==================== pipe_hazard_ctrl
==> pipe_hazard_ctrl/m4.png <==
Scale bar: 20 um. Supply wires on this layer in grey.
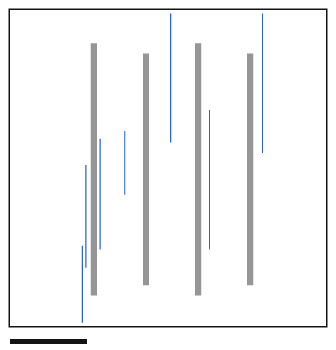

### config.mk
export PLATFORM = sky130hd
export DESIGN_NAME = pipe_hazard_ctrl
export DESIGN_NICKNAME = d
export VERILOG_FILES = /design/src/rtl/pipe_hazard_ctrl.sv
export SDC_FILE = /design/constraint.sdc
export NUM_CORES = 1
export LEC_CHECK = 0
export CORE_MARGIN = 8
export CORE_UTILIZATION = 47
export CTS_CLUSTER_DIAMETER = 80
export DETAILED_ROUTE_END_ITERATION = 8
export PLACE_DENSITY = 0.8
export SKIP_CTS_REPAIR_TIMING = 1
export SYNTH_ARGS = -nofsm -noshare
export SYNTH_HDL_FRONTEND = slang
export SYNTH_SLANG_ARGS = --single-unit
### constraint.sdc
create_clock -name clk -period 3.4 [get_ports clk]
set_input_delay 1.02 -clock clk [delete_from_list [all_inputs] [get_ports clk]]
set_output_delay 1.02 -clock clk [all_outputs]
set_load 0.02 [all_outputs]
### src/rtl/pipe_hazard_ctrl.sv
// Pipeline hazard, flush and memory-freeze control with timeout watchdog.
// Define HAZARD_FORWARDING_EN to stall on load-use only (forwarding build).
module pipe_hazard_ctrl #(
  parameter int MEM_TIMEOUT = 15,
  parameter int CNT_W       = 16
) (
  input  logic             clk,
  input  logic             rst,
  input  logic [3:0]       src1,
  input  logic [3:0]       src2,
  input  logic             two_src,
  input  logic             exe_wb_en,
  input  logic [3:0]       exe_dest,
  input  logic             exe_mem_read,
  input  logic             mem_wb_en,
  input  logic [3:0]       mem_dest,
  input  logic             branch_taken,
  input  logic             mem_req,
  input  logic             mem_ready,
  output logic             hazard,
  output logic             flush,
  output logic             freeze,
  output logic             mem_err,
  output logic [CNT_W-1:0] hazard_cnt,
  output logic [CNT_W-1:0] freeze_cnt
);

  localparam int WW = (MEM_TIMEOUT < 1) ? 1 : $clog2(MEM_TIMEOUT + 1);

  typedef enum logic [1:0] {
    S_RUN,
    S_WAIT,
    S_ERR
  } state_t;

  state_t           state_q;
  logic [WW-1:0]    wait_q;
  logic             err_q;
  logic [CNT_W-1:0] hcnt_q;
  logic [CNT_W-1:0] fcnt_q;

  logic exe_hit;
  logic mem_hit;
  logic raw;

  assign exe_hit = exe_wb_en &
                   ((src1 == exe_dest) |
                    (two_src & (src2 == exe_dest)));
  assign mem_hit = mem_wb_en &
                   ((src1 == mem_dest) |
                    (two_src & (src2 == mem_dest)));

`ifdef HAZARD_FORWARDING_EN
  // MEM results are forwarded; only a load in EXE cannot be bypassed
  assign raw = exe_hit & exe_mem_read;
  logic unused_mem_hit;
  assign unused_mem_hit = mem_hit;
`else
  assign raw = exe_hit | mem_hit;
  logic unused_mem_read;
  assign unused_mem_read = exe_mem_read;
`endif

  assign freeze = mem_req & ~mem_ready;
  assign flush  = branch_taken & ~freeze;
  assign hazard = raw & ~freeze & ~flush;

  always_ff @(posedge clk or negedge rst) begin
    if (!rst) begin
      state_q <= S_RUN;
      wait_q  <= '0;
      err_q   <= 1'b0;
    end else begin
      unique case (state_q)
        S_RUN: begin
          if (freeze) begin
            state_q <= S_WAIT;
            wait_q  <= WW'(1);
          end
        end
        S_WAIT: begin
          if (!freeze) begin
            state_q <= S_RUN;
            wait_q  <= '0;
          end else if (wait_q == WW'(MEM_TIMEOUT)) begin
            state_q <= S_ERR;
            err_q   <= 1'b1;
          end else begin
            wait_q <= wait_q + 1'b1;
          end
        end
        S_ERR: begin
          err_q <= 1'b1;
        end
        default: begin
          state_q <= S_RUN;
          wait_q  <= '0;
        end
      endcase
    end
  end

  always_ff @(posedge clk or negedge rst) begin
    if (!rst) begin
      hcnt_q <= '0;
      fcnt_q <= '0;
    end else begin
      if (hazard && !(&hcnt_q))
        hcnt_q <= hcnt_q + 1'b1;
      if (freeze && !(&fcnt_q))
        fcnt_q <= fcnt_q + 1'b1;
    end
  end

  assign mem_err    = err_q;
  assign hazard_cnt = hcnt_q;
  assign freeze_cnt = fcnt_q;

endmodule

==================== i2s_core
## src/rtl/i2s_core.sv

```systemverilog
// I2S master core: derives BCLK/WCLK from adc_clk, serializes a stereo TX pair
// and deserializes the stereo RX stream in standard (one-bit-delayed) I2S format.
module i2s_core #(
  parameter int BCLK_DIV    = 8,
  parameter int BITS_PER_CH = 32,
  parameter int DATA_WIDTH  = 24
) (
  input  logic                  adc_clk,
  input  logic                  rst,
  input  logic [DATA_WIDTH-1:0] tx_left,
  input  logic [DATA_WIDTH-1:0] tx_right,
  output logic                  tx_ack,
  input  logic                  i2s_sdin,
  output logic [DATA_WIDTH-1:0] rx_left,
  output logic [DATA_WIDTH-1:0] rx_right,
  output logic                  rx_valid,
  output logic                  i2s_bclk,
  output logic                  i2s_wclk,
  output logic                  i2s_sdout
);

  localparam int CNT_W = (BCLK_DIV > 2) ? $clog2(BCLK_DIV) : 1;
  localparam int BIT_W = $clog2(BITS_PER_CH);
  localparam int IDX_W = (DATA_WIDTH > 2) ? $clog2(DATA_WIDTH) : 1;

  localparam logic [CNT_W-1:0] CNT_RISE = CNT_W'(BCLK_DIV / 2 - 1);
  localparam logic [CNT_W-1:0] CNT_LAST = CNT_W'(BCLK_DIV - 1);
  localparam logic [CNT_W-1:0] CNT_ONE  = CNT_W'(1);
  localparam logic [BIT_W-1:0] BIT_LAST = BIT_W'(BITS_PER_CH - 1);
  localparam logic [BIT_W-1:0] BIT_ONE  = BIT_W'(1);
  localparam logic [BIT_W-1:0] BIT_DMAX = BIT_W'(DATA_WIDTH);

  logic [CNT_W-1:0]      r_cnt;
  logic [BIT_W-1:0]      r_bitcnt;
  logic                  r_bclk;
  logic                  r_wclk;
  logic                  r_sdout;
  logic                  r_tx_ack;
  logic                  r_rx_valid;
  logic [DATA_WIDTH-1:0] r_hold_l;
  logic [DATA_WIDTH-1:0] r_hold_r;
  logic [DATA_WIDTH-1:0] r_rx_sr;
  logic [DATA_WIDTH-1:0] r_rx_left;
  logic [DATA_WIDTH-1:0] r_rx_right;

  logic                  w_rise;
  logic                  w_fall;
  logic                  w_slot_end;
  logic                  w_wrap;
  logic                  w_frame_start;
  logic                  w_rx_take;
  logic                  w_wclk_nx;
  logic                  w_sdout_nx;
  logic [BIT_W-1:0]      w_bitcnt_nx;
  logic [DATA_WIDTH-1:0] w_word;
  logic [IDX_W-1:0]      w_idx;

  // Tick decode and next transmit bit; bit k of a slot carries W[DATA_WIDTH-k], k=0 is the I2S delay bit.
  always_comb begin
    w_rise        = (r_cnt == CNT_RISE);
    w_fall        = (r_cnt == CNT_LAST);
    w_slot_end    = (r_bitcnt == BIT_LAST);
    w_wrap        = w_fall && w_slot_end;
    w_frame_start = w_wrap && r_wclk;
    w_bitcnt_nx   = w_slot_end ? {BIT_W{1'b0}} : (r_bitcnt + BIT_ONE);
    w_wclk_nx     = w_slot_end ? ~r_wclk : r_wclk;
    w_rx_take     = w_rise && (r_bitcnt >= BIT_ONE) && (r_bitcnt <= BIT_DMAX);
    w_word        = w_wclk_nx ? r_hold_r : r_hold_l;
    w_idx         = IDX_W'(DATA_WIDTH - int'(w_bitcnt_nx));
    w_sdout_nx    = 1'b0;
    if ((w_bitcnt_nx >= BIT_ONE) && (w_bitcnt_nx <= BIT_DMAX)) begin
      w_sdout_nx = w_word[w_idx];
    end else begin
      w_sdout_nx = 1'b0;
    end
  end

  // Clock divider, bit counter and the bclk/wclk/sdout pins.
  always_ff @(posedge adc_clk or posedge rst) begin
    if (rst) begin
      r_cnt    <= {CNT_W{1'b0}};
      r_bitcnt <= {BIT_W{1'b0}};
      r_bclk   <= 1'b0;
      r_wclk   <= 1'b0;
      r_sdout  <= 1'b0;
    end else begin
      r_cnt <= w_fall ? {CNT_W{1'b0}} : (r_cnt + CNT_ONE);
      if (w_rise) begin
        r_bclk <= 1'b1;
      end else if (w_fall) begin
        r_bclk <= 1'b0;
      end
      if (w_fall) begin
        r_bitcnt <= w_bitcnt_nx;
        r_wclk   <= w_wclk_nx;
        r_sdout  <= w_sdout_nx;
      end
    end
  end

  // Frame-start latch of the TX pair and the handshake pulses.
  always_ff @(posedge adc_clk or posedge rst) begin
    if (rst) begin
      r_hold_l   <= {DATA_WIDTH{1'b0}};
      r_hold_r   <= {DATA_WIDTH{1'b0}};
      r_tx_ack   <= 1'b0;
      r_rx_valid <= 1'b0;
    end else begin
      r_tx_ack   <= w_frame_start;
      r_rx_valid <= w_frame_start;
      if (w_frame_start) begin
        r_hold_l <= tx_left;
        r_hold_r <= tx_right;
      end
    end
  end

  // Receive: sdin is already in the adc_clk domain because bclk is generated here.
  always_ff @(posedge adc_clk or posedge rst) begin
    if (rst) begin
      r_rx_sr    <= {DATA_WIDTH{1'b0}};
      r_rx_left  <= {DATA_WIDTH{1'b0}};
      r_rx_right <= {DATA_WIDTH{1'b0}};
    end else begin
      if (w_rx_take) begin
        r_rx_sr <= {r_rx_sr[DATA_WIDTH-2:0], i2s_sdin};
      end
      if (w_wrap) begin
        if (r_wclk) begin
          r_rx_right <= r_rx_sr;
        end else begin
          r_rx_left <= r_rx_sr;
        end
      end
    end
  end

  assign tx_ack    = r_tx_ack;
  assign rx_valid  = r_rx_valid;
  assign rx_left   = r_rx_left;
  assign rx_right  = r_rx_right;
  assign i2s_bclk  = r_bclk;
  assign i2s_wclk  = r_wclk;
  assign i2s_sdout = r_sdout;

endmodule

```

## config.mk

```make
export PLATFORM = sky130hd
export DESIGN_NAME = i2s_core
export DESIGN_NICKNAME = d
export VERILOG_FILES = /design/src/rtl/i2s_core.sv
export SDC_FILE = /design/constraint.sdc
export NUM_CORES = 1
export LEC_CHECK = 0
export CAP_MARGIN = 20
export CORE_MARGIN = 4
export CORE_UTILIZATION = 40
export DETAILED_ROUTE_END_ITERATION = 12
export PLACE_DENSITY_LB_ADDON = 0.12
export SLEW_MARGIN = 0
export SYNTH_ARGS = -nofsm -noshare
export SYNTH_HDL_FRONTEND = slang
export SYNTH_SLANG_ARGS = --single-unit
```

## constraint.sdc

```tcl
create_clock -name adc_clk -period 7.4 [get_ports adc_clk]
set_input_delay 1.85 -clock adc_clk [delete_from_list [all_inputs] [get_ports adc_clk]]
set_output_delay 1.85 -clock adc_clk [all_outputs]
set_load 0.03 [all_outputs]
```

==================== quad_step_gen_flat
<file path="src/rtl/quad_step_gen_pkg.sv">
// Shared definitions for the quadrature step generator: FSM encoding,
// per-direction phase levels and the direction encoding.
package quad_pkg;

   typedef enum logic [2:0] {
      ST_IDLE,
      ST_PH1,
      ST_PH2,
      ST_PH3,
      ST_PH4,
      ST_GAP
   } quad_state_e;

   localparam logic DIR_CW = 1'b1;

   // {rot_a, rot_b} for each phase; every detent ends at rest level 00
   localparam logic [1:0] QUAD_CW  [0:3] = '{2'b10, 2'b11, 2'b01, 2'b00};
   localparam logic [1:0] QUAD_CCW [0:3] = '{2'b01, 2'b11, 2'b10, 2'b00};

   function automatic logic [1:0] quad_level(input logic dir, input logic [1:0] idx);
      return (dir == DIR_CW) ? QUAD_CW[idx] : QUAD_CCW[idx];
   endfunction

endpackage

</file>
<file path="src/rtl/quad_step_gen_if.sv">
// Command handshake and quadrature output bundle of the step generator.
interface quad_step_gen_if #(
   parameter int CNT_W = 8
);
   logic             step_valid;
   logic             step_ready;
   logic             step_dir;
   logic [CNT_W-1:0] step_count;
   logic             abort;
   logic             rot_a;
   logic             rot_b;
   logic             busy;
   logic             done;

   modport master (
      output step_valid, step_dir, step_count, abort,
      input  step_ready, rot_a, rot_b, busy, done
   );

   modport slave (
      input  step_valid, step_dir, step_count, abort,
      output step_ready, rot_a, rot_b, busy, done
   );
endinterface

</file>
<file path="src/rtl/quad_step_gen_dwell_timer.sv">
// Reloadable down-counter: start loads (hold cycles - 1), expire pulses in
// the last cycle of the hold so the owner can change state on that edge.
module quad_dwell_timer #(
   parameter int W = 3
) (
   input  logic         clk,
   input  logic         rst_n,
   input  logic         start,
   input  logic [W-1:0] load_val,
   output logic         expire
);
   logic [W-1:0] cnt;
   logic         run;

   always_ff @(posedge clk or negedge rst_n) begin
      if (!rst_n) begin
         cnt <= '0;
         run <= 1'b0;
      end else if (start) begin
         cnt <= load_val;
         run <= 1'b1;
      end else if (run) begin
         if (cnt == '0) run <= 1'b0;
         else           cnt <= cnt - 1'b1;
      end
   end

   assign expire = run && (cnt == '0);
endmodule

</file>
<file path="src/rtl/quad_step_gen.sv">
// Quadrature transmitter: turns step commands into rot_a/rot_b Gray
// waveforms, one full 4-phase cycle (ending at 00) per detent.
module quad_step_gen
   import quad_pkg::*;
#(
   parameter int PHASE_CYCLES = 4,
   parameter int GAP_CYCLES   = 0,
   parameter int CNT_W        = 8
) (
   input logic            clk,
   input logic            rst_n,
   quad_step_gen_if.slave bus
);
   localparam int DWELL_MAX = (PHASE_CYCLES > GAP_CYCLES) ? PHASE_CYCLES : GAP_CYCLES;
   localparam int TMR_W     = $clog2(DWELL_MAX + 1);
   localparam logic [TMR_W-1:0] PHASE_LOAD = TMR_W'(PHASE_CYCLES - 1);
   localparam logic [TMR_W-1:0] GAP_LOAD   = TMR_W'((GAP_CYCLES > 0) ? GAP_CYCLES - 1 : 0);

   quad_state_e      state;
   logic [1:0]       ab_q;
   logic             ready_q;
   logic             done_q;
   logic             dir_q;
   logic             abort_q;
   logic [CNT_W-1:0] remaining;

   logic             accept;
   logic             last_detent;
   logic             tmr_start;
   logic [TMR_W-1:0] tmr_load;
   logic             expire;

   always_comb begin
      accept      = (state == ST_IDLE) && bus.step_valid;
      // an abort arriving in the very cycle PH4 expires still ends the command here
      last_detent = (remaining == CNT_W'(1)) || abort_q || bus.abort;
      tmr_start   = 1'b0;
      tmr_load    = PHASE_LOAD;
      unique case (state)
         ST_IDLE: tmr_start = accept && (bus.step_count != '0);
         ST_PH1, ST_PH2, ST_PH3, ST_GAP: tmr_start = expire;
         ST_PH4: begin
            tmr_start = expire && !last_detent;
            if (GAP_CYCLES > 0) tmr_load = GAP_LOAD;
         end
         default: tmr_start = 1'b0;
      endcase
   end

   quad_dwell_timer #(.W(TMR_W)) u_dwell (
      .clk      (clk),
      .rst_n    (rst_n),
      .start    (tmr_start),
      .load_val (tmr_load),
      .expire   (expire)
   );

   always_ff @(posedge clk or negedge rst_n) begin
      if (!rst_n) begin
         state     <= ST_IDLE;
         ab_q      <= 2'b00;
         ready_q   <= 1'b1;
         done_q    <= 1'b0;
         dir_q     <= DIR_CW;
         abort_q   <= 1'b0;
         remaining <= '0;
      end else begin
         done_q <= 1'b0;
         if (state != ST_IDLE) abort_q <= abort_q | bus.abort;
         unique case (state)
            ST_IDLE: begin
               if (accept) begin
                  dir_q     <= bus.step_dir;
                  abort_q   <= bus.abort;
                  remaining <= bus.step_count;
                  if (bus.step_count == '0) begin
                     done_q <= 1'b1;
                  end else begin
                     state   <= ST_PH1;
                     ab_q    <= quad_level(bus.step_dir, 2'd0);
                     ready_q <= 1'b0;
                  end
               end
            end
            ST_PH1: if (expire) begin
               state <= ST_PH2;
               ab_q  <= quad_level(dir_q, 2'd1);
            end
            ST_PH2: if (expire) begin
               state <= ST_PH3;
               ab_q  <= quad_level(dir_q, 2'd2);
            end
            ST_PH3: if (expire) begin
               state <= ST_PH4;
               ab_q  <= quad_level(dir_q, 2'd3);
            end
            ST_PH4: if (expire) begin
               if (last_detent) begin
                  state     <= ST_IDLE;
                  ready_q   <= 1'b1;
                  done_q    <= 1'b1;
                  remaining <= '0;
               end else begin
                  remaining <= remaining - 1'b1;
                  if (GAP_CYCLES > 0) begin
                     state <= ST_GAP;
                  end else begin
                     state <= ST_PH1;
                     ab_q  <= quad_level(dir_q, 2'd0);
                  end
               end
            end
            ST_GAP: if (expire) begin
               state <= ST_PH1;
               ab_q  <= quad_level(dir_q, 2'd0);
            end
            default: state <= ST_IDLE;
         endcase
      end
   end

   assign bus.rot_a      = ab_q[1];
   assign bus.rot_b      = ab_q[0];
   assign bus.step_ready = ready_q;
   assign bus.busy       = ~ready_q;
   assign bus.done       = done_q;
endmodule

</file>
<file path="src/flat_wrapper.sv">
// flat-port wrapper written by rule: the top's interface ports become plain ports
module quad_step_gen_flat import quad_pkg::*;
#(
   parameter int PHASE_CYCLES = 4,
   parameter int GAP_CYCLES   = 0,
   parameter int CNT_W        = 8
)
  (clk, rst_n, bus_step_valid, bus_step_dir, bus_step_count, bus_abort, bus_step_ready, bus_rot_a, bus_rot_b, bus_busy, bus_done);
  quad_step_gen_if #(.CNT_W(CNT_W)) bus_i ();
  input logic clk;
  input logic rst_n;
  input wire logic [$bits(bus_i.step_valid)-1:0] bus_step_valid;
  input wire logic [$bits(bus_i.step_dir)-1:0] bus_step_dir;
  input wire logic [$bits(bus_i.step_count)-1:0] bus_step_count;
  input wire logic [$bits(bus_i.abort)-1:0] bus_abort;
  output wire logic [$bits(bus_i.step_ready)-1:0] bus_step_ready;
  output wire logic [$bits(bus_i.rot_a)-1:0] bus_rot_a;
  output wire logic [$bits(bus_i.rot_b)-1:0] bus_rot_b;
  output wire logic [$bits(bus_i.busy)-1:0] bus_busy;
  output wire logic [$bits(bus_i.done)-1:0] bus_done;
  assign bus_i.step_valid = bus_step_valid;
  assign bus_i.step_dir = bus_step_dir;
  assign bus_i.step_count = bus_step_count;
  assign bus_i.abort = bus_abort;
  assign bus_step_ready = bus_i.step_ready;
  assign bus_rot_a = bus_i.rot_a;
  assign bus_rot_b = bus_i.rot_b;
  assign bus_busy = bus_i.busy;
  assign bus_done = bus_i.done;
  quad_step_gen #(.PHASE_CYCLES(PHASE_CYCLES), .GAP_CYCLES(GAP_CYCLES), .CNT_W(CNT_W)) u_core (.clk(clk), .rst_n(rst_n), .bus(bus_i));
endmodule
</file>
<file path="config.mk">
export PLATFORM = sky130hd
export DESIGN_NAME = quad_step_gen_flat
export DESIGN_NICKNAME = d
export VERILOG_FILES = /design/src/rtl/quad_step_gen_pkg.sv /design/src/rtl/quad_step_gen_if.sv /design/src/rtl/quad_step_gen_dwell_timer.sv /design/src/rtl/quad_step_gen.sv /design/src/flat_wrapper.sv
export SDC_FILE = /design/constraint.sdc
export NUM_CORES = 1
export LEC_CHECK = 0
export CAP_MARGIN = 20
export CORE_MARGIN = 4
export CORE_UTILIZATION = 49
export DETAILED_ROUTE_END_ITERATION = 6
export HOLD_SLACK_MARGIN = 0.03
export PLACE_DENSITY = 0.83
export REMOVE_ABC_BUFFERS = 1
export SYNTH_ARGS = -nofsm -noshare
export SYNTH_HDL_FRONTEND = slang
export SYNTH_HIERARCHICAL = 1
export SYNTH_SLANG_ARGS = --single-unit
</file>
<file path="constraint.sdc">
create_clock -name clk -period 2.1 [get_ports clk]
set_input_delay 0.315 -clock clk [delete_from_list [all_inputs] [get_ports clk]]
set_output_delay 0.315 -clock clk [all_outputs]
set_load 0.05 [all_outputs]
</file>
==================== hamming_sec_decoder
===== src/rtl/hamming_sec_decoder.sv =====
// rtl/hamming_sec_decoder.sv - two-stage Hamming(12,8) SEC decoder with handshakes and error counters
module hamming_sec_decoder #(
    parameter int CNT_W = 16
) (
    input  logic             clk,
    input  logic             rst,
    input  logic             in_valid,
    input  logic [11:0]      in_code,
    output logic             in_ready,
    output logic             out_valid,
    output logic [7:0]       out_data,
    output logic             out_corrected,
    output logic             out_uncorr,
    input  logic             out_ready,
    input  logic             clr_cnt,
    output logic [CNT_W-1:0] corr_cnt,
    output logic [CNT_W-1:0] uncorr_cnt
);

    localparam logic [CNT_W-1:0] CNT_ONE = {{(CNT_W-1){1'b0}}, 1'b1};
    localparam logic [CNT_W-1:0] CNT_MAX = {CNT_W{1'b1}};

    function automatic logic [3:0] syndrome(input logic [11:0] c);
        logic [3:0] s;
        s[0] = c[0] ^ c[2] ^ c[4] ^ c[6] ^ c[8] ^ c[10];
        s[1] = c[1] ^ c[2] ^ c[5] ^ c[6] ^ c[9] ^ c[10];
        s[2] = c[3] ^ c[4] ^ c[5] ^ c[6] ^ c[11];
        s[3] = c[7] ^ c[8] ^ c[9] ^ c[10] ^ c[11];
        return s;
    endfunction

    function automatic logic [7:0] extract(input logic [11:0] c);
        return {c[11], c[10], c[9], c[8], c[6], c[5], c[4], c[2]};
    endfunction

    logic        s1_valid;
    logic [11:0] s1_code;
    logic [3:0]  s1_syn;
    logic        s1_adv;
    logic        xfer;
    logic [11:0] fixed_code;
    logic [7:0]  dec_data;
    logic        dec_corr;
    logic        dec_uncorr;

    assign s1_adv   = !out_valid || out_ready;
    assign in_ready = !s1_valid || s1_adv;
    assign xfer     = s1_valid && s1_adv;

    // Syndromes 13..15 point outside the codeword, so the raw word is passed through.
    always_comb begin
        fixed_code = s1_code;
        dec_corr   = 1'b0;
        dec_uncorr = 1'b0;
        if (s1_syn >= 4'd13) begin
            dec_uncorr = 1'b1;
        end else if (s1_syn != 4'd0) begin
            dec_corr   = 1'b1;
            fixed_code = s1_code ^ (12'b1 << (s1_syn - 4'd1));
        end
        dec_data = extract(fixed_code);
    end

    always_ff @(posedge clk or negedge rst) begin
        if (!rst) begin
            s1_valid <= 1'b0;
            s1_code  <= '0;
            s1_syn   <= '0;
        end else if (in_valid && in_ready) begin
            s1_valid <= 1'b1;
            s1_code  <= in_code;
            s1_syn   <= syndrome(in_code);
        end else if (s1_adv) begin
            s1_valid <= 1'b0;
        end
    end

    // Output payload only changes on a transfer, so it holds under back-pressure.
    always_ff @(posedge clk or negedge rst) begin
        if (!rst) begin
            out_valid     <= 1'b0;
            out_data      <= '0;
            out_corrected <= 1'b0;
            out_uncorr    <= 1'b0;
        end else if (s1_adv) begin
            out_valid <= s1_valid;
            if (s1_valid) begin
                out_data      <= dec_data;
                out_corrected <= dec_corr;
                out_uncorr    <= dec_uncorr;
            end
        end
    end

    always_ff @(posedge clk or negedge rst) begin
        if (!rst) begin
            corr_cnt   <= '0;
            uncorr_cnt <= '0;
        end else if (clr_cnt) begin
            corr_cnt   <= '0;
            uncorr_cnt <= '0;
        end else if (xfer) begin
            if (dec_corr && corr_cnt != CNT_MAX) begin
                corr_cnt <= corr_cnt + CNT_ONE;
            end
            if (dec_uncorr && uncorr_cnt != CNT_MAX) begin
                uncorr_cnt <= uncorr_cnt + CNT_ONE;
            end
        end
    end

endmodule


===== config.mk =====
export PLATFORM = sky130hd
export DESIGN_NAME = hamming_sec_decoder
export DESIGN_NICKNAME = d
export VERILOG_FILES = /design/src/rtl/hamming_sec_decoder.sv
export SDC_FILE = /design/constraint.sdc
export NUM_CORES = 1
export LEC_CHECK = 0
export CAP_MARGIN = 20
export CORE_AREA = 2 2 79 81
export CTS_CLUSTER_SIZE = 28
export DETAILED_ROUTE_END_ITERATION = 6
export DIE_AREA = 0 0 81 83
export PLACE_DENSITY = 0.89
export SLEW_MARGIN = 40
export SYNTH_ARGS = -nofsm -noshare
export SYNTH_HDL_FRONTEND = slang
export SYNTH_SLANG_ARGS = --single-unit

===== constraint.sdc =====
create_clock -name clk -period 4.25 [get_ports clk]
set_input_delay 0.425 -clock clk [delete_from_list [all_inputs] [get_ports clk]]
set_output_delay 0.425 -clock clk [all_outputs]
set_load 0.02 [all_outputs]


==> screenshots <==
Routing congestion map.
panel A
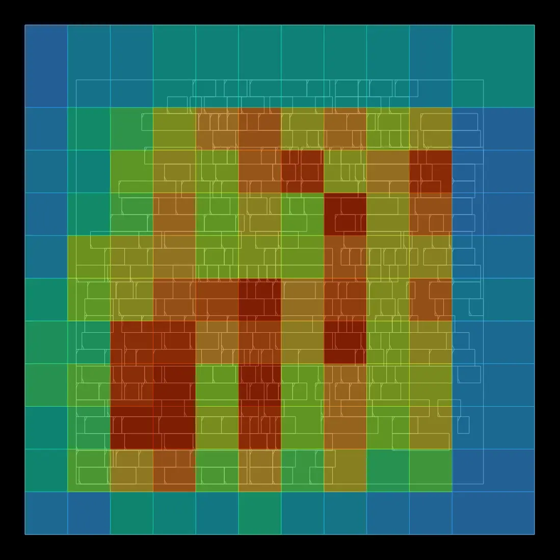
panel B
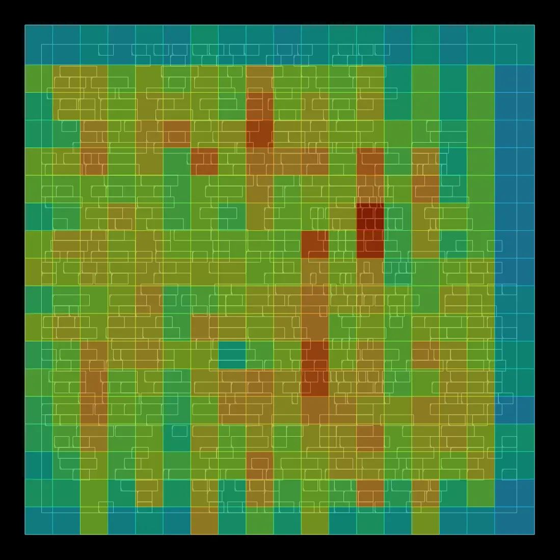
panel C
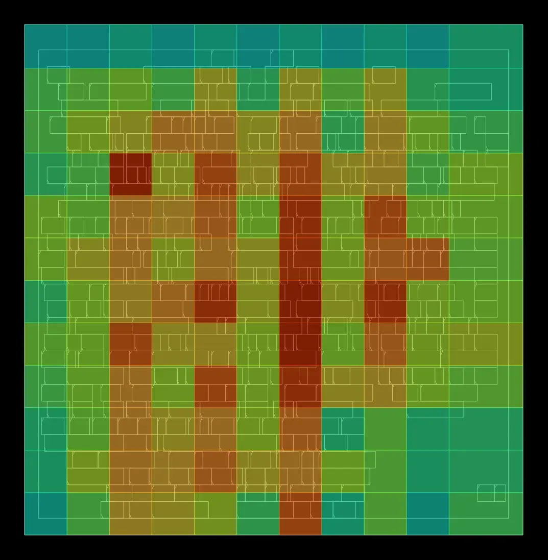
Of these, highest track usage: panel C
| picture | from |
|---|---|
| panel C | hamming_sec_decoder |
| panel B | i2s_core |
| panel A | pipe_hazard_ctrl |

==> i2s_core/m2.png <==
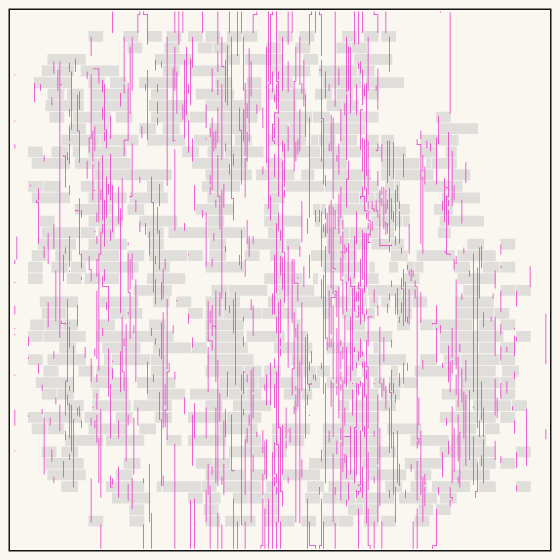
share of all routed wire: 48%
main direction: vertical
wire length on this layer: 5,690 um

==> i2s_core/m3.png <==
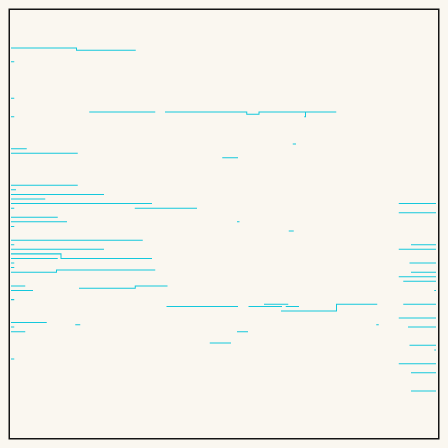
share of all routed wire: 6.2%
main direction: horizontal
wire length on this layer: 731 um
nets with wire on the layer: 53

==> results_dict.tcl, i2s_core <==
# collected from the flow reports
set metrics [dict create \
    die_y_um 127 \
    clkLatencyLatePin_ps 410 \
    path_max_fanout 17 \
    fin_util 0.545 \
    grt_pass1_wl_mm 20.0 \
    layout-drive-gt1-share 0.344 \
    top_cell_area_share 0.581 \
    dr_wl_met2_mm 5.69 \
    syn_inst 392 \
    clkTransAtPathRegs_ps 60 \
    p_sw_uw 337 \
    status "completed" \
    lay_top_cells "dfrtp_1, mux2_2, clkdlybuf4s50_1, clkbuf_16, mux2i_1" \
    synthTopCellsByCount "dfrtp_1, mux2_2, clkbuf_1, mux2i_1" \
    min_from "r_cnt[0]" \
    comb_cells 227 \
    startpoint_type "register" \
    dp_cells 656 \
    portBuffers 103 \
    yosys.area.top_type "dfrtp_1" \
    hp-class "reg -> reg" \
    worstPathRequired_ps 7720 \
    powerClk_uw 864 \
    worst_path_max_delay_cell "ha_1" \
    clock_buffers 17 \
    rr_startpoint "r_bitcnt[0]" \
    place_congestion 0.765 \
    yosys_warnings 0 \
    cp-end-kind "register" \
]
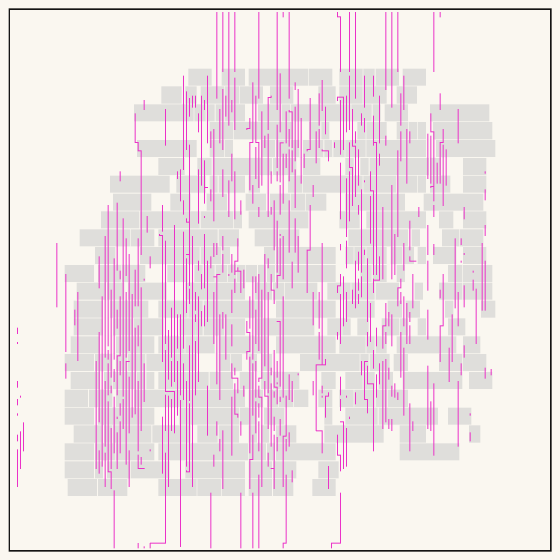
(pipe_hazard_ctrl/m2.png)
nets with wire on the layer: 276
share of all routed wire: 49%
wire length on this layer: 2,650 um
longest straight run: 38.1 um

Notes on pipe_hazard_ctrl/m4.png above:
longest straight run: 36.0 um
nets with wire on the layer: 6
share of all routed wire: 3.6%
wire length on this layer: 197 um
main direction: vertical

==> results_dict.tcl, pipe_hazard_ctrl <==
# collected from the flow reports
set metrics [dict create \
    tns_ps -75.2 \
    hold_ws_ps 468 \
    slew_violations 0 \
    clk_path_buf_depth 2 \
    setup_violations 1 \
    violations "setup timing" \
    layout-drive-gt1-share 0.140 \
    fp_util 0.481 \
    p_total_mw 1.25 \
    status "finished with violations" \
    relSlewSlack 0.442 \
    portBuffers 59 \
    setup_ws_ps -75.2 \
    synth_flop_count 39 \
    worstPathRequired_ps 2380 \
    busiest_layer "met2" \
]
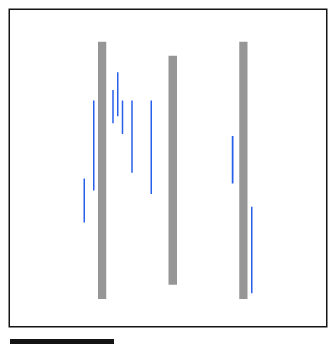
(quad_step_gen_flat/m4.png)
Scale bar: 20 um. Supply wires on this layer in grey.
main direction: vertical
nets with wire on the layer: 9

==> results_dict.tcl, quad_step_gen_flat <==
# collected from the flow reports
set metrics [dict create \
    status "completed" \
    buf_share 0.186 \
    p_int_mw 1.28 \
    crit_chain "inv_1, ha_2, nand2b_4, nor2_2, a21boi_2, nand2_1, o211ai_4, mux2_1" \
    layout-drive-gt1-share 0.195 \
    reg_top3 "u_core/remaining: 8 flops, u_core/state: 3 flops, u_core/u_dwell/cnt: 3 flops" \
    busiest_layer "met2" \
    top_level_ports 18 \
    synthTopCellsByCount "dfrtp_1, nand2_1, nor2_1, o21ai_1, inv_1" \
    rrSetupSlack_ps 130 \
    p_comb_frac 0.575 \
    async_reset_ff_frac 1.00 \
    relSlewSlack 0.660 \
    cp.depth 8 \
    seq-power_uw 771 \
    syn_inst 158 \
]
==> hamming_sec_decoder/m1.png <==
Scale bar: 20 um. Supply wires on this layer in grey.
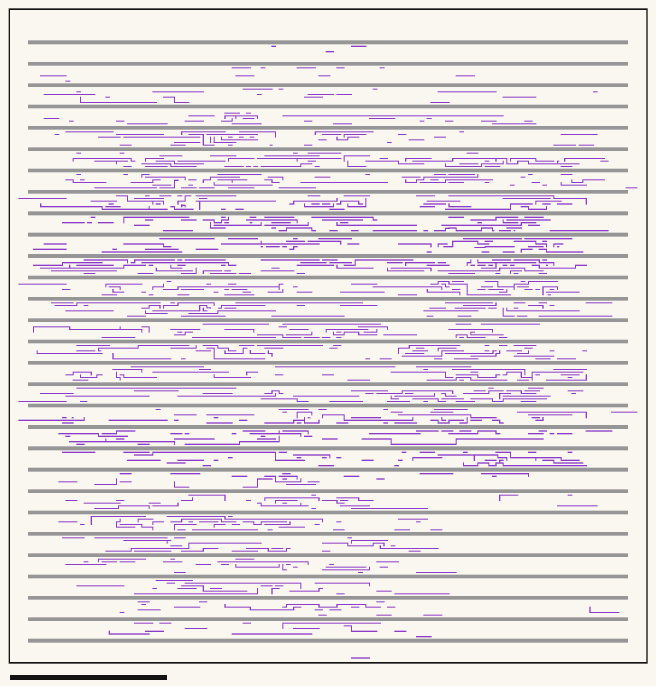
share of all routed wire: 42%
wire length on this layer: 2,900 um
main direction: horizontal
nets with wire on the layer: 348

==> results_dict.tcl, hamming_sec_decoder <==
# collected from the flow reports
set metrics [dict create \
    powerDensity_mw_per_mm2 321 \
    placed_cell_area_sq_mm 0.00384 \
    reg_top3 "corr_cnt: 16 flops, uncorr_cnt: 16 flops" \
    cap_violations 0 \
    ir_drop_mv 0.221 \
    clock_area_frac 0.0229 \
    dr_wl_met2_mm 3.60 \
    diodes 0 \
    use_met2 0.373 \
    buf_share 0.154 \
    pre_cts_slack_ps 1630 \
    hold_buffers 0 \
    relSlewSlack 0.520 \
    cp.depth 5 \
    pwr-share-seq 0.517 \
    fa_ha_area_frac 0.00777 \
    synthTopCellsByCount "dfrtp_1, nand2_1, mux2_2, nor2_1" \
    n_tap_cell 75 \
    rrSetupSlack_ps 2030 \
    seq_area_sq_mm 0.00140 \
    warnings 26 \
    root_buffer "clkbuf_8" \
    synth-area-yosys_sq_mm 0.00322 \
    status "completed" \
    simple_gate_share 0.254 \
    die_width_um 81 \
    clock_skew_ps 8.20 \
    fin_area_sq_mm 0.00393 \
    yosys_warnings 0 \
    worstPathRequired_ps 4460 \
]

==================== seq_multiplier
==> seq_multiplier/congestion_map.png <==
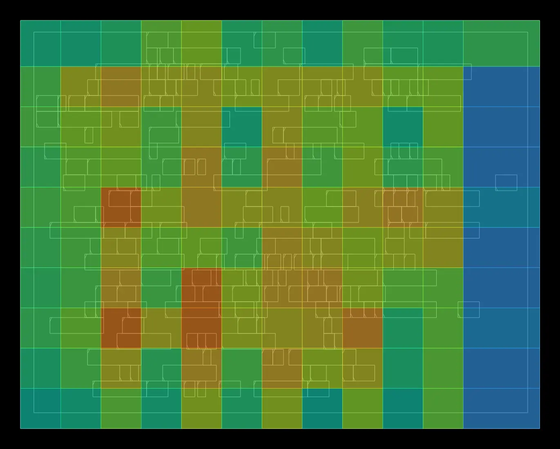

## src/rtl/seq_multiplier.sv

```systemverilog
// Sequential shift-and-add unsigned multiplier: WIDTH x WIDTH -> 2*WIDTH over WIDTH cycles.
// Define SEQ_MULT_EARLY_TERM_EN to finish as soon as the remaining multiplier bits are all zero.
module seq_multiplier #(
  parameter int unsigned WIDTH = 4
) (
  input  logic                 clk,
  input  logic                 rst,
  input  logic                 start,
  input  logic [WIDTH-1:0]     multiplicand,
  input  logic [WIDTH-1:0]     multiplier,
  output logic                 busy,
  output logic                 done,
  output logic [2*WIDTH-1:0]   product
);

  localparam int unsigned PW = 2 * WIDTH;
  localparam int unsigned CW = $clog2(WIDTH + 1);
  localparam logic [CW-1:0] LastCount = CW'(WIDTH - 1);

  typedef enum logic [1:0] {
    StIdle,
    StBusy,
    StDone
  } state_e;

  state_e          state;
  logic [PW-1:0]   acc;
  logic [PW-1:0]   mcand_sh;
  logic [WIDTH-1:0] mplier_sh;
  logic [CW-1:0]   count;

  logic [PW-1:0]    acc_next;
  logic [WIDTH-1:0] mplier_next;
  logic             last_step;

  always_comb begin
    acc_next    = mplier_sh[0] ? (acc + mcand_sh) : acc;
    mplier_next = mplier_sh >> 1;
`ifdef SEQ_MULT_EARLY_TERM_EN
    // Nothing left to add once the shifted multiplier is empty.
    last_step   = (count == LastCount) || (mplier_next == '0);
`else
    last_step   = (count == LastCount);
`endif
  end

  always_ff @(posedge clk or posedge rst) begin
    if (rst) begin
      state     <= StIdle;
      acc       <= '0;
      mcand_sh  <= '0;
      mplier_sh <= '0;
      count     <= '0;
      product   <= '0;
      busy      <= 1'b0;
      done      <= 1'b0;
    end else begin
      case (state)
        StIdle: begin
          if (start) begin
            mcand_sh  <= {{WIDTH{1'b0}}, multiplicand};
            mplier_sh <= multiplier;
            acc       <= '0;
            count     <= '0;
            busy      <= 1'b1;
            state     <= StBusy;
          end
        end
        StBusy: begin
          acc       <= acc_next;
          mcand_sh  <= mcand_sh << 1;
          mplier_sh <= mplier_next;
          count     <= count + CW'(1);
          if (last_step) begin
            // Only the final sum ever reaches product.
            product <= acc_next;
            done    <= 1'b1;
            state   <= StDone;
          end
        end
        StDone: begin
          done  <= 1'b0;
          busy  <= 1'b0;
          state <= StIdle;
        end
        default: begin
          done  <= 1'b0;
          busy  <= 1'b0;
          state <= StIdle;
        end
      endcase
    end
  end

endmodule

```

## config.mk

```make
export PLATFORM = sky130hd
export DESIGN_NAME = seq_multiplier
export DESIGN_NICKNAME = d
export VERILOG_FILES = /design/src/rtl/seq_multiplier.sv
export SDC_FILE = /design/constraint.sdc
export NUM_CORES = 1
export LEC_CHECK = 0
export CORE_AREA = 2 2 87 68
export DETAILED_ROUTE_END_ITERATION = 8
export DIE_AREA = 0 0 89 70
export PLACE_DENSITY_LB_ADDON = 0.12
export SYNTH_ARGS = -nofsm -noshare
export SYNTH_HDL_FRONTEND = slang
export SYNTH_SLANG_ARGS = --single-unit
```

## constraint.sdc

```tcl
create_clock -name clk -period 2.8 [get_ports clk]
set_clock_uncertainty 0.15 [all_clocks]
set_input_delay 0.28 -clock clk [delete_from_list [all_inputs] [get_ports clk]]
set_output_delay 0.28 -clock clk [all_outputs]
set_load 0.01 [all_outputs]
```

==================== load_sequencer
### src/rtl/load_sequencer.sv
// RV32I load sequencer: aligns, extends and optionally splits misaligned loads
// across two word reads. Optional feature macro: MISALIGN_SPLIT_EN.
module load_sequencer #(
  parameter int XLEN = 32
) (
  input  logic            clk,
  input  logic            rst,
  input  logic            req_valid,
  output logic            req_ready,
  input  logic [XLEN-1:0] req_addr,
  input  logic [2:0]      req_funct3,
  output logic            mem_re,
  output logic [XLEN-1:0] mem_addr,
  input  logic [XLEN-1:0] mem_rdata,
  output logic            resp_valid,
  output logic [XLEN-1:0] resp_data,
  output logic            resp_err
);

  // state  | meaning
  // IDLE   | ready for a request; accept cycle issues the first word read
  // FIT    | response cycle for single-word or illegal loads
  // SPLIT0 | first word returned; issue the read of the following word
  // SPLIT1 | second word returned; response cycle for split loads
  typedef enum logic [1:0] {IDLE, FIT, SPLIT0, SPLIT1} state_t;

  state_t          state_q, state_d;
  logic [2:0]      funct3_q, funct3_d;
  logic [1:0]      sft_q, sft_d;
  logic            err_q, err_d;
`ifdef MISALIGN_SPLIT_EN
  logic [XLEN-1:0]   waddr_q, waddr_d;
  logic [XLEN-1:0]   lo_buf_q, lo_buf_d;
  logic [2*XLEN-1:0] split_shifted;
`endif

  logic            illegal_in, split_in;
  logic [XLEN-1:0] fit_shifted;

  function automatic logic [XLEN-1:0] extend(input logic [2:0] f3, input logic [XLEN-1:0] w);
    logic [XLEN-1:0] r;
    case (f3[1:0])
      2'd0:    r = {{(XLEN-8){w[7] & ~f3[2]}}, w[7:0]};
      2'd1:    r = {{(XLEN-16){w[15] & ~f3[2]}}, w[15:0]};
      default: r = w;
    endcase
    return r;
  endfunction

  always_comb begin
    illegal_in = (req_funct3 == 3'd3) || (req_funct3 == 3'd6) || (req_funct3 == 3'd7);
    split_in   = ((req_funct3[1:0] == 2'd1) && (req_addr[1:0] == 2'd3)) ||
                 ((req_funct3 == 3'd2) && (req_addr[1:0] != 2'd0));
  end

  always_comb begin
    state_d    = state_q;
    funct3_d   = funct3_q;
    sft_d      = sft_q;
    err_d      = err_q;
`ifdef MISALIGN_SPLIT_EN
    waddr_d    = waddr_q;
    lo_buf_d   = lo_buf_q;
    split_shifted = {mem_rdata, lo_buf_q} >> {sft_q, 3'b000};
`endif
    fit_shifted = mem_rdata >> {sft_q, 3'b000};
    req_ready  = 1'b0;
    mem_re     = 1'b0;
    mem_addr   = '0;
    resp_valid = 1'b0;
    resp_data  = '0;
    resp_err   = 1'b0;

    case (state_q)
      IDLE: begin
        req_ready = 1'b1;
        if (req_valid) begin
          funct3_d = req_funct3;
          sft_d    = req_addr[1:0];
`ifdef MISALIGN_SPLIT_EN
          if (illegal_in) begin
`else
          // Without split support a misaligned word-crossing load is reported as an error.
          if (illegal_in || split_in) begin
`endif
            err_d   = 1'b1;
            state_d = FIT;
          end else begin
            err_d    = 1'b0;
            mem_re   = 1'b1;
            mem_addr = {req_addr[XLEN-1:2], 2'b00};
`ifdef MISALIGN_SPLIT_EN
            waddr_d  = {req_addr[XLEN-1:2], 2'b00};
            state_d  = split_in ? SPLIT0 : FIT;
`else
            state_d  = FIT;
`endif
          end
        end
      end
      FIT: begin
        resp_valid = 1'b1;
        resp_err   = err_q;
        resp_data  = err_q ? '0 : extend(funct3_q, fit_shifted);
        state_d    = IDLE;
      end
`ifdef MISALIGN_SPLIT_EN
      SPLIT0: begin
        lo_buf_d = mem_rdata;
        mem_re   = 1'b1;
        mem_addr = waddr_q + XLEN'(4);
        state_d  = SPLIT1;
      end
      SPLIT1: begin
        resp_valid = 1'b1;
        resp_data  = extend(funct3_q, split_shifted[XLEN-1:0]);
        state_d    = IDLE;
      end
`endif
      default: state_d = IDLE;
    endcase

    if (rst) begin
      req_ready  = 1'b0;
      mem_re     = 1'b0;
      mem_addr   = '0;
      resp_valid = 1'b0;
      resp_data  = '0;
      resp_err   = 1'b0;
    end
  end

  always_ff @(posedge clk) begin
    if (rst) begin
      state_q  <= IDLE;
      funct3_q <= '0;
      sft_q    <= '0;
      err_q    <= 1'b0;
`ifdef MISALIGN_SPLIT_EN
      waddr_q  <= '0;
      lo_buf_q <= '0;
`endif
    end else begin
      state_q  <= state_d;
      funct3_q <= funct3_d;
      sft_q    <= sft_d;
      err_q    <= err_d;
`ifdef MISALIGN_SPLIT_EN
      waddr_q  <= waddr_d;
      lo_buf_q <= lo_buf_d;
`endif
    end
  end

endmodule

### config.mk
export PLATFORM = sky130hd
export DESIGN_NAME = load_sequencer
export DESIGN_NICKNAME = d
export VERILOG_FILES = /design/src/rtl/load_sequencer.sv
export SDC_FILE = /design/constraint.sdc
export NUM_CORES = 1
export LEC_CHECK = 0
export CAP_MARGIN = 25
export CORE_MARGIN = 4
export CORE_UTILIZATION = 31
export DETAILED_ROUTE_END_ITERATION = 12
export GPL_TIMING_DRIVEN = 0
export PLACE_DENSITY_LB_ADDON = 0.2
export SYNTH_ARGS = -nofsm -noshare
export SYNTH_HDL_FRONTEND = slang
export SYNTH_SLANG_ARGS = --single-unit
### constraint.sdc
create_clock -name clk -period 5.06 [get_ports clk]
set_clock_uncertainty 0.2 [all_clocks]
set_input_delay 1.012 -clock clk [delete_from_list [all_inputs] [get_ports clk]]
set_output_delay 1.012 -clock clk [all_outputs]
set_load 0.01 [all_outputs]
==> load_sequencer/m1.png <==
Scale bar: 20 um. Supply wires on this layer in grey.
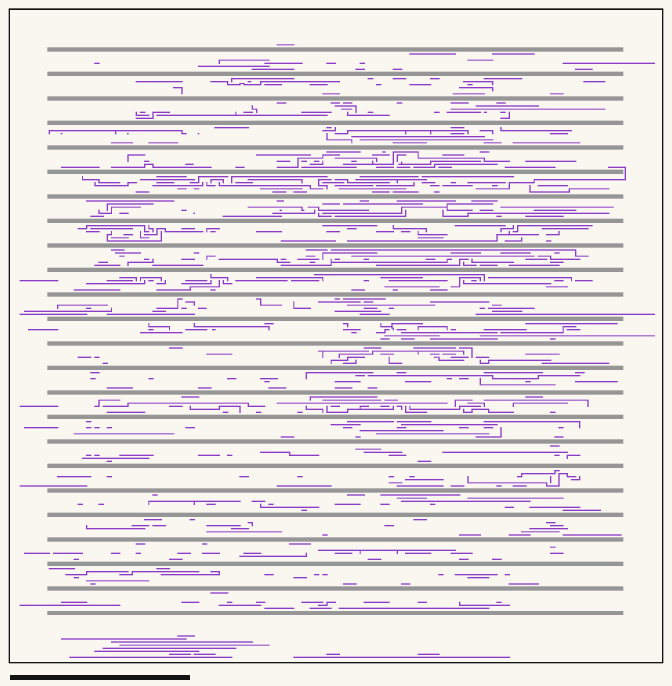
share of all routed wire: 38%
nets with wire on the layer: 324
wire length on this layer: 2,250 um

==> load_sequencer/congestion_map.png <==
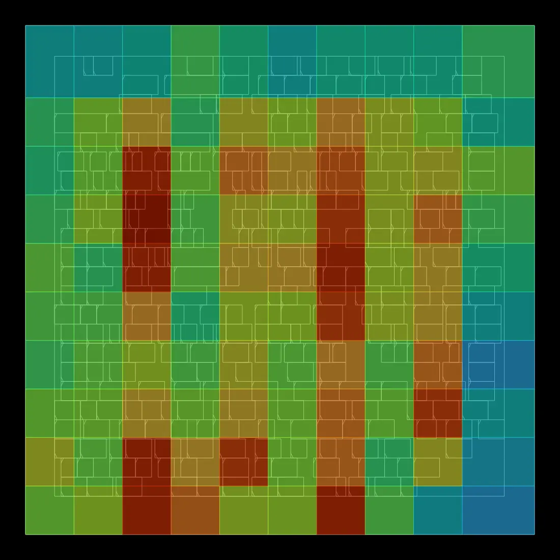
Finished Core Util: 0.688
DR WL/cell: 16.3 um
met1 usage: 0.241

==> results_dict.tcl, load_sequencer <==
# collected from the flow reports
set metrics [dict create \
    synth_flop_count 7 \
    p_comb_frac 0.558 \
    layout_top_cell "clkdlybuf4s50_1" \
    seq_area_frac 0.0509 \
    setup_violations 0 \
    largest_class "non-clock buffers" \
    die_y_um 72.4 \
    rows 23 \
    dr_wl_met2_mm 3.01 \
    buf_share 0.524 \
    cpMostUsedCell "clkdlybuf4s50_1" \
    flops 7 \
    top_level_ports 138 \
    status "completed" \
    clk_path_buf_depth 2 \
    logic_area_sq_mm 0.00105 \
]
==> seq_multiplier/class_map.png <==
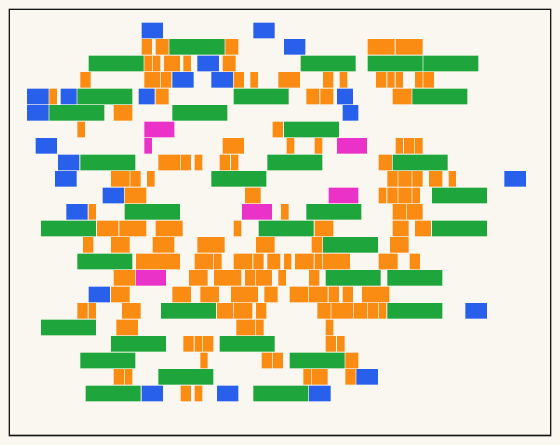
[green] registers | cells: 35 | share of their area: 43%
[orange] remaining logic cells | cells: 135 | share of their area: 43%
[magenta] clock drivers and dummy loads | cells: 6 | share of their area: 3.5%
[blue] remaining buffers and delay cells | cells: 24 | share of their area: 11%

Notes on seq_multiplier/congestion_map.png above:
busiest grt layer: met2
Finished Core Util: 0.389
total track usage: 0.143
met1 usage: 0.206

==> results_dict.tcl, seq_multiplier <==
# collected from the flow reports
set metrics [dict create \
    status "completed" \
    worstPathRequired_ps 2820 \
    mappedNetlistArea_sq_mm 0.00179 \
    die_y_um 70 \
    clk_path_buf_depth 2 \
    rsz0062_at_grt "no" \
    numCtsBuffers 5 \
    hold_ws_ps 255 \
    hold_viol 0 \
    num-nonclk-buffers 24 \
    rrSetupSlack_ps 530 \
    setup_ws_ps 533 \
    startpoint_type "register" \
    cap_violations 0 \
    cts_setup_buffers 0 \
    cts.sinks 35 \
]

==================== card_glyph_decoder_flat
==> card_glyph_decoder_flat/m2.png <==
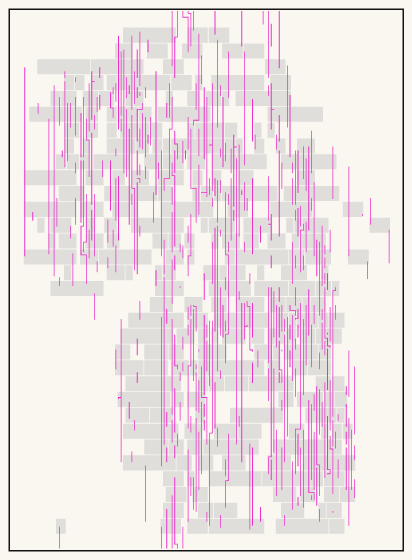

[config.mk]
export PLATFORM = sky130hd
export DESIGN_NAME = card_glyph_decoder_flat
export DESIGN_NICKNAME = d
export VERILOG_FILES = /design/src/rtl/card_glyph_pkg.sv /design/src/rtl/card_glyph_decoder_if.sv /design/src/rtl/glyph_pair_lookup.sv /design/src/rtl/card_glyph_decoder.sv /design/src/flat_wrapper.sv
export SDC_FILE = /design/constraint.sdc
export NUM_CORES = 1
export LEC_CHECK = 0
export CAP_MARGIN = 20
export CORE_ASPECT_RATIO = 1.4
export CORE_MARGIN = 2
export CORE_UTILIZATION = 40
export CTS_BUF_LIST = sky130_fd_sc_hd__clkbuf_4 sky130_fd_sc_hd__clkbuf_8 sky130_fd_sc_hd__clkbuf_16
export DETAILED_ROUTE_END_ITERATION = 6
export PLACE_DENSITY = 0.72
export SLEW_MARGIN = 20
export SYNTH_ARGS = -nofsm -noshare
export SYNTH_HDL_FRONTEND = slang
export SYNTH_HIERARCHICAL = 1
export SYNTH_SLANG_ARGS = --single-unit
[constraint.sdc]
create_clock -name clk -period 2.9 [get_ports clk]
set_input_delay 0.29 -clock clk [delete_from_list [all_inputs] [get_ports clk]]
set_output_delay 0.29 -clock clk [all_outputs]
set_load 0.02 [all_outputs]
[src/rtl/card_glyph_pkg.sv]
// Shared glyph codes, card constants and FSM state encoding for the card glyph decoder.
package card_glyph_pkg;

  localparam int GLYPH_BLANK = 24;
  localparam int GLYPH_A     = 13;
  localparam int GLYPH_J     = 10;
  localparam int GLYPH_K_L   = 12;
  localparam int GLYPH_K_R   = 23;
  localparam int GLYPH_Q_T   = 22;
  localparam int GLYPH_I     = 15;
  localparam int GLYPH_H     = 16;
  localparam int GLYPH_E     = 17;
  localparam int GLYPH_C     = 18;
  localparam int GLYPH_S     = 20;
  localparam int GLYPH_P     = 21;

  localparam int NUM_CARDS    = 52;
  localparam int NUM_RANKS    = 13;
  localparam int CARD_INVALID = 63;

  typedef enum logic [2:0] {
    S_D1  = 3'd0,
    S_D2  = 3'd1,
    S_D3  = 3'd2,
    S_D4  = 3'd3,
    S_OUT = 3'd4
  } state_t;

endpackage

[src/rtl/card_glyph_decoder_if.sv]
// Glyph input stream and card output stream of the card glyph decoder.
// Optional CARD_DUP_DETECT_EN adds card_dup / dup_clear.
interface card_glyph_decoder_if #(
  parameter int GLYPH_W = 5,
  parameter int CARD_W  = 6
);
  logic [GLYPH_W-1:0] glyph_in;
  logic               glyph_valid;
  logic               glyph_ready;
  logic               flush;
  logic [CARD_W-1:0]  card;
  logic               card_err;
  logic               card_valid;
  logic               card_ready;
  logic               timeout;
`ifdef CARD_DUP_DETECT_EN
  logic               card_dup;
  logic               dup_clear;
`endif

  modport slave (
    input  glyph_in, glyph_valid, flush, card_ready,
    output glyph_ready, card, card_err, card_valid, timeout
`ifdef CARD_DUP_DETECT_EN
    , input dup_clear, output card_dup
`endif
  );

  modport master (
    output glyph_in, glyph_valid, flush, card_ready,
    input  glyph_ready, card, card_err, card_valid, timeout
`ifdef CARD_DUP_DETECT_EN
    , output dup_clear, input card_dup
`endif
  );
endinterface

[src/rtl/glyph_pair_lookup.sv]
// Combinational decode of (dig1,dig2) into a rank and (dig3,dig4) into a suit.
module glyph_pair_lookup
  import card_glyph_pkg::*;
#(
  parameter int GLYPH_W = 5
) (
  input  logic [GLYPH_W-1:0] dig1,
  input  logic [GLYPH_W-1:0] dig2,
  input  logic [GLYPH_W-1:0] dig3,
  input  logic [GLYPH_W-1:0] dig4,
  output logic [3:0]         rank,
  output logic [1:0]         suit,
  output logic               rank_bad,
  output logic               suit_bad
);

  // NOTE: every output gets a default first so no path can infer a latch.
  always_comb begin
    rank     = '0;
    rank_bad = 1'b0;
    if (dig1 == GLYPH_W'(GLYPH_A) && dig2 == GLYPH_W'(GLYPH_BLANK))
      rank = 4'd0;
    else if (dig1 >= GLYPH_W'(2) && dig1 <= GLYPH_W'(9) && dig2 == GLYPH_W'(GLYPH_BLANK))
      rank = 4'(dig1 - GLYPH_W'(1));
    else if (dig1 == GLYPH_W'(1) && dig2 == GLYPH_W'(0))
      rank = 4'd9;
    else if (dig1 == GLYPH_W'(GLYPH_J) && dig2 == GLYPH_W'(GLYPH_BLANK))
      rank = 4'd10;
    else if (dig1 == GLYPH_W'(0) && dig2 == GLYPH_W'(GLYPH_Q_T))
      rank = 4'd11;
    else if (dig1 == GLYPH_W'(GLYPH_K_L) && dig2 == GLYPH_W'(GLYPH_K_R))
      rank = 4'd12;
    else
      rank_bad = 1'b1;
  end

  always_comb begin
    suit     = '0;
    suit_bad = 1'b0;
    if (dig3 == GLYPH_W'(0) && dig4 == GLYPH_W'(GLYPH_I))
      suit = 2'd0;
    else if (dig3 == GLYPH_W'(GLYPH_H) && dig4 == GLYPH_W'(GLYPH_E))
      suit = 2'd1;
    else if (dig3 == GLYPH_W'(GLYPH_C) && dig4 == GLYPH_W'(1))
      suit = 2'd2;
    else if (dig3 == GLYPH_W'(GLYPH_S) && dig4 == GLYPH_W'(GLYPH_P))
      suit = 2'd3;
    else
      suit_bad = 1'b1;
  end

endmodule

[src/rtl/card_glyph_decoder.sv]
// Reassembles four serial display glyphs into a card index 0..51 with error flag.
// Optional CARD_DUP_DETECT_EN tracks already-delivered cards and flags repeats.
module card_glyph_decoder
  import card_glyph_pkg::*;
#(
  parameter int GLYPH_W        = 5,
  parameter int CARD_W         = 6,
  parameter int TIMEOUT_CYCLES = 1000
) (
  input logic                  clk,
  input logic                  rst_n,
  card_glyph_decoder_if.slave  bus
);

  localparam int CNT_W = (TIMEOUT_CYCLES > 1) ? $clog2(TIMEOUT_CYCLES) : 1;
  localparam bit TO_EN = (TIMEOUT_CYCLES != 0);
  localparam logic [CNT_W-1:0] CNT_LAST = CNT_W'(TIMEOUT_CYCLES - 1);

  state_t             state;
  logic [GLYPH_W-1:0] g1, g2, g3;
  logic [CNT_W-1:0]   idle_cnt;
  logic [CARD_W-1:0]  card_q;
  logic               card_err_q, card_valid_q, timeout_q;
  logic [3:0]         rank;
  logic [1:0]         suit;
  logic               rank_bad, suit_bad, decode_bad;
  logic [CARD_W-1:0]  card_next;
  logic               accept, handshake;

  // The fourth glyph is decoded straight off the bus on its accept edge.
  glyph_pair_lookup #(.GLYPH_W(GLYPH_W)) u_lookup (
    .dig1(g1), .dig2(g2), .dig3(g3), .dig4(bus.glyph_in),
    .rank(rank), .suit(suit), .rank_bad(rank_bad), .suit_bad(suit_bad)
  );

  assign decode_bad = rank_bad | suit_bad;
  assign card_next  = decode_bad ? CARD_W'(CARD_INVALID)
                                 : CARD_W'(suit) * CARD_W'(NUM_RANKS) + CARD_W'(rank);
  assign accept     = bus.glyph_valid & bus.glyph_ready;
  assign handshake  = card_valid_q & bus.card_ready;

  assign bus.glyph_ready = (state != S_OUT);
  assign bus.card        = card_q;
  assign bus.card_err    = card_err_q;
  assign bus.card_valid  = card_valid_q;
  assign bus.timeout     = timeout_q;

`ifdef CARD_DUP_DETECT_EN
  logic [NUM_CARDS-1:0] seen;
  logic                 dup_q;
  logic                 dup_next;

  assign dup_next     = !decode_bad && (card_next < CARD_W'(NUM_CARDS)) && seen[card_next];
  assign bus.card_dup = dup_q;

  // NOTE: the mask is a handful of flops, not a RAM, so it takes the async reset.
  always_ff @(posedge clk or negedge rst_n) begin
    if (!rst_n)
      seen <= '0;
    else if (bus.dup_clear)
      seen <= '0;
    else if (!bus.flush && state == S_OUT && handshake && !card_err_q)
      seen[card_q] <= 1'b1;
  end

  always_ff @(posedge clk or negedge rst_n) begin
    if (!rst_n)
      dup_q <= 1'b0;
    else if (bus.flush)
      dup_q <= 1'b0;
    else if (state == S_D4 && accept)
      dup_q <= dup_next;
  end
`endif

  // NOTE: all state here uses non-blocking assignment so every register samples pre-edge values.
  always_ff @(posedge clk or negedge rst_n) begin
    if (!rst_n) begin
      state        <= S_D1;
      g1           <= GLYPH_W'(GLYPH_BLANK);
      g2           <= GLYPH_W'(GLYPH_BLANK);
      g3           <= GLYPH_W'(GLYPH_BLANK);
      idle_cnt     <= '0;
      card_q       <= CARD_W'(CARD_INVALID);
      card_err_q   <= 1'b0;
      card_valid_q <= 1'b0;
      timeout_q    <= 1'b0;
    end else if (bus.flush) begin
      state        <= S_D1;
      idle_cnt     <= '0;
      card_q       <= CARD_W'(CARD_INVALID);
      card_err_q   <= 1'b0;
      card_valid_q <= 1'b0;
      timeout_q    <= 1'b0;
    end else begin
      timeout_q <= 1'b0;
      case (state)
        S_D1, S_D2, S_D3, S_D4: begin
          if (accept) begin
            idle_cnt <= '0;
            case (state)
              S_D1:    begin g1 <= bus.glyph_in; state <= S_D2; end
              S_D2:    begin g2 <= bus.glyph_in; state <= S_D3; end
              S_D3:    begin g3 <= bus.glyph_in; state <= S_D4; end
              default: begin
                state        <= S_OUT;
                card_q       <= card_next;
                card_err_q   <= decode_bad;
                card_valid_q <= 1'b1;
              end
            endcase
          end else if (TO_EN && state != S_D1) begin
            if (idle_cnt == CNT_LAST) begin
              state     <= S_D1;
              idle_cnt  <= '0;
              timeout_q <= 1'b1;
            end else begin
              idle_cnt <= idle_cnt + 1'b1;
            end
          end
        end
        S_OUT: begin
          if (handshake) begin
            state        <= S_D1;
            card_valid_q <= 1'b0;
          end
        end
        default: state <= S_D1;
      endcase
    end
  end

endmodule

[src/flat_wrapper.sv]
// flat-port wrapper written by rule: the top's interface ports become plain ports
module card_glyph_decoder_flat import card_glyph_pkg::*;
#(
  parameter int GLYPH_W        = 5,
  parameter int CARD_W         = 6,
  parameter int TIMEOUT_CYCLES = 1000
)
  (clk, rst_n, bus_glyph_in, bus_glyph_valid, bus_flush, bus_card_ready, bus_glyph_ready, bus_card, bus_card_err, bus_card_valid, bus_timeout);
  card_glyph_decoder_if #(.GLYPH_W(GLYPH_W), .CARD_W(CARD_W)) bus_i ();
  input logic clk;
  input logic rst_n;
  input wire logic [$bits(bus_i.glyph_in)-1:0] bus_glyph_in;
  input wire logic [$bits(bus_i.glyph_valid)-1:0] bus_glyph_valid;
  input wire logic [$bits(bus_i.flush)-1:0] bus_flush;
  input wire logic [$bits(bus_i.card_ready)-1:0] bus_card_ready;
  output wire logic [$bits(bus_i.glyph_ready)-1:0] bus_glyph_ready;
  output wire logic [$bits(bus_i.card)-1:0] bus_card;
  output wire logic [$bits(bus_i.card_err)-1:0] bus_card_err;
  output wire logic [$bits(bus_i.card_valid)-1:0] bus_card_valid;
  output wire logic [$bits(bus_i.timeout)-1:0] bus_timeout;
  assign bus_i.glyph_in = bus_glyph_in;
  assign bus_i.glyph_valid = bus_glyph_valid;
  assign bus_i.flush = bus_flush;
  assign bus_i.card_ready = bus_card_ready;
  assign bus_glyph_ready = bus_i.glyph_ready;
  assign bus_card = bus_i.card;
  assign bus_card_err = bus_i.card_err;
  assign bus_card_valid = bus_i.card_valid;
  assign bus_timeout = bus_i.timeout;
  card_glyph_decoder #(.GLYPH_W(GLYPH_W), .CARD_W(CARD_W), .TIMEOUT_CYCLES(TIMEOUT_CYCLES)) u_core (.clk(clk), .rst_n(rst_n), .bus(bus_i));
endmodule
==================== alarm_scheduler
<file path="config.mk">
export PLATFORM = sky130hd
export DESIGN_NAME = alarm_scheduler
export DESIGN_NICKNAME = d
export VERILOG_FILES = /design/src/rtl/alarm_pkg.sv /design/src/rtl/alarm_slot.sv /design/src/rtl/alarm_scheduler.sv
export SDC_FILE = /design/constraint.sdc
export NUM_CORES = 1
export LEC_CHECK = 0
export CORE_UTILIZATION = 45
export DETAILED_ROUTE_END_ITERATION = 10
export GPL_TIMING_DRIVEN = 0
export HOLD_SLACK_MARGIN = 0.12
export PLACE_DENSITY = 0.66
export REMOVE_ABC_BUFFERS = 1
export SLEW_MARGIN = 40
export SYNTH_ARGS = -nofsm -noshare
export SYNTH_HDL_FRONTEND = slang
export SYNTH_SLANG_ARGS = --single-unit
</file>
<file path="constraint.sdc">
create_clock -name clk -period 2.1 [get_ports clk]
set_clock_uncertainty 0.15 [all_clocks]
set_input_delay 0.42 -clock clk [delete_from_list [all_inputs] [get_ports clk]]
set_output_delay 0.42 -clock clk [all_outputs]
set_load 0.02 [all_outputs]
</file>
<file path="src/rtl/alarm_pkg.sv">
// ---------------------------------------------------------------------------
// alarm_pkg
// Shared definitions for the alarm scheduler: FSM state encoding, the BCD
// time record, slot/timing constants and small index helpers.
// ---------------------------------------------------------------------------
package alarm_pkg;

  localparam int NUM_SLOTS  = 4;
  localparam int RING_MIN   = 10;  // minutes an alarm sounds before giving up
  localparam int SNOOZE_MIN = 5;   // minutes of silence per snooze
  localparam int MAX_SNOOZE = 3;   // snoozes allowed per alarm event

  localparam int SLOT_W = 2;
  localparam int DUR_W  = 4;       // holds 0..RING_MIN-1
  localparam int SNZ_W  = 3;       // holds 0..SNOOZE_MIN-1
  localparam int USED_W = 2;       // holds 0..MAX_SNOOZE

  typedef enum logic [1:0] {
    ST_IDLE    = 2'd0,
    ST_RINGING = 2'd1,
    ST_SNOOZE  = 2'd2
  } state_t;

  // 13-bit BCD time HH:MM, most significant digit first.
  typedef struct packed {
    logic [1:0] hr1;
    logic [3:0] hr0;
    logic [2:0] min1;
    logic [3:0] min0;
  } bcd_time_t;

  // Index of the lowest set bit; 0 when nothing is set.
  function automatic logic [SLOT_W-1:0] lowest_set(input logic [NUM_SLOTS-1:0] v);
    logic [SLOT_W-1:0] idx;
    idx = '0;
    for (int i = NUM_SLOTS - 1; i >= 0; i--) begin
      if (v[i]) idx = SLOT_W'(i);
    end
    return idx;
  endfunction

  function automatic logic [NUM_SLOTS-1:0] slot_onehot(input logic [SLOT_W-1:0] idx);
    logic [NUM_SLOTS-1:0] oh;
    oh = '0;
    oh[idx] = 1'b1;
    return oh;
  endfunction

endpackage

</file>
<file path="src/rtl/alarm_slot.sv">
// ---------------------------------------------------------------------------
// alarm_slot
// One alarm slot: stored BCD time plus armed bit, and an equality comparator
// against the current time.
//   clk, rst   : clock, synchronous active-high reset
//   wr_en      : load wr_time / wr_arm into this slot
//   wr_time    : BCD time to store (not range-checked)
//   wr_arm     : armed bit to store
//   cur_time   : current BCD time
//   match      : slot is armed and its time equals cur_time
// ---------------------------------------------------------------------------
module alarm_slot
  import alarm_pkg::*;
(
  input  logic      clk,
  input  logic      rst,
  input  logic      wr_en,
  input  bcd_time_t wr_time,
  input  logic      wr_arm,
  input  bcd_time_t cur_time,
  output logic      match
);

  bcd_time_t alarm_time;
  logic      armed;

  // NOTE: non-blocking assignments for all clocked state so every register
  // samples pre-edge values regardless of process ordering.
  // NOTE: the slot storage is reset (not left to power-up) because a reset
  // must guarantee that no stale alarm can fire afterwards.
  always_ff @(posedge clk) begin
    if (rst) begin
      alarm_time <= '0;
      armed      <= 1'b0;
    end else if (wr_en) begin
      alarm_time <= wr_time;
      armed      <= wr_arm;
    end
  end

  assign match = armed && (alarm_time == cur_time);

endmodule

</file>
<file path="src/rtl/alarm_scheduler.sv">
// ---------------------------------------------------------------------------
// alarm_scheduler
// Four-slot alarm clock controller. Armed slots whose time matches the
// current time on a minute tick become pending; pending slots are served one
// at a time, lowest index first, through IDLE -> RINGING <-> SNOOZE.
//   clk, rst            : clock, synchronous active-high reset
//   tick                : one-cycle pulse each minute
//   cur_hr1..cur_min0   : current BCD time (already updated in the tick cycle)
//   wr_en, wr_slot      : slot write strobe and target slot
//   wr_hr1..wr_min0     : BCD alarm time to store
//   wr_arm              : armed bit to store
//   snooze, dismiss     : user pulses
//   led_on              : alarm sounding
//   active_slot         : slot being served, 0 when idle
//   busy                : not IDLE
// ---------------------------------------------------------------------------
module alarm_scheduler
  import alarm_pkg::*;
(
  input  logic              clk,
  input  logic              rst,
  input  logic              tick,
  input  logic [1:0]        cur_hr1,
  input  logic [3:0]        cur_hr0,
  input  logic [2:0]        cur_min1,
  input  logic [3:0]        cur_min0,
  input  logic              wr_en,
  input  logic [SLOT_W-1:0] wr_slot,
  input  logic [1:0]        wr_hr1,
  input  logic [3:0]        wr_hr0,
  input  logic [2:0]        wr_min1,
  input  logic [3:0]        wr_min0,
  input  logic              wr_arm,
  input  logic              snooze,
  input  logic              dismiss,
  output logic              led_on,
  output logic [SLOT_W-1:0] active_slot,
  output logic              busy
);

  bcd_time_t cur_time;
  bcd_time_t wr_time;
  logic [NUM_SLOTS-1:0] match;

  assign cur_time = {cur_hr1, cur_hr0, cur_min1, cur_min0};
  assign wr_time  = {wr_hr1, wr_hr0, wr_min1, wr_min0};

  for (genvar g = 0; g < NUM_SLOTS; g++) begin : g_slot
    alarm_slot u_slot (
      .clk      (clk),
      .rst      (rst),
      .wr_en    (wr_en && (wr_slot == SLOT_W'(g))),
      .wr_time  (wr_time),
      .wr_arm   (wr_arm),
      .cur_time (cur_time),
      .match    (match[g])
    );
  end

  state_t               state, state_next;
  logic [SLOT_W-1:0]    act_slot, act_slot_next;
  logic [NUM_SLOTS-1:0] pending, pending_next;
  logic [DUR_W-1:0]     dur_cnt, dur_cnt_next;
  logic [SNZ_W-1:0]     snz_cnt, snz_cnt_next;
  logic [USED_W-1:0]    snz_used, snz_used_next;

  logic [NUM_SLOTS-1:0] serve_clr;
  logic [NUM_SLOTS-1:0] wr_clr;
  logic                 wr_hits_active;

  always_ff @(posedge clk) begin
    if (rst) begin
      state    <= ST_IDLE;
      act_slot <= '0;
      pending  <= '0;
      dur_cnt  <= '0;
      snz_cnt  <= '0;
      snz_used <= '0;
    end else begin
      state    <= state_next;
      act_slot <= act_slot_next;
      pending  <= pending_next;
      dur_cnt  <= dur_cnt_next;
      snz_cnt  <= snz_cnt_next;
      snz_used <= snz_used_next;
    end
  end

  always_comb begin
    // NOTE: every output of this block gets a default first so no path can
    // leave a value unassigned and infer a latch.
    state_next    = state;
    act_slot_next = act_slot;
    dur_cnt_next  = dur_cnt;
    snz_cnt_next  = snz_cnt;
    snz_used_next = snz_used;
    serve_clr     = '0;
    wr_clr        = wr_en ? slot_onehot(wr_slot) : '0;
    // Rewriting the slot being served invalidates the event in progress.
    wr_hits_active = wr_en && (wr_slot == act_slot);

    unique case (state)
      ST_IDLE: begin
        if (|pending) begin
          state_next    = ST_RINGING;
          act_slot_next = lowest_set(pending);
          serve_clr     = slot_onehot(act_slot_next);
          dur_cnt_next  = '0;
          snz_used_next = '0;
        end
      end

      ST_RINGING: begin
        // Priority: slot rewrite / dismiss, then snooze, then tick.
        if (wr_hits_active || dismiss) begin
          state_next = ST_IDLE;
        end else if (snooze) begin
          if (snz_used < USED_W'(MAX_SNOOZE)) begin
            state_next    = ST_SNOOZE;
            snz_cnt_next  = '0;
            snz_used_next = snz_used + 1'b1;
          end else begin
            state_next = ST_IDLE;  // snooze budget spent: acts as dismiss
          end
        end else if (tick) begin
          if (dur_cnt == DUR_W'(RING_MIN - 1)) state_next = ST_IDLE;
          else dur_cnt_next = dur_cnt + 1'b1;
        end
      end

      ST_SNOOZE: begin
        if (wr_hits_active || dismiss) begin
          state_next = ST_IDLE;
        end else if (tick) begin
          if (snz_cnt == SNZ_W'(SNOOZE_MIN - 1)) begin
            state_next   = ST_RINGING;
            dur_cnt_next = '0;
          end else begin
            snz_cnt_next = snz_cnt + 1'b1;
          end
        end
      end

      default: state_next = ST_IDLE;
    endcase

    // New matches are captured in every state; a write to a slot wins over a
    // match on that slot in the same cycle.
    pending_next = (pending | (tick ? match : '0)) & ~serve_clr & ~wr_clr;
  end

  assign led_on      = (state == ST_RINGING);
  assign busy        = (state != ST_IDLE);
  assign active_slot = busy ? act_slot : '0;

endmodule

</file>

==> notes/layouts.md <==
Pictures saved along the way, in no particular order.

Routing congestion map.
picture 1
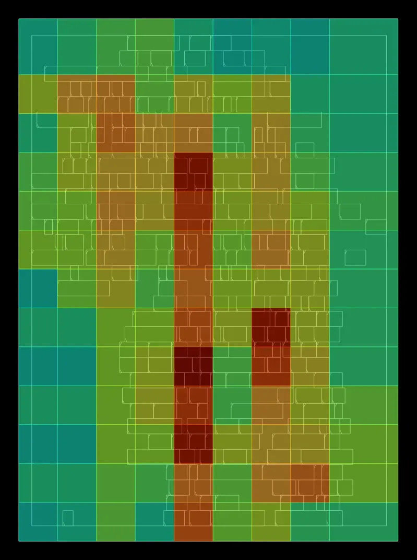
picture 2
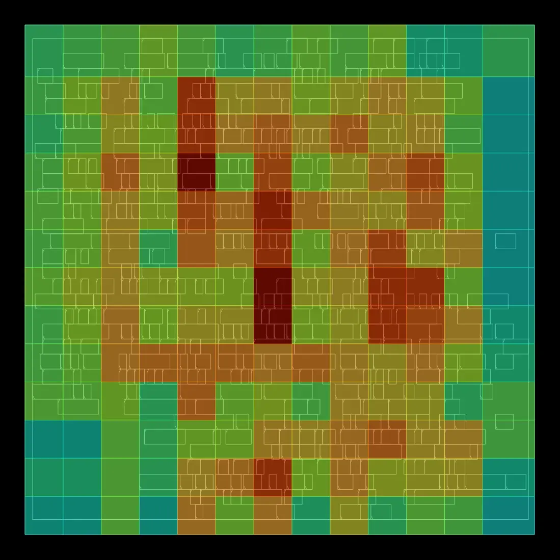
card_glyph_decoder_flat is picture 1.
alarm_scheduler is picture 2.
Of these, highest track usage: picture 2

==> alarm_scheduler/class_map.png <==
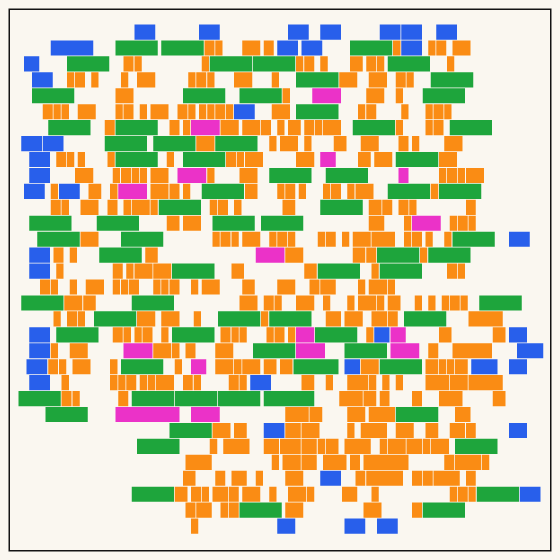
[blue] remaining buffers and delay cells | cells: 41 | share of their area: 9.8%
[magenta] clock drivers and dummy loads | cells: 16 | share of their area: 4.9%
[green] registers | cells: 73 | share of their area: 35%
[orange] remaining logic cells | cells: 360 | share of their area: 50%

==> results_dict.tcl, alarm_scheduler <==
# collected from the flow reports
set metrics [dict create \
    hp-class "reg -> reg" \
    worstSetupEndpoint "active_slot[0]" \
    yosys_warnings 0 \
    synth_seq_share 0.399 \
    top_cell_area_share 0.399 \
    yosysCellCount 459 \
    p_int_mw 2.14 \
    n_fill_cell 755 \
    met1Wirelength_mm 4.57 \
    vias_per_cell 5.37 \
    cap_violations 0 \
    largest_reg_flops 52 \
    dpl.hpwl_mm 6.28 \
    htreeDepth 3 \
    dr_wl_met2_mm 4.15 \
    setup_ws_ps 56.0 \
    pwr-share-seq 0.493 \
    grt_pass1_wl_mm 14.8 \
    worstSetupPathType "reg -> out" \
    top_cells_by_area "dfxtp_1, nand2_1, a21oi_1" \
    setup.worst_path.start "state[0]" \
    dr_wl_met3_um 437 \
    n_tap_cell 102 \
    fmax_mhz 489 \
    status "completed" \
]
==> card_glyph_decoder_flat/m1.png <==
Scale bar: 20 um. Supply wires on this layer in grey.
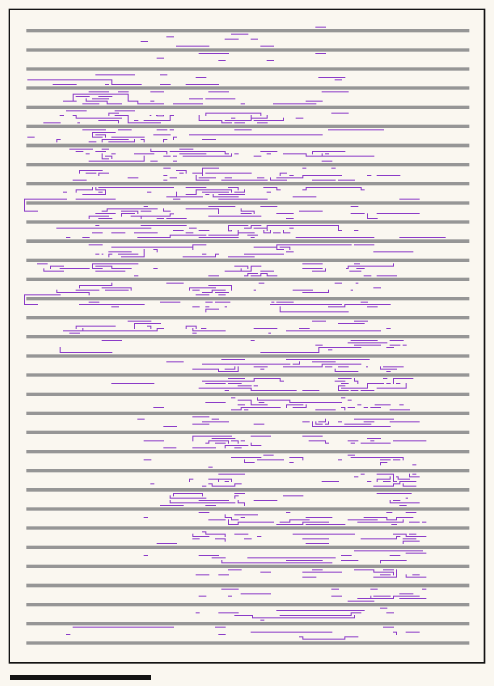
main direction: horizontal
wire length on this layer: 1,750 um
nets with wire on the layer: 254
share of all routed wire: 39%
longest straight run: 18.9 um

## Picture notes: card_glyph_decoder_flat/m2.png
nets with wire on the layer: 248
main direction: vertical

==> results_dict.tcl, card_glyph_decoder_flat <==
# collected from the flow reports
set metrics [dict create \
    status "finished with violations" \
    violations "setup timing" \
    worstSetupPathType "reg -> reg" \
    slew_violations 0 \
    critPathBufInv 2 \
    clk_path_buf_depth 2 \
    setup_violations 1 \
    placed_cell_area_sq_mm 0.00266 \
    clkLatencyLatePin_ps 290 \
    hold_ws_ps 101 \
    path_max_fanout 3 \
    lay_top_cells "dfrtp_1, buf_4, clkdlybuf4s50_1, nor2_1, mux2_2" \
    setup_ws_ps -66.6 \
    critPathMaxStageDelay_ps 490 \
    use_met3 0.0292 \
    fp_nets 237 \
    synth.logic.top_family "simple AND/OR/NAND/NOR gates" \
    relSlewSlack 0.452 \
]

==================== fetch_pair_queue
--- src/rtl/fetch_pair_queue.sv ---
// fetch_pair_queue: circular decoupling queue between the dual fetch path and decode.
// Fetch pushes 0-2 {pc, instr} slots per cycle. Decode sees the two oldest entries
// and retires 0-2 per cycle. Flush empties the queue on a branch miss or redirect.
//
// Handshake: a fetch slot is taken on a rising edge only if in_ready was high during
// that cycle. in_ready is high only when at least two entries are free, so a pair is
// always taken whole or not at all. A pair that is not taken is held by fetch and
// presented again. The decode side works as follows: an output slot is consumed when
// its deq bit is high while its out_valid is high. deq2 counts only when deq1 is also
// high. Acceptance is judged from the count at the start of the cycle. A dequeue in
// the same cycle never creates room for an enqueue.
module fetch_pair_queue #(
    parameter int          DEPTH = 8,
    parameter int          CNT_W = 4,
    parameter logic [31:0] NOP   = 32'h00000013
) (
    input  logic             clk,
    input  logic             reset,
    input  logic             flush,
    input  logic             in_valid1,
    input  logic             in_valid2,
    input  logic [14:0]      in_pc1,
    input  logic [14:0]      in_pc2,
    input  logic [31:0]      in_instr1,
    input  logic [31:0]      in_instr2,
    output logic             in_ready,
    input  logic             deq1,
    input  logic             deq2,
    output logic             out_valid1,
    output logic             out_valid2,
    output logic [14:0]      out_pc1,
    output logic [14:0]      out_pc2,
    output logic [31:0]      out_instr1,
    output logic [31:0]      out_instr2,
    output logic [CNT_W-1:0] count
);

    localparam int PTR_W = $clog2(DEPTH);
    localparam int ENT_W = 47;

    logic [ENT_W-1:0] mem_q [DEPTH];
    logic [PTR_W-1:0] rd_ptr_q, rd_ptr_d;
    logic [PTR_W-1:0] wr_ptr_q, wr_ptr_d;
    logic [CNT_W-1:0] count_q, count_d;

    logic [CNT_W-1:0] free_slots;
    logic [1:0]       n_enq;
    logic [1:0]       n_deq;
    logic [PTR_W-1:0] wr_ptr_p1;
    logic [PTR_W-1:0] rd_ptr_p1;
    logic [ENT_W-1:0] ent1;
    logic [ENT_W-1:0] ent2;

    // Pointer arithmetic wraps naturally because DEPTH is a power of two.
    assign wr_ptr_p1 = wr_ptr_q + PTR_W'(1);
    assign rd_ptr_p1 = rd_ptr_q + PTR_W'(1);

    // Acceptance uses only the start-of-cycle count. There is no bypass from dequeue.
    assign free_slots = CNT_W'(DEPTH) - count_q;
    assign in_ready   = !reset && !flush && (free_slots >= CNT_W'(2));

    // A lone slot 2 without slot 1 is dropped.
    assign n_enq = in_ready ? ({1'b0, in_valid1} + {1'b0, in_valid1 & in_valid2}) : 2'd0;

    assign out_valid1 = (count_q != '0);
    assign out_valid2 = (count_q >= CNT_W'(2));

    // A dequeue on an empty slot is ignored.
    assign n_deq = {1'b0, deq1 & out_valid1} + {1'b0, deq1 & deq2 & out_valid2};

    assign ent1       = mem_q[rd_ptr_q];
    assign ent2       = mem_q[rd_ptr_p1];
    assign out_pc1    = out_valid1 ? ent1[46:32] : 15'd0;
    assign out_instr1 = out_valid1 ? ent1[31:0]  : NOP;
    assign out_pc2    = out_valid2 ? ent2[46:32] : 15'd0;
    assign out_instr2 = out_valid2 ? ent2[31:0]  : NOP;
    assign count      = count_q;

    // Next-state pointers and count. Flush discards any same-cycle enqueue or dequeue.
    always_comb begin
        rd_ptr_d = rd_ptr_q + PTR_W'(n_deq);
        wr_ptr_d = wr_ptr_q + PTR_W'(n_enq);
        count_d  = count_q + CNT_W'(n_enq) - CNT_W'(n_deq);
        if (flush) begin
            rd_ptr_d = '0;
            wr_ptr_d = '0;
            count_d  = '0;
        end
    end

    // Control state register. Reset takes priority over everything.
    always_ff @(posedge clk) begin
        if (reset) begin
            rd_ptr_q <= '0;
            wr_ptr_q <= '0;
            count_q  <= '0;
        end else begin
            rd_ptr_q <= rd_ptr_d;
            wr_ptr_q <= wr_ptr_d;
            count_q  <= count_d;
        end
    end

    // Entry storage. Slot 1 is written at wr_ptr and slot 2 at the next index (with wrap).
    // n_enq is already zero during reset and flush.
    always_ff @(posedge clk) begin
        if (n_enq != 2'd0) begin
            mem_q[wr_ptr_q] <= {in_pc1, in_instr1};
        end
        if (n_enq == 2'd2) begin
            mem_q[wr_ptr_p1] <= {in_pc2, in_instr2};
        end
    end

endmodule

--- config.mk ---
export PLATFORM = sky130hd
export DESIGN_NAME = fetch_pair_queue
export DESIGN_NICKNAME = d
export VERILOG_FILES = /design/src/rtl/fetch_pair_queue.sv
export SDC_FILE = /design/constraint.sdc
export NUM_CORES = 1
export LEC_CHECK = 0
export CELL_PAD_IN_SITES_DETAIL_PLACEMENT = 2
export CELL_PAD_IN_SITES_GLOBAL_PLACEMENT = 2
export CORE_MARGIN = 1
export CORE_UTILIZATION = 45
export DETAILED_ROUTE_END_ITERATION = 16
export PLACE_DENSITY = 0.81
export SETUP_SLACK_MARGIN = 0.05
export SLEW_MARGIN = 0
export SYNTH_ARGS = -nofsm -noshare
export SYNTH_HDL_FRONTEND = slang
export SYNTH_SLANG_ARGS = --single-unit
--- constraint.sdc ---
create_clock -name clk -period 11 [get_ports clk]
set_clock_uncertainty 0.05 [all_clocks]
set_input_delay 2.2 -clock clk [delete_from_list [all_inputs] [get_ports clk]]
set_output_delay 2.2 -clock clk [all_outputs]
set_load 0.02 [all_outputs]
==================== multicycle_core_flat
### src/rtl/multicycle_core_if.sv
// multicycle_core_if
//   Bundles the core's instruction-memory and data-memory signals.
//   master : the core (drives PC and the data-memory side, consumes instr/dReadData)
//   slave  : the memory subsystem (returns instr and dReadData)
//
// Timing contract (there is no valid/ready pair on this bus):
//   instr      : registered read of PC, valid from ID through WB.
//   dReadData  : registered read of dAddress, valid in WB.
//   MemWrite   : the memory writes dWriteData at the rising edge that ends MEM.
//   MemRead    : qualifies dAddress in MEM for a load.
interface multicycle_core_if;
   logic [31:0] instr;
   logic [31:0] dReadData;
   logic [31:0] PC;
   logic [31:0] dAddress;
   logic [31:0] dWriteData;
   logic [31:0] WriteBackData;
   logic        MemRead;
   logic        MemWrite;

   modport master (
      input  instr, dReadData,
      output PC, dAddress, dWriteData, WriteBackData, MemRead, MemWrite
   );

   modport slave (
      output instr, dReadData,
      input  PC, dAddress, dWriteData, WriteBackData, MemRead, MemWrite
   );
endinterface

### src/rtl/multicycle_core.sv
// multicycle_core
//   Five-state (IF, ID, EX, MEM, WB) RV32I-subset core with a 32x32 register
//   file, ALU, immediate generator and PC logic.
// Ports:
//   clk       : clock, all state updates on the rising edge
//   rst       : synchronous active-high reset
//   bus       : memory-side signals (multicycle_core_if.master)
//   state_dbg : current FSM state, for observation only
module multicycle_core #(
   parameter logic [31:0] INITIAL_PC = 32'h0040_0000
) (
   input  logic                      clk,
   input  logic                      rst,
   multicycle_core_if.master         bus,
   output logic [2:0]                state_dbg
);

   localparam logic [2:0] S_IF  = 3'd0;
   localparam logic [2:0] S_ID  = 3'd1;
   localparam logic [2:0] S_EX  = 3'd2;
   localparam logic [2:0] S_MEM = 3'd3;
   localparam logic [2:0] S_WB  = 3'd4;

   localparam logic [6:0] OP_R      = 7'b0110011;
   localparam logic [6:0] OP_I      = 7'b0010011;
   localparam logic [6:0] OP_LOAD   = 7'b0000011;
   localparam logic [6:0] OP_STORE  = 7'b0100011;
   localparam logic [6:0] OP_BRANCH = 7'b1100011;

   logic [2:0]  state_q, state_d;
   logic [31:0] pc_q, pc_d;
   logic [31:0] rf_q [32];
   logic [31:0] rf_d [32];
   logic [31:0] rs1_val_q, rs1_val_d;
   logic [31:0] rs2_val_q, rs2_val_d;
   logic [31:0] imm_q, imm_d;
   logic [31:0] alu_q, alu_d;
   logic        zero_q, zero_d;

   // Decode straight from instr, which is stable from ID through WB.
   logic [6:0]  opcode;
   logic [4:0]  rd, rs1, rs2;
   logic [2:0]  funct3;
   logic        alt;
   logic        is_r, is_i, is_lw, is_sw, is_beq, writes_rd;
   logic [31:0] imm_i, imm_s, imm_b;
   logic [31:0] alu_b, alu_res, wb_data;
   logic signed [31:0] alu_a_s;

   assign opcode    = bus.instr[6:0];
   assign rd        = bus.instr[11:7];
   assign funct3    = bus.instr[14:12];
   assign rs1       = bus.instr[19:15];
   assign rs2       = bus.instr[24:20];
   assign alt       = bus.instr[30];
   assign is_r      = (opcode == OP_R);
   assign is_i      = (opcode == OP_I);
   assign is_lw     = (opcode == OP_LOAD)   && (funct3 == 3'b010);
   assign is_sw     = (opcode == OP_STORE)  && (funct3 == 3'b010);
   assign is_beq    = (opcode == OP_BRANCH) && (funct3 == 3'b000);
   assign writes_rd = is_r || is_i || is_lw;

   assign imm_i = {{20{bus.instr[31]}}, bus.instr[31:20]};
   assign imm_s = {{20{bus.instr[31]}}, bus.instr[31:25], bus.instr[11:7]};
   assign imm_b = {{19{bus.instr[31]}}, bus.instr[31], bus.instr[7],
                   bus.instr[30:25], bus.instr[11:8], 1'b0};

   // ALU: R-type and beq use rs2, everything else uses the immediate.
   assign alu_b   = (is_r || is_beq) ? rs2_val_q : imm_q;
   assign alu_a_s = rs1_val_q;

   always_comb begin
      alu_res = rs1_val_q + alu_b;
      if (is_beq) begin
         alu_res = rs1_val_q - alu_b;
      end else if (is_r || is_i) begin
         case (funct3)
            // instr[30] selects sub only for R-type; addi has no subtract form.
            3'b000:  alu_res = (is_r && alt) ? rs1_val_q - alu_b : rs1_val_q + alu_b;
            3'b001:  alu_res = rs1_val_q << alu_b[4:0];
            3'b010:  alu_res = {31'd0, (alu_a_s < $signed(alu_b))};
            3'b011:  alu_res = {31'd0, (rs1_val_q < alu_b)};
            3'b100:  alu_res = rs1_val_q ^ alu_b;
            3'b101:  alu_res = alt ? 32'($unsigned(alu_a_s >>> alu_b[4:0]))
                                   : rs1_val_q >> alu_b[4:0];
            3'b110:  alu_res = rs1_val_q | alu_b;
            default: alu_res = rs1_val_q & alu_b;
         endcase
      end
   end

   assign wb_data = is_lw ? bus.dReadData : alu_q;

   always_comb begin
      state_d   = S_IF;
      pc_d      = pc_q;
      rf_d      = rf_q;
      rs1_val_d = rs1_val_q;
      rs2_val_d = rs2_val_q;
      imm_d     = imm_q;
      alu_d     = alu_q;
      zero_d    = zero_q;
      case (state_q)
         S_IF: state_d = S_ID;
         S_ID: begin
            state_d   = S_EX;
            rs1_val_d = (rs1 == 5'd0) ? 32'd0 : rf_q[rs1];
            rs2_val_d = (rs2 == 5'd0) ? 32'd0 : rf_q[rs2];
            imm_d     = is_sw ? imm_s : (is_beq ? imm_b : imm_i);
         end
         S_EX: begin
            state_d = S_MEM;
            alu_d   = alu_res;
            zero_d  = (alu_res == 32'd0);
         end
         S_MEM: state_d = S_WB;
         S_WB: begin
            state_d = S_IF;
            pc_d    = (is_beq && zero_q) ? pc_q + imm_q : pc_q + 32'd4;
            if (writes_rd && (rd != 5'd0)) begin
               rf_d[rd] = wb_data;
            end
         end
         default: state_d = S_IF;
      endcase
   end

   always_ff @(posedge clk) begin
      if (rst) begin
         state_q   <= S_IF;
         pc_q      <= INITIAL_PC;
         for (int i = 0; i < 32; i++) begin
            rf_q[i] <= 32'd0;
         end
         rs1_val_q <= 32'd0;
         rs2_val_q <= 32'd0;
         imm_q     <= 32'd0;
         alu_q     <= 32'd0;
         zero_q    <= 1'b0;
      end else begin
         state_q   <= state_d;
         pc_q      <= pc_d;
         rf_q      <= rf_d;
         rs1_val_q <= rs1_val_d;
         rs2_val_q <= rs2_val_d;
         imm_q     <= imm_d;
         alu_q     <= alu_d;
         zero_q    <= zero_d;
      end
   end

   // Strobes are gated by rst so a reset landing in MEM cannot write memory.
   assign bus.MemRead       = !rst && (state_q == S_MEM) && is_lw;
   assign bus.MemWrite      = !rst && (state_q == S_MEM) && is_sw;
   assign bus.PC            = pc_q;
   assign bus.dAddress      = alu_q;
   assign bus.dWriteData    = rs2_val_q;
   assign bus.WriteBackData = rst ? 32'd0 : wb_data;
   assign state_dbg         = state_q;

endmodule

### src/flat_wrapper.sv
// flat-port wrapper written by rule: the top's interface ports become plain ports
module multicycle_core_flat 
#(
   parameter logic [31:0] INITIAL_PC = 32'h0040_0000
)
  (clk, rst, state_dbg, bus_instr, bus_dReadData, bus_PC, bus_dAddress, bus_dWriteData, bus_WriteBackData, bus_MemRead, bus_MemWrite);
  multicycle_core_if bus_i ();
  input  logic clk;
  input  logic rst;
  output logic [2:0] state_dbg;
  input wire logic [$bits(bus_i.instr)-1:0] bus_instr;
  input wire logic [$bits(bus_i.dReadData)-1:0] bus_dReadData;
  output wire logic [$bits(bus_i.PC)-1:0] bus_PC;
  output wire logic [$bits(bus_i.dAddress)-1:0] bus_dAddress;
  output wire logic [$bits(bus_i.dWriteData)-1:0] bus_dWriteData;
  output wire logic [$bits(bus_i.WriteBackData)-1:0] bus_WriteBackData;
  output wire logic [$bits(bus_i.MemRead)-1:0] bus_MemRead;
  output wire logic [$bits(bus_i.MemWrite)-1:0] bus_MemWrite;
  assign bus_i.instr = bus_instr;
  assign bus_i.dReadData = bus_dReadData;
  assign bus_PC = bus_i.PC;
  assign bus_dAddress = bus_i.dAddress;
  assign bus_dWriteData = bus_i.dWriteData;
  assign bus_WriteBackData = bus_i.WriteBackData;
  assign bus_MemRead = bus_i.MemRead;
  assign bus_MemWrite = bus_i.MemWrite;
  multicycle_core #(.INITIAL_PC(INITIAL_PC)) u_core (.clk(clk), .rst(rst), .bus(bus_i), .state_dbg(state_dbg));
endmodule
### config.mk
export PLATFORM = sky130hd
export DESIGN_NAME = multicycle_core_flat
export DESIGN_NICKNAME = d
export VERILOG_FILES = /design/src/rtl/multicycle_core_if.sv /design/src/rtl/multicycle_core.sv /design/src/flat_wrapper.sv
export SDC_FILE = /design/constraint.sdc
export NUM_CORES = 2
export LEC_CHECK = 0
export CORE_MARGIN = 2
export CORE_UTILIZATION = 40
export DETAILED_ROUTE_END_ITERATION = 10
export PLACE_DENSITY_LB_ADDON = 0.05
export REMOVE_ABC_BUFFERS = 1
export SLEW_MARGIN = 15
export SYNTH_ARGS = -nofsm -noshare
export SYNTH_HDL_FRONTEND = slang
export SYNTH_SLANG_ARGS = --single-unit
### constraint.sdc
create_clock -name clk -period 9.3 [get_ports clk]
set_input_delay 1.395 -clock clk [delete_from_list [all_inputs] [get_ports clk]]
set_output_delay 1.395 -clock clk [all_outputs]
set_load 0.05 [all_outputs]
==================== display_scan_ctrl
[src/rtl/display_scan_ctrl.sv]
// Time-multiplexed N-digit common-anode 7-segment scanner.
// Per-frame BCD snapshot, anti-ghosting gap, leading-zero blanking.
module display_scan_ctrl #(
  parameter int N_DIGITS      = 4,
  parameter int TICK_DIV      = 50000,
  parameter int GAP_CYCLES    = 2,
  parameter bit AN_ACTIVE_LOW = 1
) (
  input  logic                          clk,
  input  logic                          rst,
  input  logic                          en,
  input  logic                          blank_lz,
  input  logic [4*N_DIGITS-1:0]         digits_in,
  input  logic [N_DIGITS-1:0]           dp_in,
  output logic [N_DIGITS-1:0]           an_out,
  output logic [6:0]                    seg_out,
  output logic                          dp_out,
  output logic [$clog2(N_DIGITS)-1:0]   digit_idx
);

  localparam int IW = $clog2(N_DIGITS);
  localparam int CW = $clog2(TICK_DIV + 1);
  localparam int GW = $clog2(GAP_CYCLES + 2);
  localparam int GL = (GAP_CYCLES > 0) ? GAP_CYCLES - 1 : 0;

  localparam logic [1:0] S_IDLE = 2'd0;
  localparam logic [1:0] S_SHOW = 2'd1;
  localparam logic [1:0] S_GAP  = 2'd2;

  localparam logic [N_DIGITS-1:0] AN_OFF = {N_DIGITS{AN_ACTIVE_LOW}};

  logic [1:0]            state, state_n;
  logic [CW-1:0]         cnt, cnt_n;
  logic [GW-1:0]         gcnt, gcnt_n;
  logic [IW-1:0]         idx_n, idx_inc;
  logic                  load;
  logic [4*N_DIGITS-1:0] snap_dig, dig_n;
  logic [N_DIGITS-1:0]   snap_dp, dp_n;
  logic                  snap_blz, blz_n;
  logic [N_DIGITS-1:0]   blank, onehot;
  logic                  all_zero, lit;
  logic [3:0]            nib;

  function automatic logic [6:0] decode(input logic [3:0] d);
    logic [6:0] s;
    case (d)
      4'd0:    s = 7'h40;
      4'd1:    s = 7'h79;
      4'd2:    s = 7'h24;
      4'd3:    s = 7'h30;
      4'd4:    s = 7'h19;
      4'd5:    s = 7'h12;
      4'd6:    s = 7'h02;
      4'd7:    s = 7'h78;
      4'd8:    s = 7'h00;
      4'd9:    s = 7'h10;
      default: s = 7'h3F;
    endcase
    return s;
  endfunction

  assign idx_inc = (digit_idx == IW'(N_DIGITS - 1)) ? '0 : digit_idx + 1'b1;

  // Next-state logic; digit_idx advances on leaving SHOW so it holds the next digit during GAP.
  always_comb begin
    state_n = state;
    cnt_n   = cnt;
    gcnt_n  = gcnt;
    idx_n   = digit_idx;
    load    = 1'b0;
    if (!en) begin
      state_n = S_IDLE;
      cnt_n   = '0;
      gcnt_n  = '0;
      idx_n   = '0;
    end else begin
      case (state)
        S_IDLE: begin
          state_n = S_SHOW;
          cnt_n   = '0;
          idx_n   = '0;
          load    = 1'b1;
        end
        S_SHOW: begin
          if (cnt == CW'(TICK_DIV - 1)) begin
            cnt_n = '0;
            idx_n = idx_inc;
            if (GAP_CYCLES > 0) begin
              state_n = S_GAP;
              gcnt_n  = '0;
            end else begin
              load = (idx_inc == '0);
            end
          end else begin
            cnt_n = cnt + 1'b1;
          end
        end
        S_GAP: begin
          if (gcnt == GW'(GL)) begin
            state_n = S_SHOW;
            gcnt_n  = '0;
            load    = (digit_idx == '0);
          end else begin
            gcnt_n = gcnt + 1'b1;
          end
        end
        default: begin
          state_n = S_IDLE;
          cnt_n   = '0;
          gcnt_n  = '0;
          idx_n   = '0;
        end
      endcase
    end
  end

  // Snapshot mux plus blanking/decode of the digit that will be driven after this edge.
  always_comb begin
    dig_n    = load ? digits_in : snap_dig;
    dp_n     = load ? dp_in     : snap_dp;
    blz_n    = load ? blank_lz  : snap_blz;
    blank    = '0;
    all_zero = 1'b1;
    for (int k = N_DIGITS - 1; k >= 1; k--) begin
      all_zero = all_zero && (dig_n[4*k +: 4] == 4'd0);
      blank[k] = blz_n && all_zero;
    end
    onehot        = '0;
    onehot[idx_n] = 1'b1;
    nib           = dig_n[{idx_n, 2'b00} +: 4];
    lit           = (state_n == S_SHOW) && !blank[idx_n];
  end

  // State, counters and frame snapshot.
  always_ff @(posedge clk or posedge rst) begin
    if (rst) begin
      state     <= S_IDLE;
      cnt       <= '0;
      gcnt      <= '0;
      digit_idx <= '0;
      snap_dig  <= '0;
      snap_dp   <= '0;
      snap_blz  <= 1'b0;
    end else begin
      state     <= state_n;
      cnt       <= cnt_n;
      gcnt      <= gcnt_n;
      digit_idx <= idx_n;
      snap_dig  <= dig_n;
      snap_dp   <= dp_n;
      snap_blz  <= blz_n;
    end
  end

  // Registered pin drivers; dark unless a non-blanked digit is shown.
  always_ff @(posedge clk or posedge rst) begin
    if (rst) begin
      an_out  <= AN_OFF;
      seg_out <= 7'h7F;
      dp_out  <= 1'b1;
    end else begin
      an_out  <= lit ? (onehot ^ AN_OFF) : AN_OFF;
      seg_out <= lit ? decode(nib) : 7'h7F;
      dp_out  <= lit ? ~dp_n[idx_n] : 1'b1;
    end
  end

endmodule
[config.mk]
export PLATFORM = sky130hd
export DESIGN_NAME = display_scan_ctrl
export DESIGN_NICKNAME = d
export VERILOG_FILES = /design/src/rtl/display_scan_ctrl.sv
export SDC_FILE = /design/constraint.sdc
export NUM_CORES = 1
export LEC_CHECK = 0
export CAP_MARGIN = 10
export CORE_ASPECT_RATIO = 1.4
export CORE_MARGIN = 1.5
export CORE_UTILIZATION = 55
export DETAILED_ROUTE_END_ITERATION = 7
export PLACE_DENSITY = 0.8
export SLEW_MARGIN = 20
export SYNTH_ARGS = -nofsm -noshare
export SYNTH_HDL_FRONTEND = slang
export SYNTH_SLANG_ARGS = --single-unit
export TNS_END_PERCENT = 1
[constraint.sdc]
create_clock -name clk -period 8.8 [get_ports clk]
set_input_delay 1.76 -clock clk [delete_from_list [all_inputs] [get_ports clk]]
set_output_delay 1.76 -clock clk [all_outputs]
set_load 0.02 [all_outputs]
==================== soc_spi_sram_ctrl
### src/rtl/soc_spi_sram_pkg.sv
// Shared opcodes, frame geometry and FSM state type for the SPI SRAM bridge.
package soc_spi_sram_pkg;

    localparam logic [7:0]  OP_READ    = 8'h03;
    localparam logic [7:0]  OP_WRITE   = 8'h02;
    localparam int unsigned BITS_TOTAL = 64;
    localparam int unsigned DATA_START = 32;

    typedef enum logic [1:0] {
        ST_IDLE,
        ST_SHIFT,
        ST_DONE
    } state_e;

    // Reorders a little-endian word so an MSB-first shift emits byte0 first.
    function automatic logic [31:0] byte_swap(input logic [31:0] w);
        return {w[7:0], w[15:8], w[23:16], w[31:24]};
    endfunction

endpackage

### src/rtl/soc_spi_sram_ctrl.sv
// Word-wide memory port to SPI SRAM bridge: one 64-bit READ/WRITE frame per request,
// mode 0 SCK at half the system clock, single-cycle ack when the frame ends.
module soc_spi_sram_ctrl
    import soc_spi_sram_pkg::*;
#(
    parameter int unsigned ADDR_W = 17
) (
    input  logic        clk,
    input  logic        i_rst_n,
    input  logic [31:0] sram_addr,
    input  logic [31:0] sram_data_write,
    input  logic        sram_we,
    input  logic        sram_cs,
    output logic [31:0] sram_data_read,
    output logic        sram_ack,
    output logic        spi_sck,
    output logic        spi_cs_n,
    output logic        spi_mosi,
    input  logic        spi_miso
);

    localparam logic [5:0] LAST_BIT   = 6'(BITS_TOTAL - 1);
    localparam logic [5:0] FIRST_DATA = 6'(DATA_START);

    state_e      state_q, state_d;
    logic [63:0] tx_q, tx_d;
    logic [31:0] rx_q, rx_d;
    logic [31:0] rdata_q, rdata_d;
    logic [5:0]  cnt_q, cnt_d;
    logic        we_q, we_d;
    logic        sck_q, sck_d;
    logic        cs_n_q, cs_n_d;
    logic        ack_q, ack_d;
    logic [23:0] byte_addr;
    logic        bit_end;
    logic        unused_addr_hi;

    // Word address bits above the SRAM byte range are intentionally dropped.
    assign unused_addr_hi = ^sram_addr[31:ADDR_W-2];

    always_comb begin
        byte_addr = '0;
        byte_addr[ADDR_W-1:0] = {sram_addr[ADDR_W-3:0], 2'b00};
    end

    // Last cycle of an SCK-high phase: MISO is sampled and MOSI advances here.
    assign bit_end = (state_q == ST_SHIFT) && sck_q;

    always_ff @(posedge clk or negedge i_rst_n) begin
        if (!i_rst_n) begin
            state_q <= ST_IDLE;
            tx_q    <= '0;
            rx_q    <= '0;
            rdata_q <= '0;
            cnt_q   <= '0;
            we_q    <= 1'b0;
            sck_q   <= 1'b0;
            cs_n_q  <= 1'b1;
            ack_q   <= 1'b0;
        end else begin
            state_q <= state_d;
            tx_q    <= tx_d;
            rx_q    <= rx_d;
            rdata_q <= rdata_d;
            cnt_q   <= cnt_d;
            we_q    <= we_d;
            sck_q   <= sck_d;
            cs_n_q  <= cs_n_d;
            ack_q   <= ack_d;
        end
    end

    always_comb begin
        state_d = state_q;
        case (state_q)
            ST_IDLE:  if (sram_cs) state_d = ST_SHIFT;
            ST_SHIFT: if (bit_end && (cnt_q == LAST_BIT)) state_d = ST_DONE;
            ST_DONE:  state_d = ST_IDLE;
            default:  state_d = ST_IDLE;
        endcase
    end

    always_comb begin
        tx_d    = tx_q;
        rx_d    = rx_q;
        rdata_d = rdata_q;
        cnt_d   = cnt_q;
        we_d    = we_q;
        sck_d   = 1'b0;
        cs_n_d  = 1'b1;
        ack_d   = 1'b0;
        case (state_q)
            ST_IDLE: begin
                if (sram_cs) begin
                    tx_d   = {sram_we ? OP_WRITE : OP_READ, byte_addr,
                              sram_we ? byte_swap(sram_data_write) : 32'h0};
                    we_d   = sram_we;
                    cnt_d  = '0;
                    cs_n_d = 1'b0;
                end
            end
            ST_SHIFT: begin
                cs_n_d = 1'b0;
                sck_d  = ~sck_q;
                if (bit_end) begin
                    tx_d  = {tx_q[62:0], 1'b0};
                    cnt_d = cnt_q + 6'd1;
                    if (cnt_q >= FIRST_DATA) rx_d = {rx_q[30:0], spi_miso};
                    if (cnt_q == LAST_BIT) begin
                        cs_n_d = 1'b1;
                        ack_d  = 1'b1;
                        if (!we_q) rdata_d = byte_swap({rx_q[30:0], spi_miso});
                    end
                end
            end
            default: ;
        endcase
    end

    assign spi_sck        = sck_q;
    assign spi_cs_n       = cs_n_q;
    assign spi_mosi       = tx_q[63];
    assign sram_ack       = ack_q;
    assign sram_data_read = rdata_q;

endmodule

### config.mk
export PLATFORM = sky130hd
export DESIGN_NAME = soc_spi_sram_ctrl
export DESIGN_NICKNAME = d
export VERILOG_FILES = /design/src/rtl/soc_spi_sram_pkg.sv /design/src/rtl/soc_spi_sram_ctrl.sv
export SDC_FILE = /design/constraint.sdc
export NUM_CORES = 1
export LEC_CHECK = 0
export ABC_AREA = 0
export CAP_MARGIN = 20
export CORE_UTILIZATION = 26
export CTS_BUF_LIST = sky130_fd_sc_hd__clkbuf_4 sky130_fd_sc_hd__clkbuf_8
export CTS_CLUSTER_DIAMETER = 80
export DETAILED_ROUTE_END_ITERATION = 6
export GPL_ROUTABILITY_DRIVEN = 0
export GPL_TIMING_DRIVEN = 0
export PLACE_DENSITY = 0.56
export SLEW_MARGIN = 15
export SYNTH_ARGS = -nofsm -noshare
export SYNTH_HDL_FRONTEND = slang
export SYNTH_SLANG_ARGS = --single-unit
export TNS_END_PERCENT = 20
### constraint.sdc
create_clock -name clk -period 4.85 [get_ports clk]
set_input_delay 1.2125 -clock clk [delete_from_list [all_inputs] [get_ports clk]]
set_output_delay 1.2125 -clock clk [all_outputs]
set_load 0.01 [all_outputs]

==> screenshots <==
Signal wires on met3.
shot_01.png
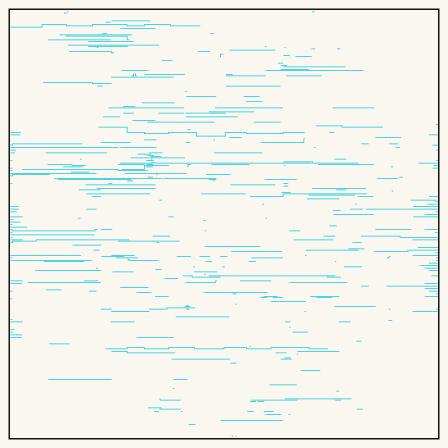
shot_02.png
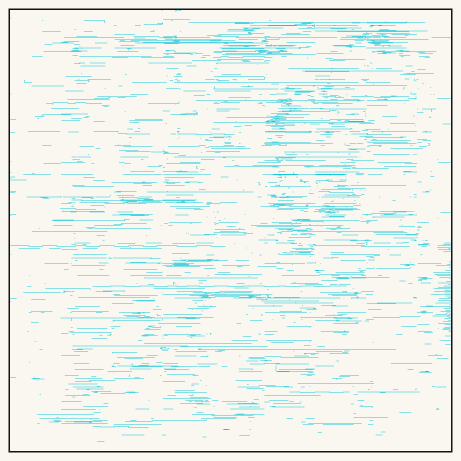
shot_03.png
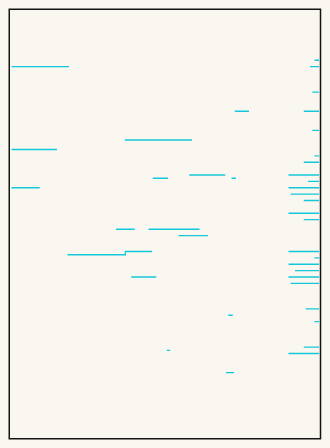
shot_04.png
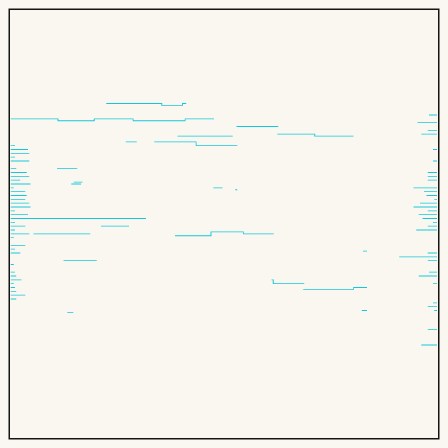
multicycle_core_flat is shot_02.png.
soc_spi_sram_ctrl is shot_04.png.
display_scan_ctrl is shot_03.png.
fetch_pair_queue is shot_01.png.

==> soc_spi_sram_ctrl/m2.png <==
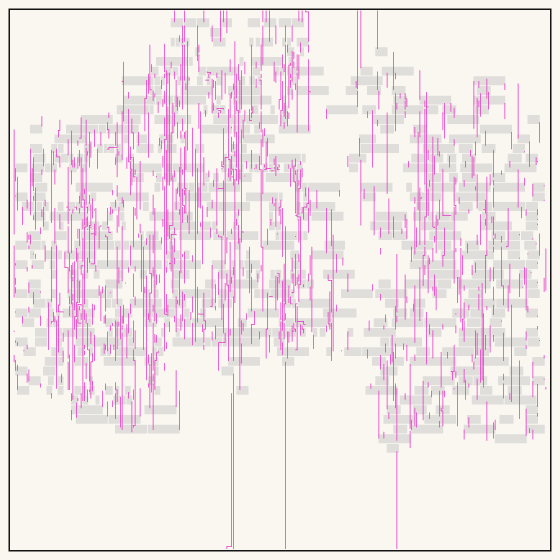
nets with wire on the layer: 565
main direction: vertical
wire length on this layer: 5,650 um
share of all routed wire: 43%

==> soc_spi_sram_ctrl/m1.png <==
Scale bar: 50 um. Supply wires on this layer in grey.
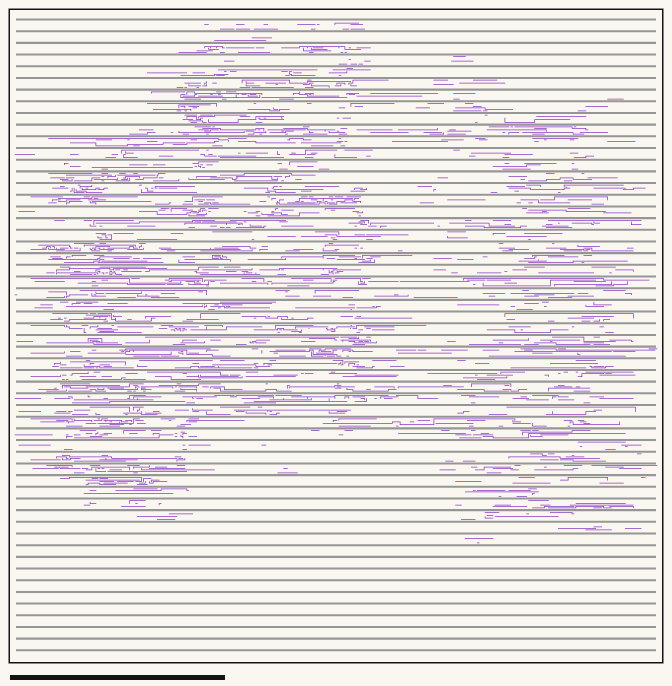
main direction: horizontal
nets with wire on the layer: 586
longest straight run: 45.1 um
share of all routed wire: 51%
wire length on this layer: 6,640 um

==> results_dict.tcl, soc_spi_sram_ctrl <==
# collected from the flow reports
set metrics [dict create \
    status "completed" \
    syn_inst 511 \
    dieArea_sq_mm 0.0230 \
    p_sw_mw 1.16 \
    rrSetupSlack_ps 2950 \
    synth_seq_share 0.596 \
    critPathMaxStageDelay_ps 630 \
    diodes 0 \
    layout-drive-gt1-share 0.200 \
    worstSetupEndpoint "spi_sck" \
    worst_path_max_delay_cell "clkdlybuf4s50_1" \
    met1Wirelength_mm 6.64 \
    warnings 45 \
    use_met2 0.173 \
    antenna_left 0 \
    largest_class "registers" \
    rr_startpoint "state_q[0]" \
]
==> fetch_pair_queue/m1.png <==
Scale bar: 50 um. Supply wires on this layer in grey.
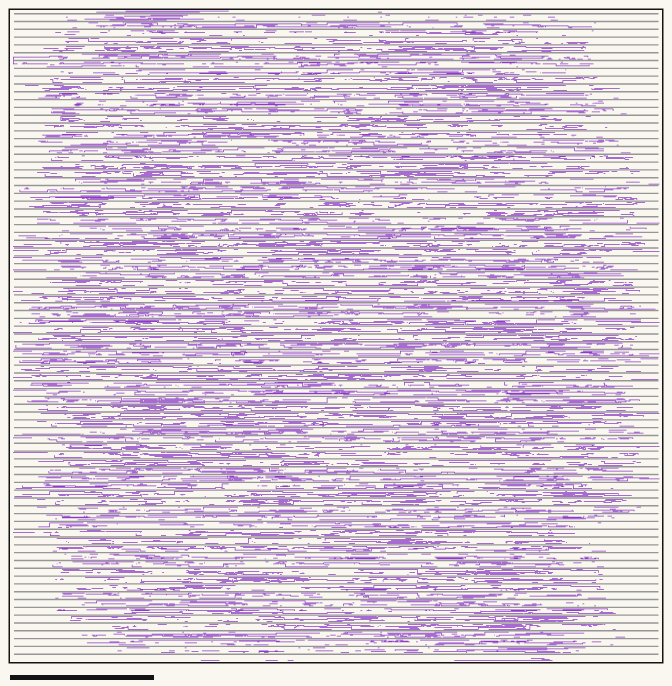
nets with wire on the layer: 1,607
longest straight run: 67.2 um
main direction: horizontal
share of all routed wire: 41%

==> results_dict.tcl, fetch_pair_queue <==
# collected from the flow reports
set metrics [dict create \
    cts_tree "built" \
    ys.flop_type "edfxtp_1" \
    die_width_um 227 \
    power.leakage_nw 8.15 \
    fin_cells 2288 \
    route.detailed.drc 0 \
    cap_violations 0 \
    cp.arrival_ps 4740 \
    clock_area_frac 0.0509 \
    yosys.area.top_type "edfxtp_1" \
    dr.pass1.iters 5 \
    crit_chain "ha_4, buf_4, mux4_2, nand2_1, a21oi_1, clkdlybuf4s50_1" \
    p_comb_frac 0.398 \
    fmax_mhz 143 \
    met1Wirelength_mm 31.4 \
    status "completed" \
    numCtsBuffers 45 \
    antenna_found_initial 8 \
    n_tap_cell 672 \
    mappedNetlistArea_sq_mm 0.0228 \
    synth_seq_share 0.504 \
    hold_buffers 0 \
    yosys_warnings 0 \
    finalCritPeriodShare 0.635 \
    largest_reg_flops 376 \
    hold_ws_ps 669 \
    dieArea_sq_mm 0.0515 \
    buf_share 0.0837 \
    largest_class "registers" \
]
==> multicycle_core_flat/m1.png <==
Scale bar: 100 um. Supply wires on this layer in grey.
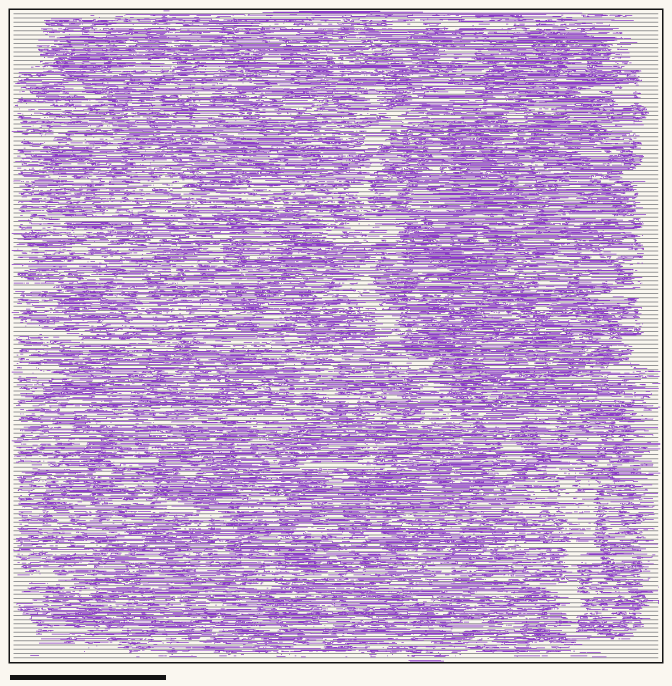
nets with wire on the layer: 7,713
longest straight run: 173 um

==> results_dict.tcl, multicycle_core_flat <==
# collected from the flow reports
set metrics [dict create \
    yosys.area.top_type "dfxtp_1" \
    worstSetupEndpoint "u_core.zero_q" \
    cap_violations 0 \
    synth_cell_types 99 \
    clkLatencyLatePin_ps 820 \
    largest_class "combinational gates" \
    hold_viol 0 \
    num_vias 66400 \
    critPathMaxStageDelay_ps 830 \
    grt_pass1_vias 62300 \
    xor_area_frac 0.00815 \
    dr_wl_met3_mm 23.8 \
    cts.sinks 1169 \
    synth_flop_count 1169 \
    whs_path_depth 2 \
    status "completed" \
    fin_area_sq_mm 0.0781 \
]
==> display_scan_ctrl/m2.png <==
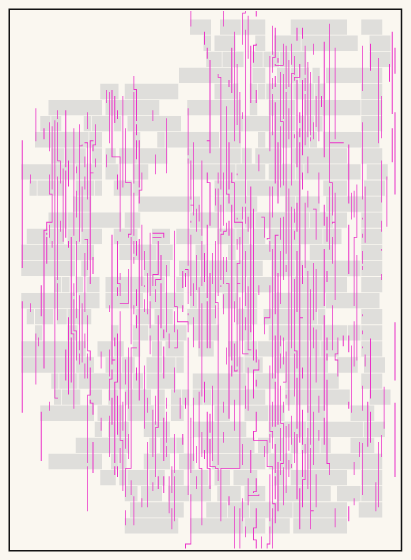
share of all routed wire: 55%
main direction: vertical
nets with wire on the layer: 307
wire length on this layer: 3,470 um
longest straight run: 50.7 um

==> results_dict.tcl, display_scan_ctrl <==
# collected from the flow reports
set metrics [dict create \
    crit_chain "clkdlybuf4s50_1, o21ai_2, buf_4, mux2i_1, nor4_1, a2111oi_2, inv_1, ha_1, nor3_1, o31ai_1" \
    p_comb_frac 0.247 \
    slew_violations 0 \
    period_needed_ps 4420 \
    hold_viol 0 \
    syn_to_final_growth_pct 17.4 \
    overflow 0 \
    rows 32 \
    die_width_um 66.1 \
    path_max_fanout 27 \
    synth_flop_count 55 \
    die_y_um 91.3 \
    layout-drive-gt1-share 0.184 \
    critPathTopFamily "buffers and inverters" \
    status "completed" \
]


## Gallery

Routing congestion map.
image #1
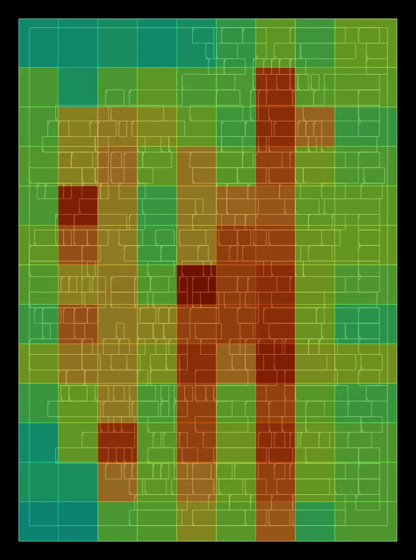
image #2
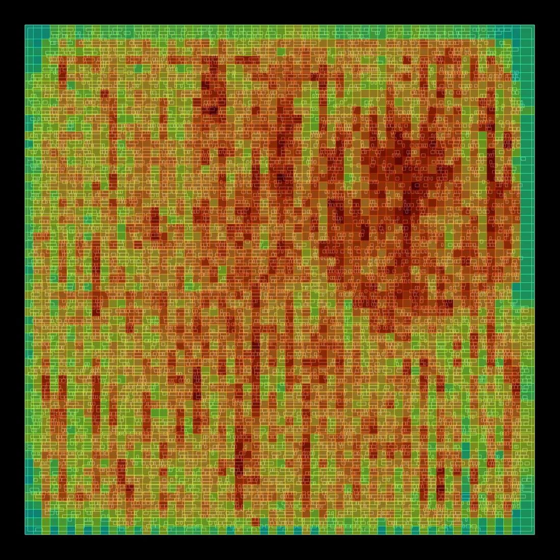
image #3
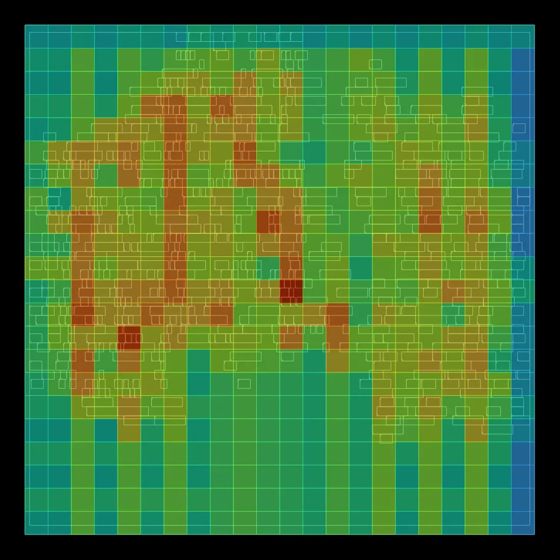
image #4
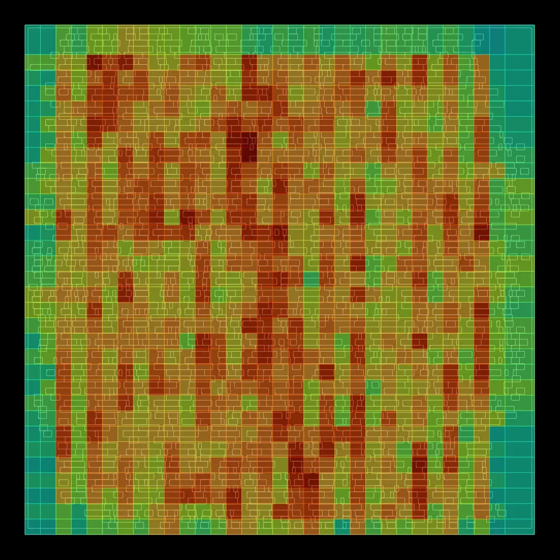
image #1: display_scan_ctrl
image #4: fetch_pair_queue
image #2: multicycle_core_flat
image #3: soc_spi_sram_ctrl
The one with the lowest track usage is image #3.


==> notes/layouts.md <==
Pictures saved along the way, in no particular order.

Signal wires on met2.
(a)
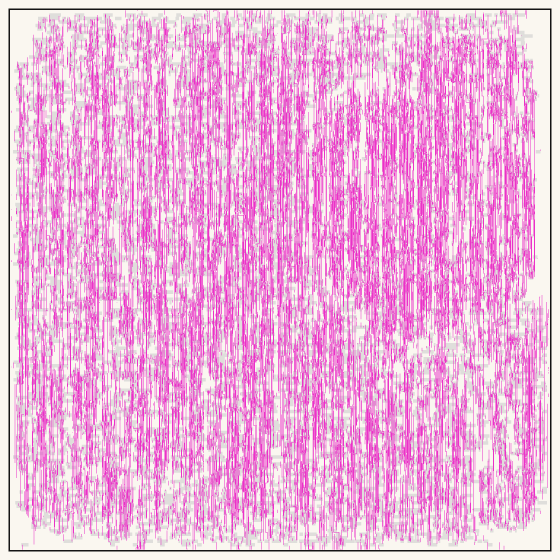
(b)
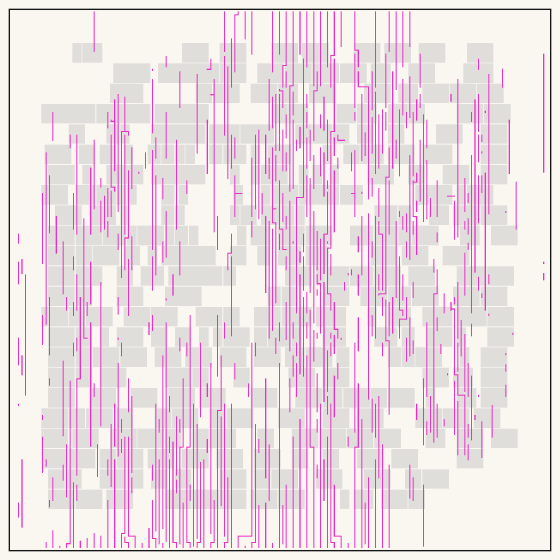
(c)
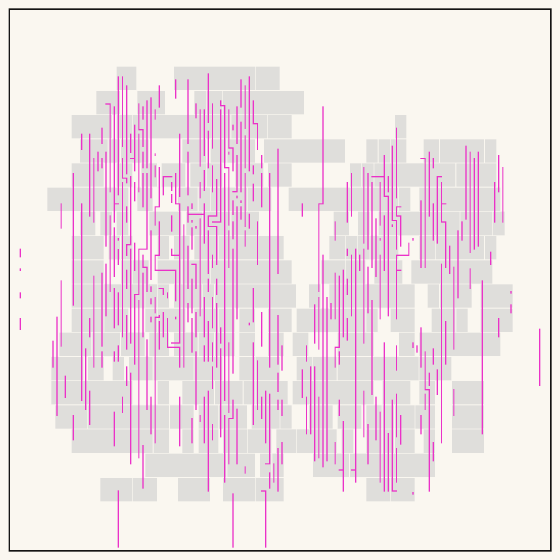
(d)
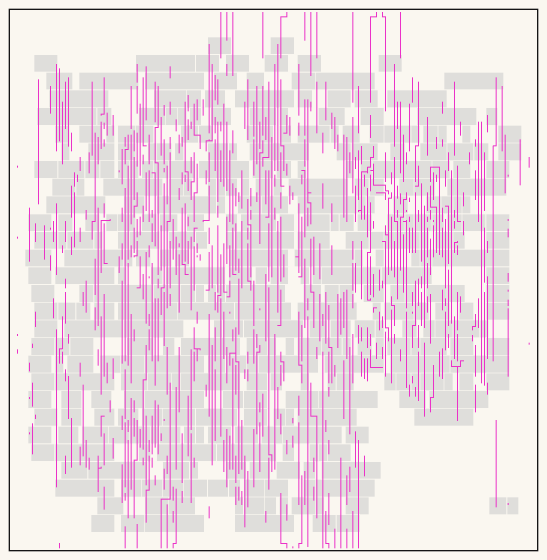
(e)
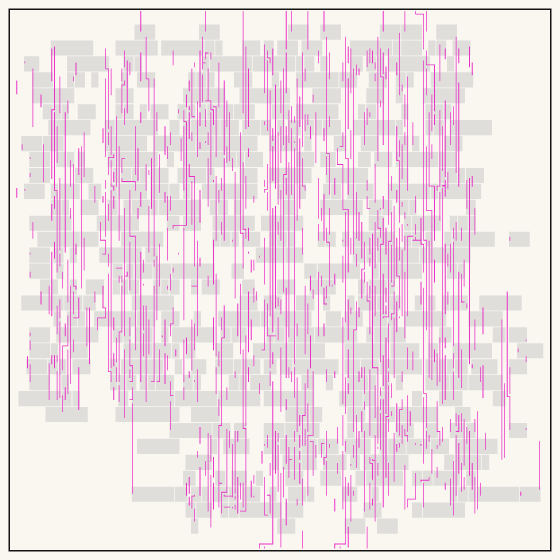
(f)
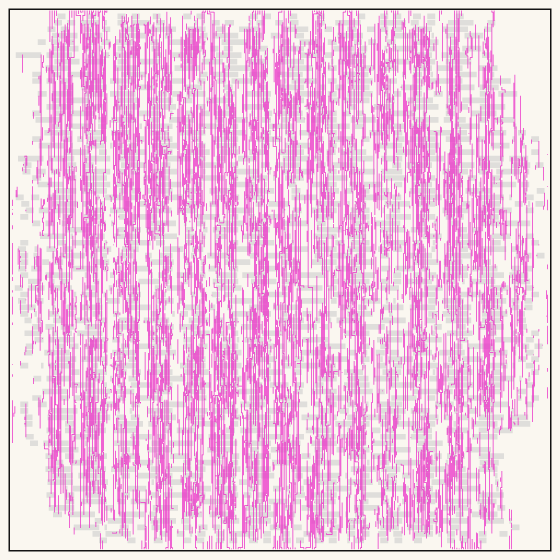
| from | picture |
|---|---|
| fetch_pair_queue | (f) |
| load_sequencer | (b) |
| hamming_sec_decoder | (d) |
| alarm_scheduler | (e) |
| multicycle_core_flat | (a) |
| quad_step_gen_flat | (c) |

Key to (d):
main direction: vertical
longest straight run: 40.1 um

No activity file was given, so power comes from the tool's default toggle rates.
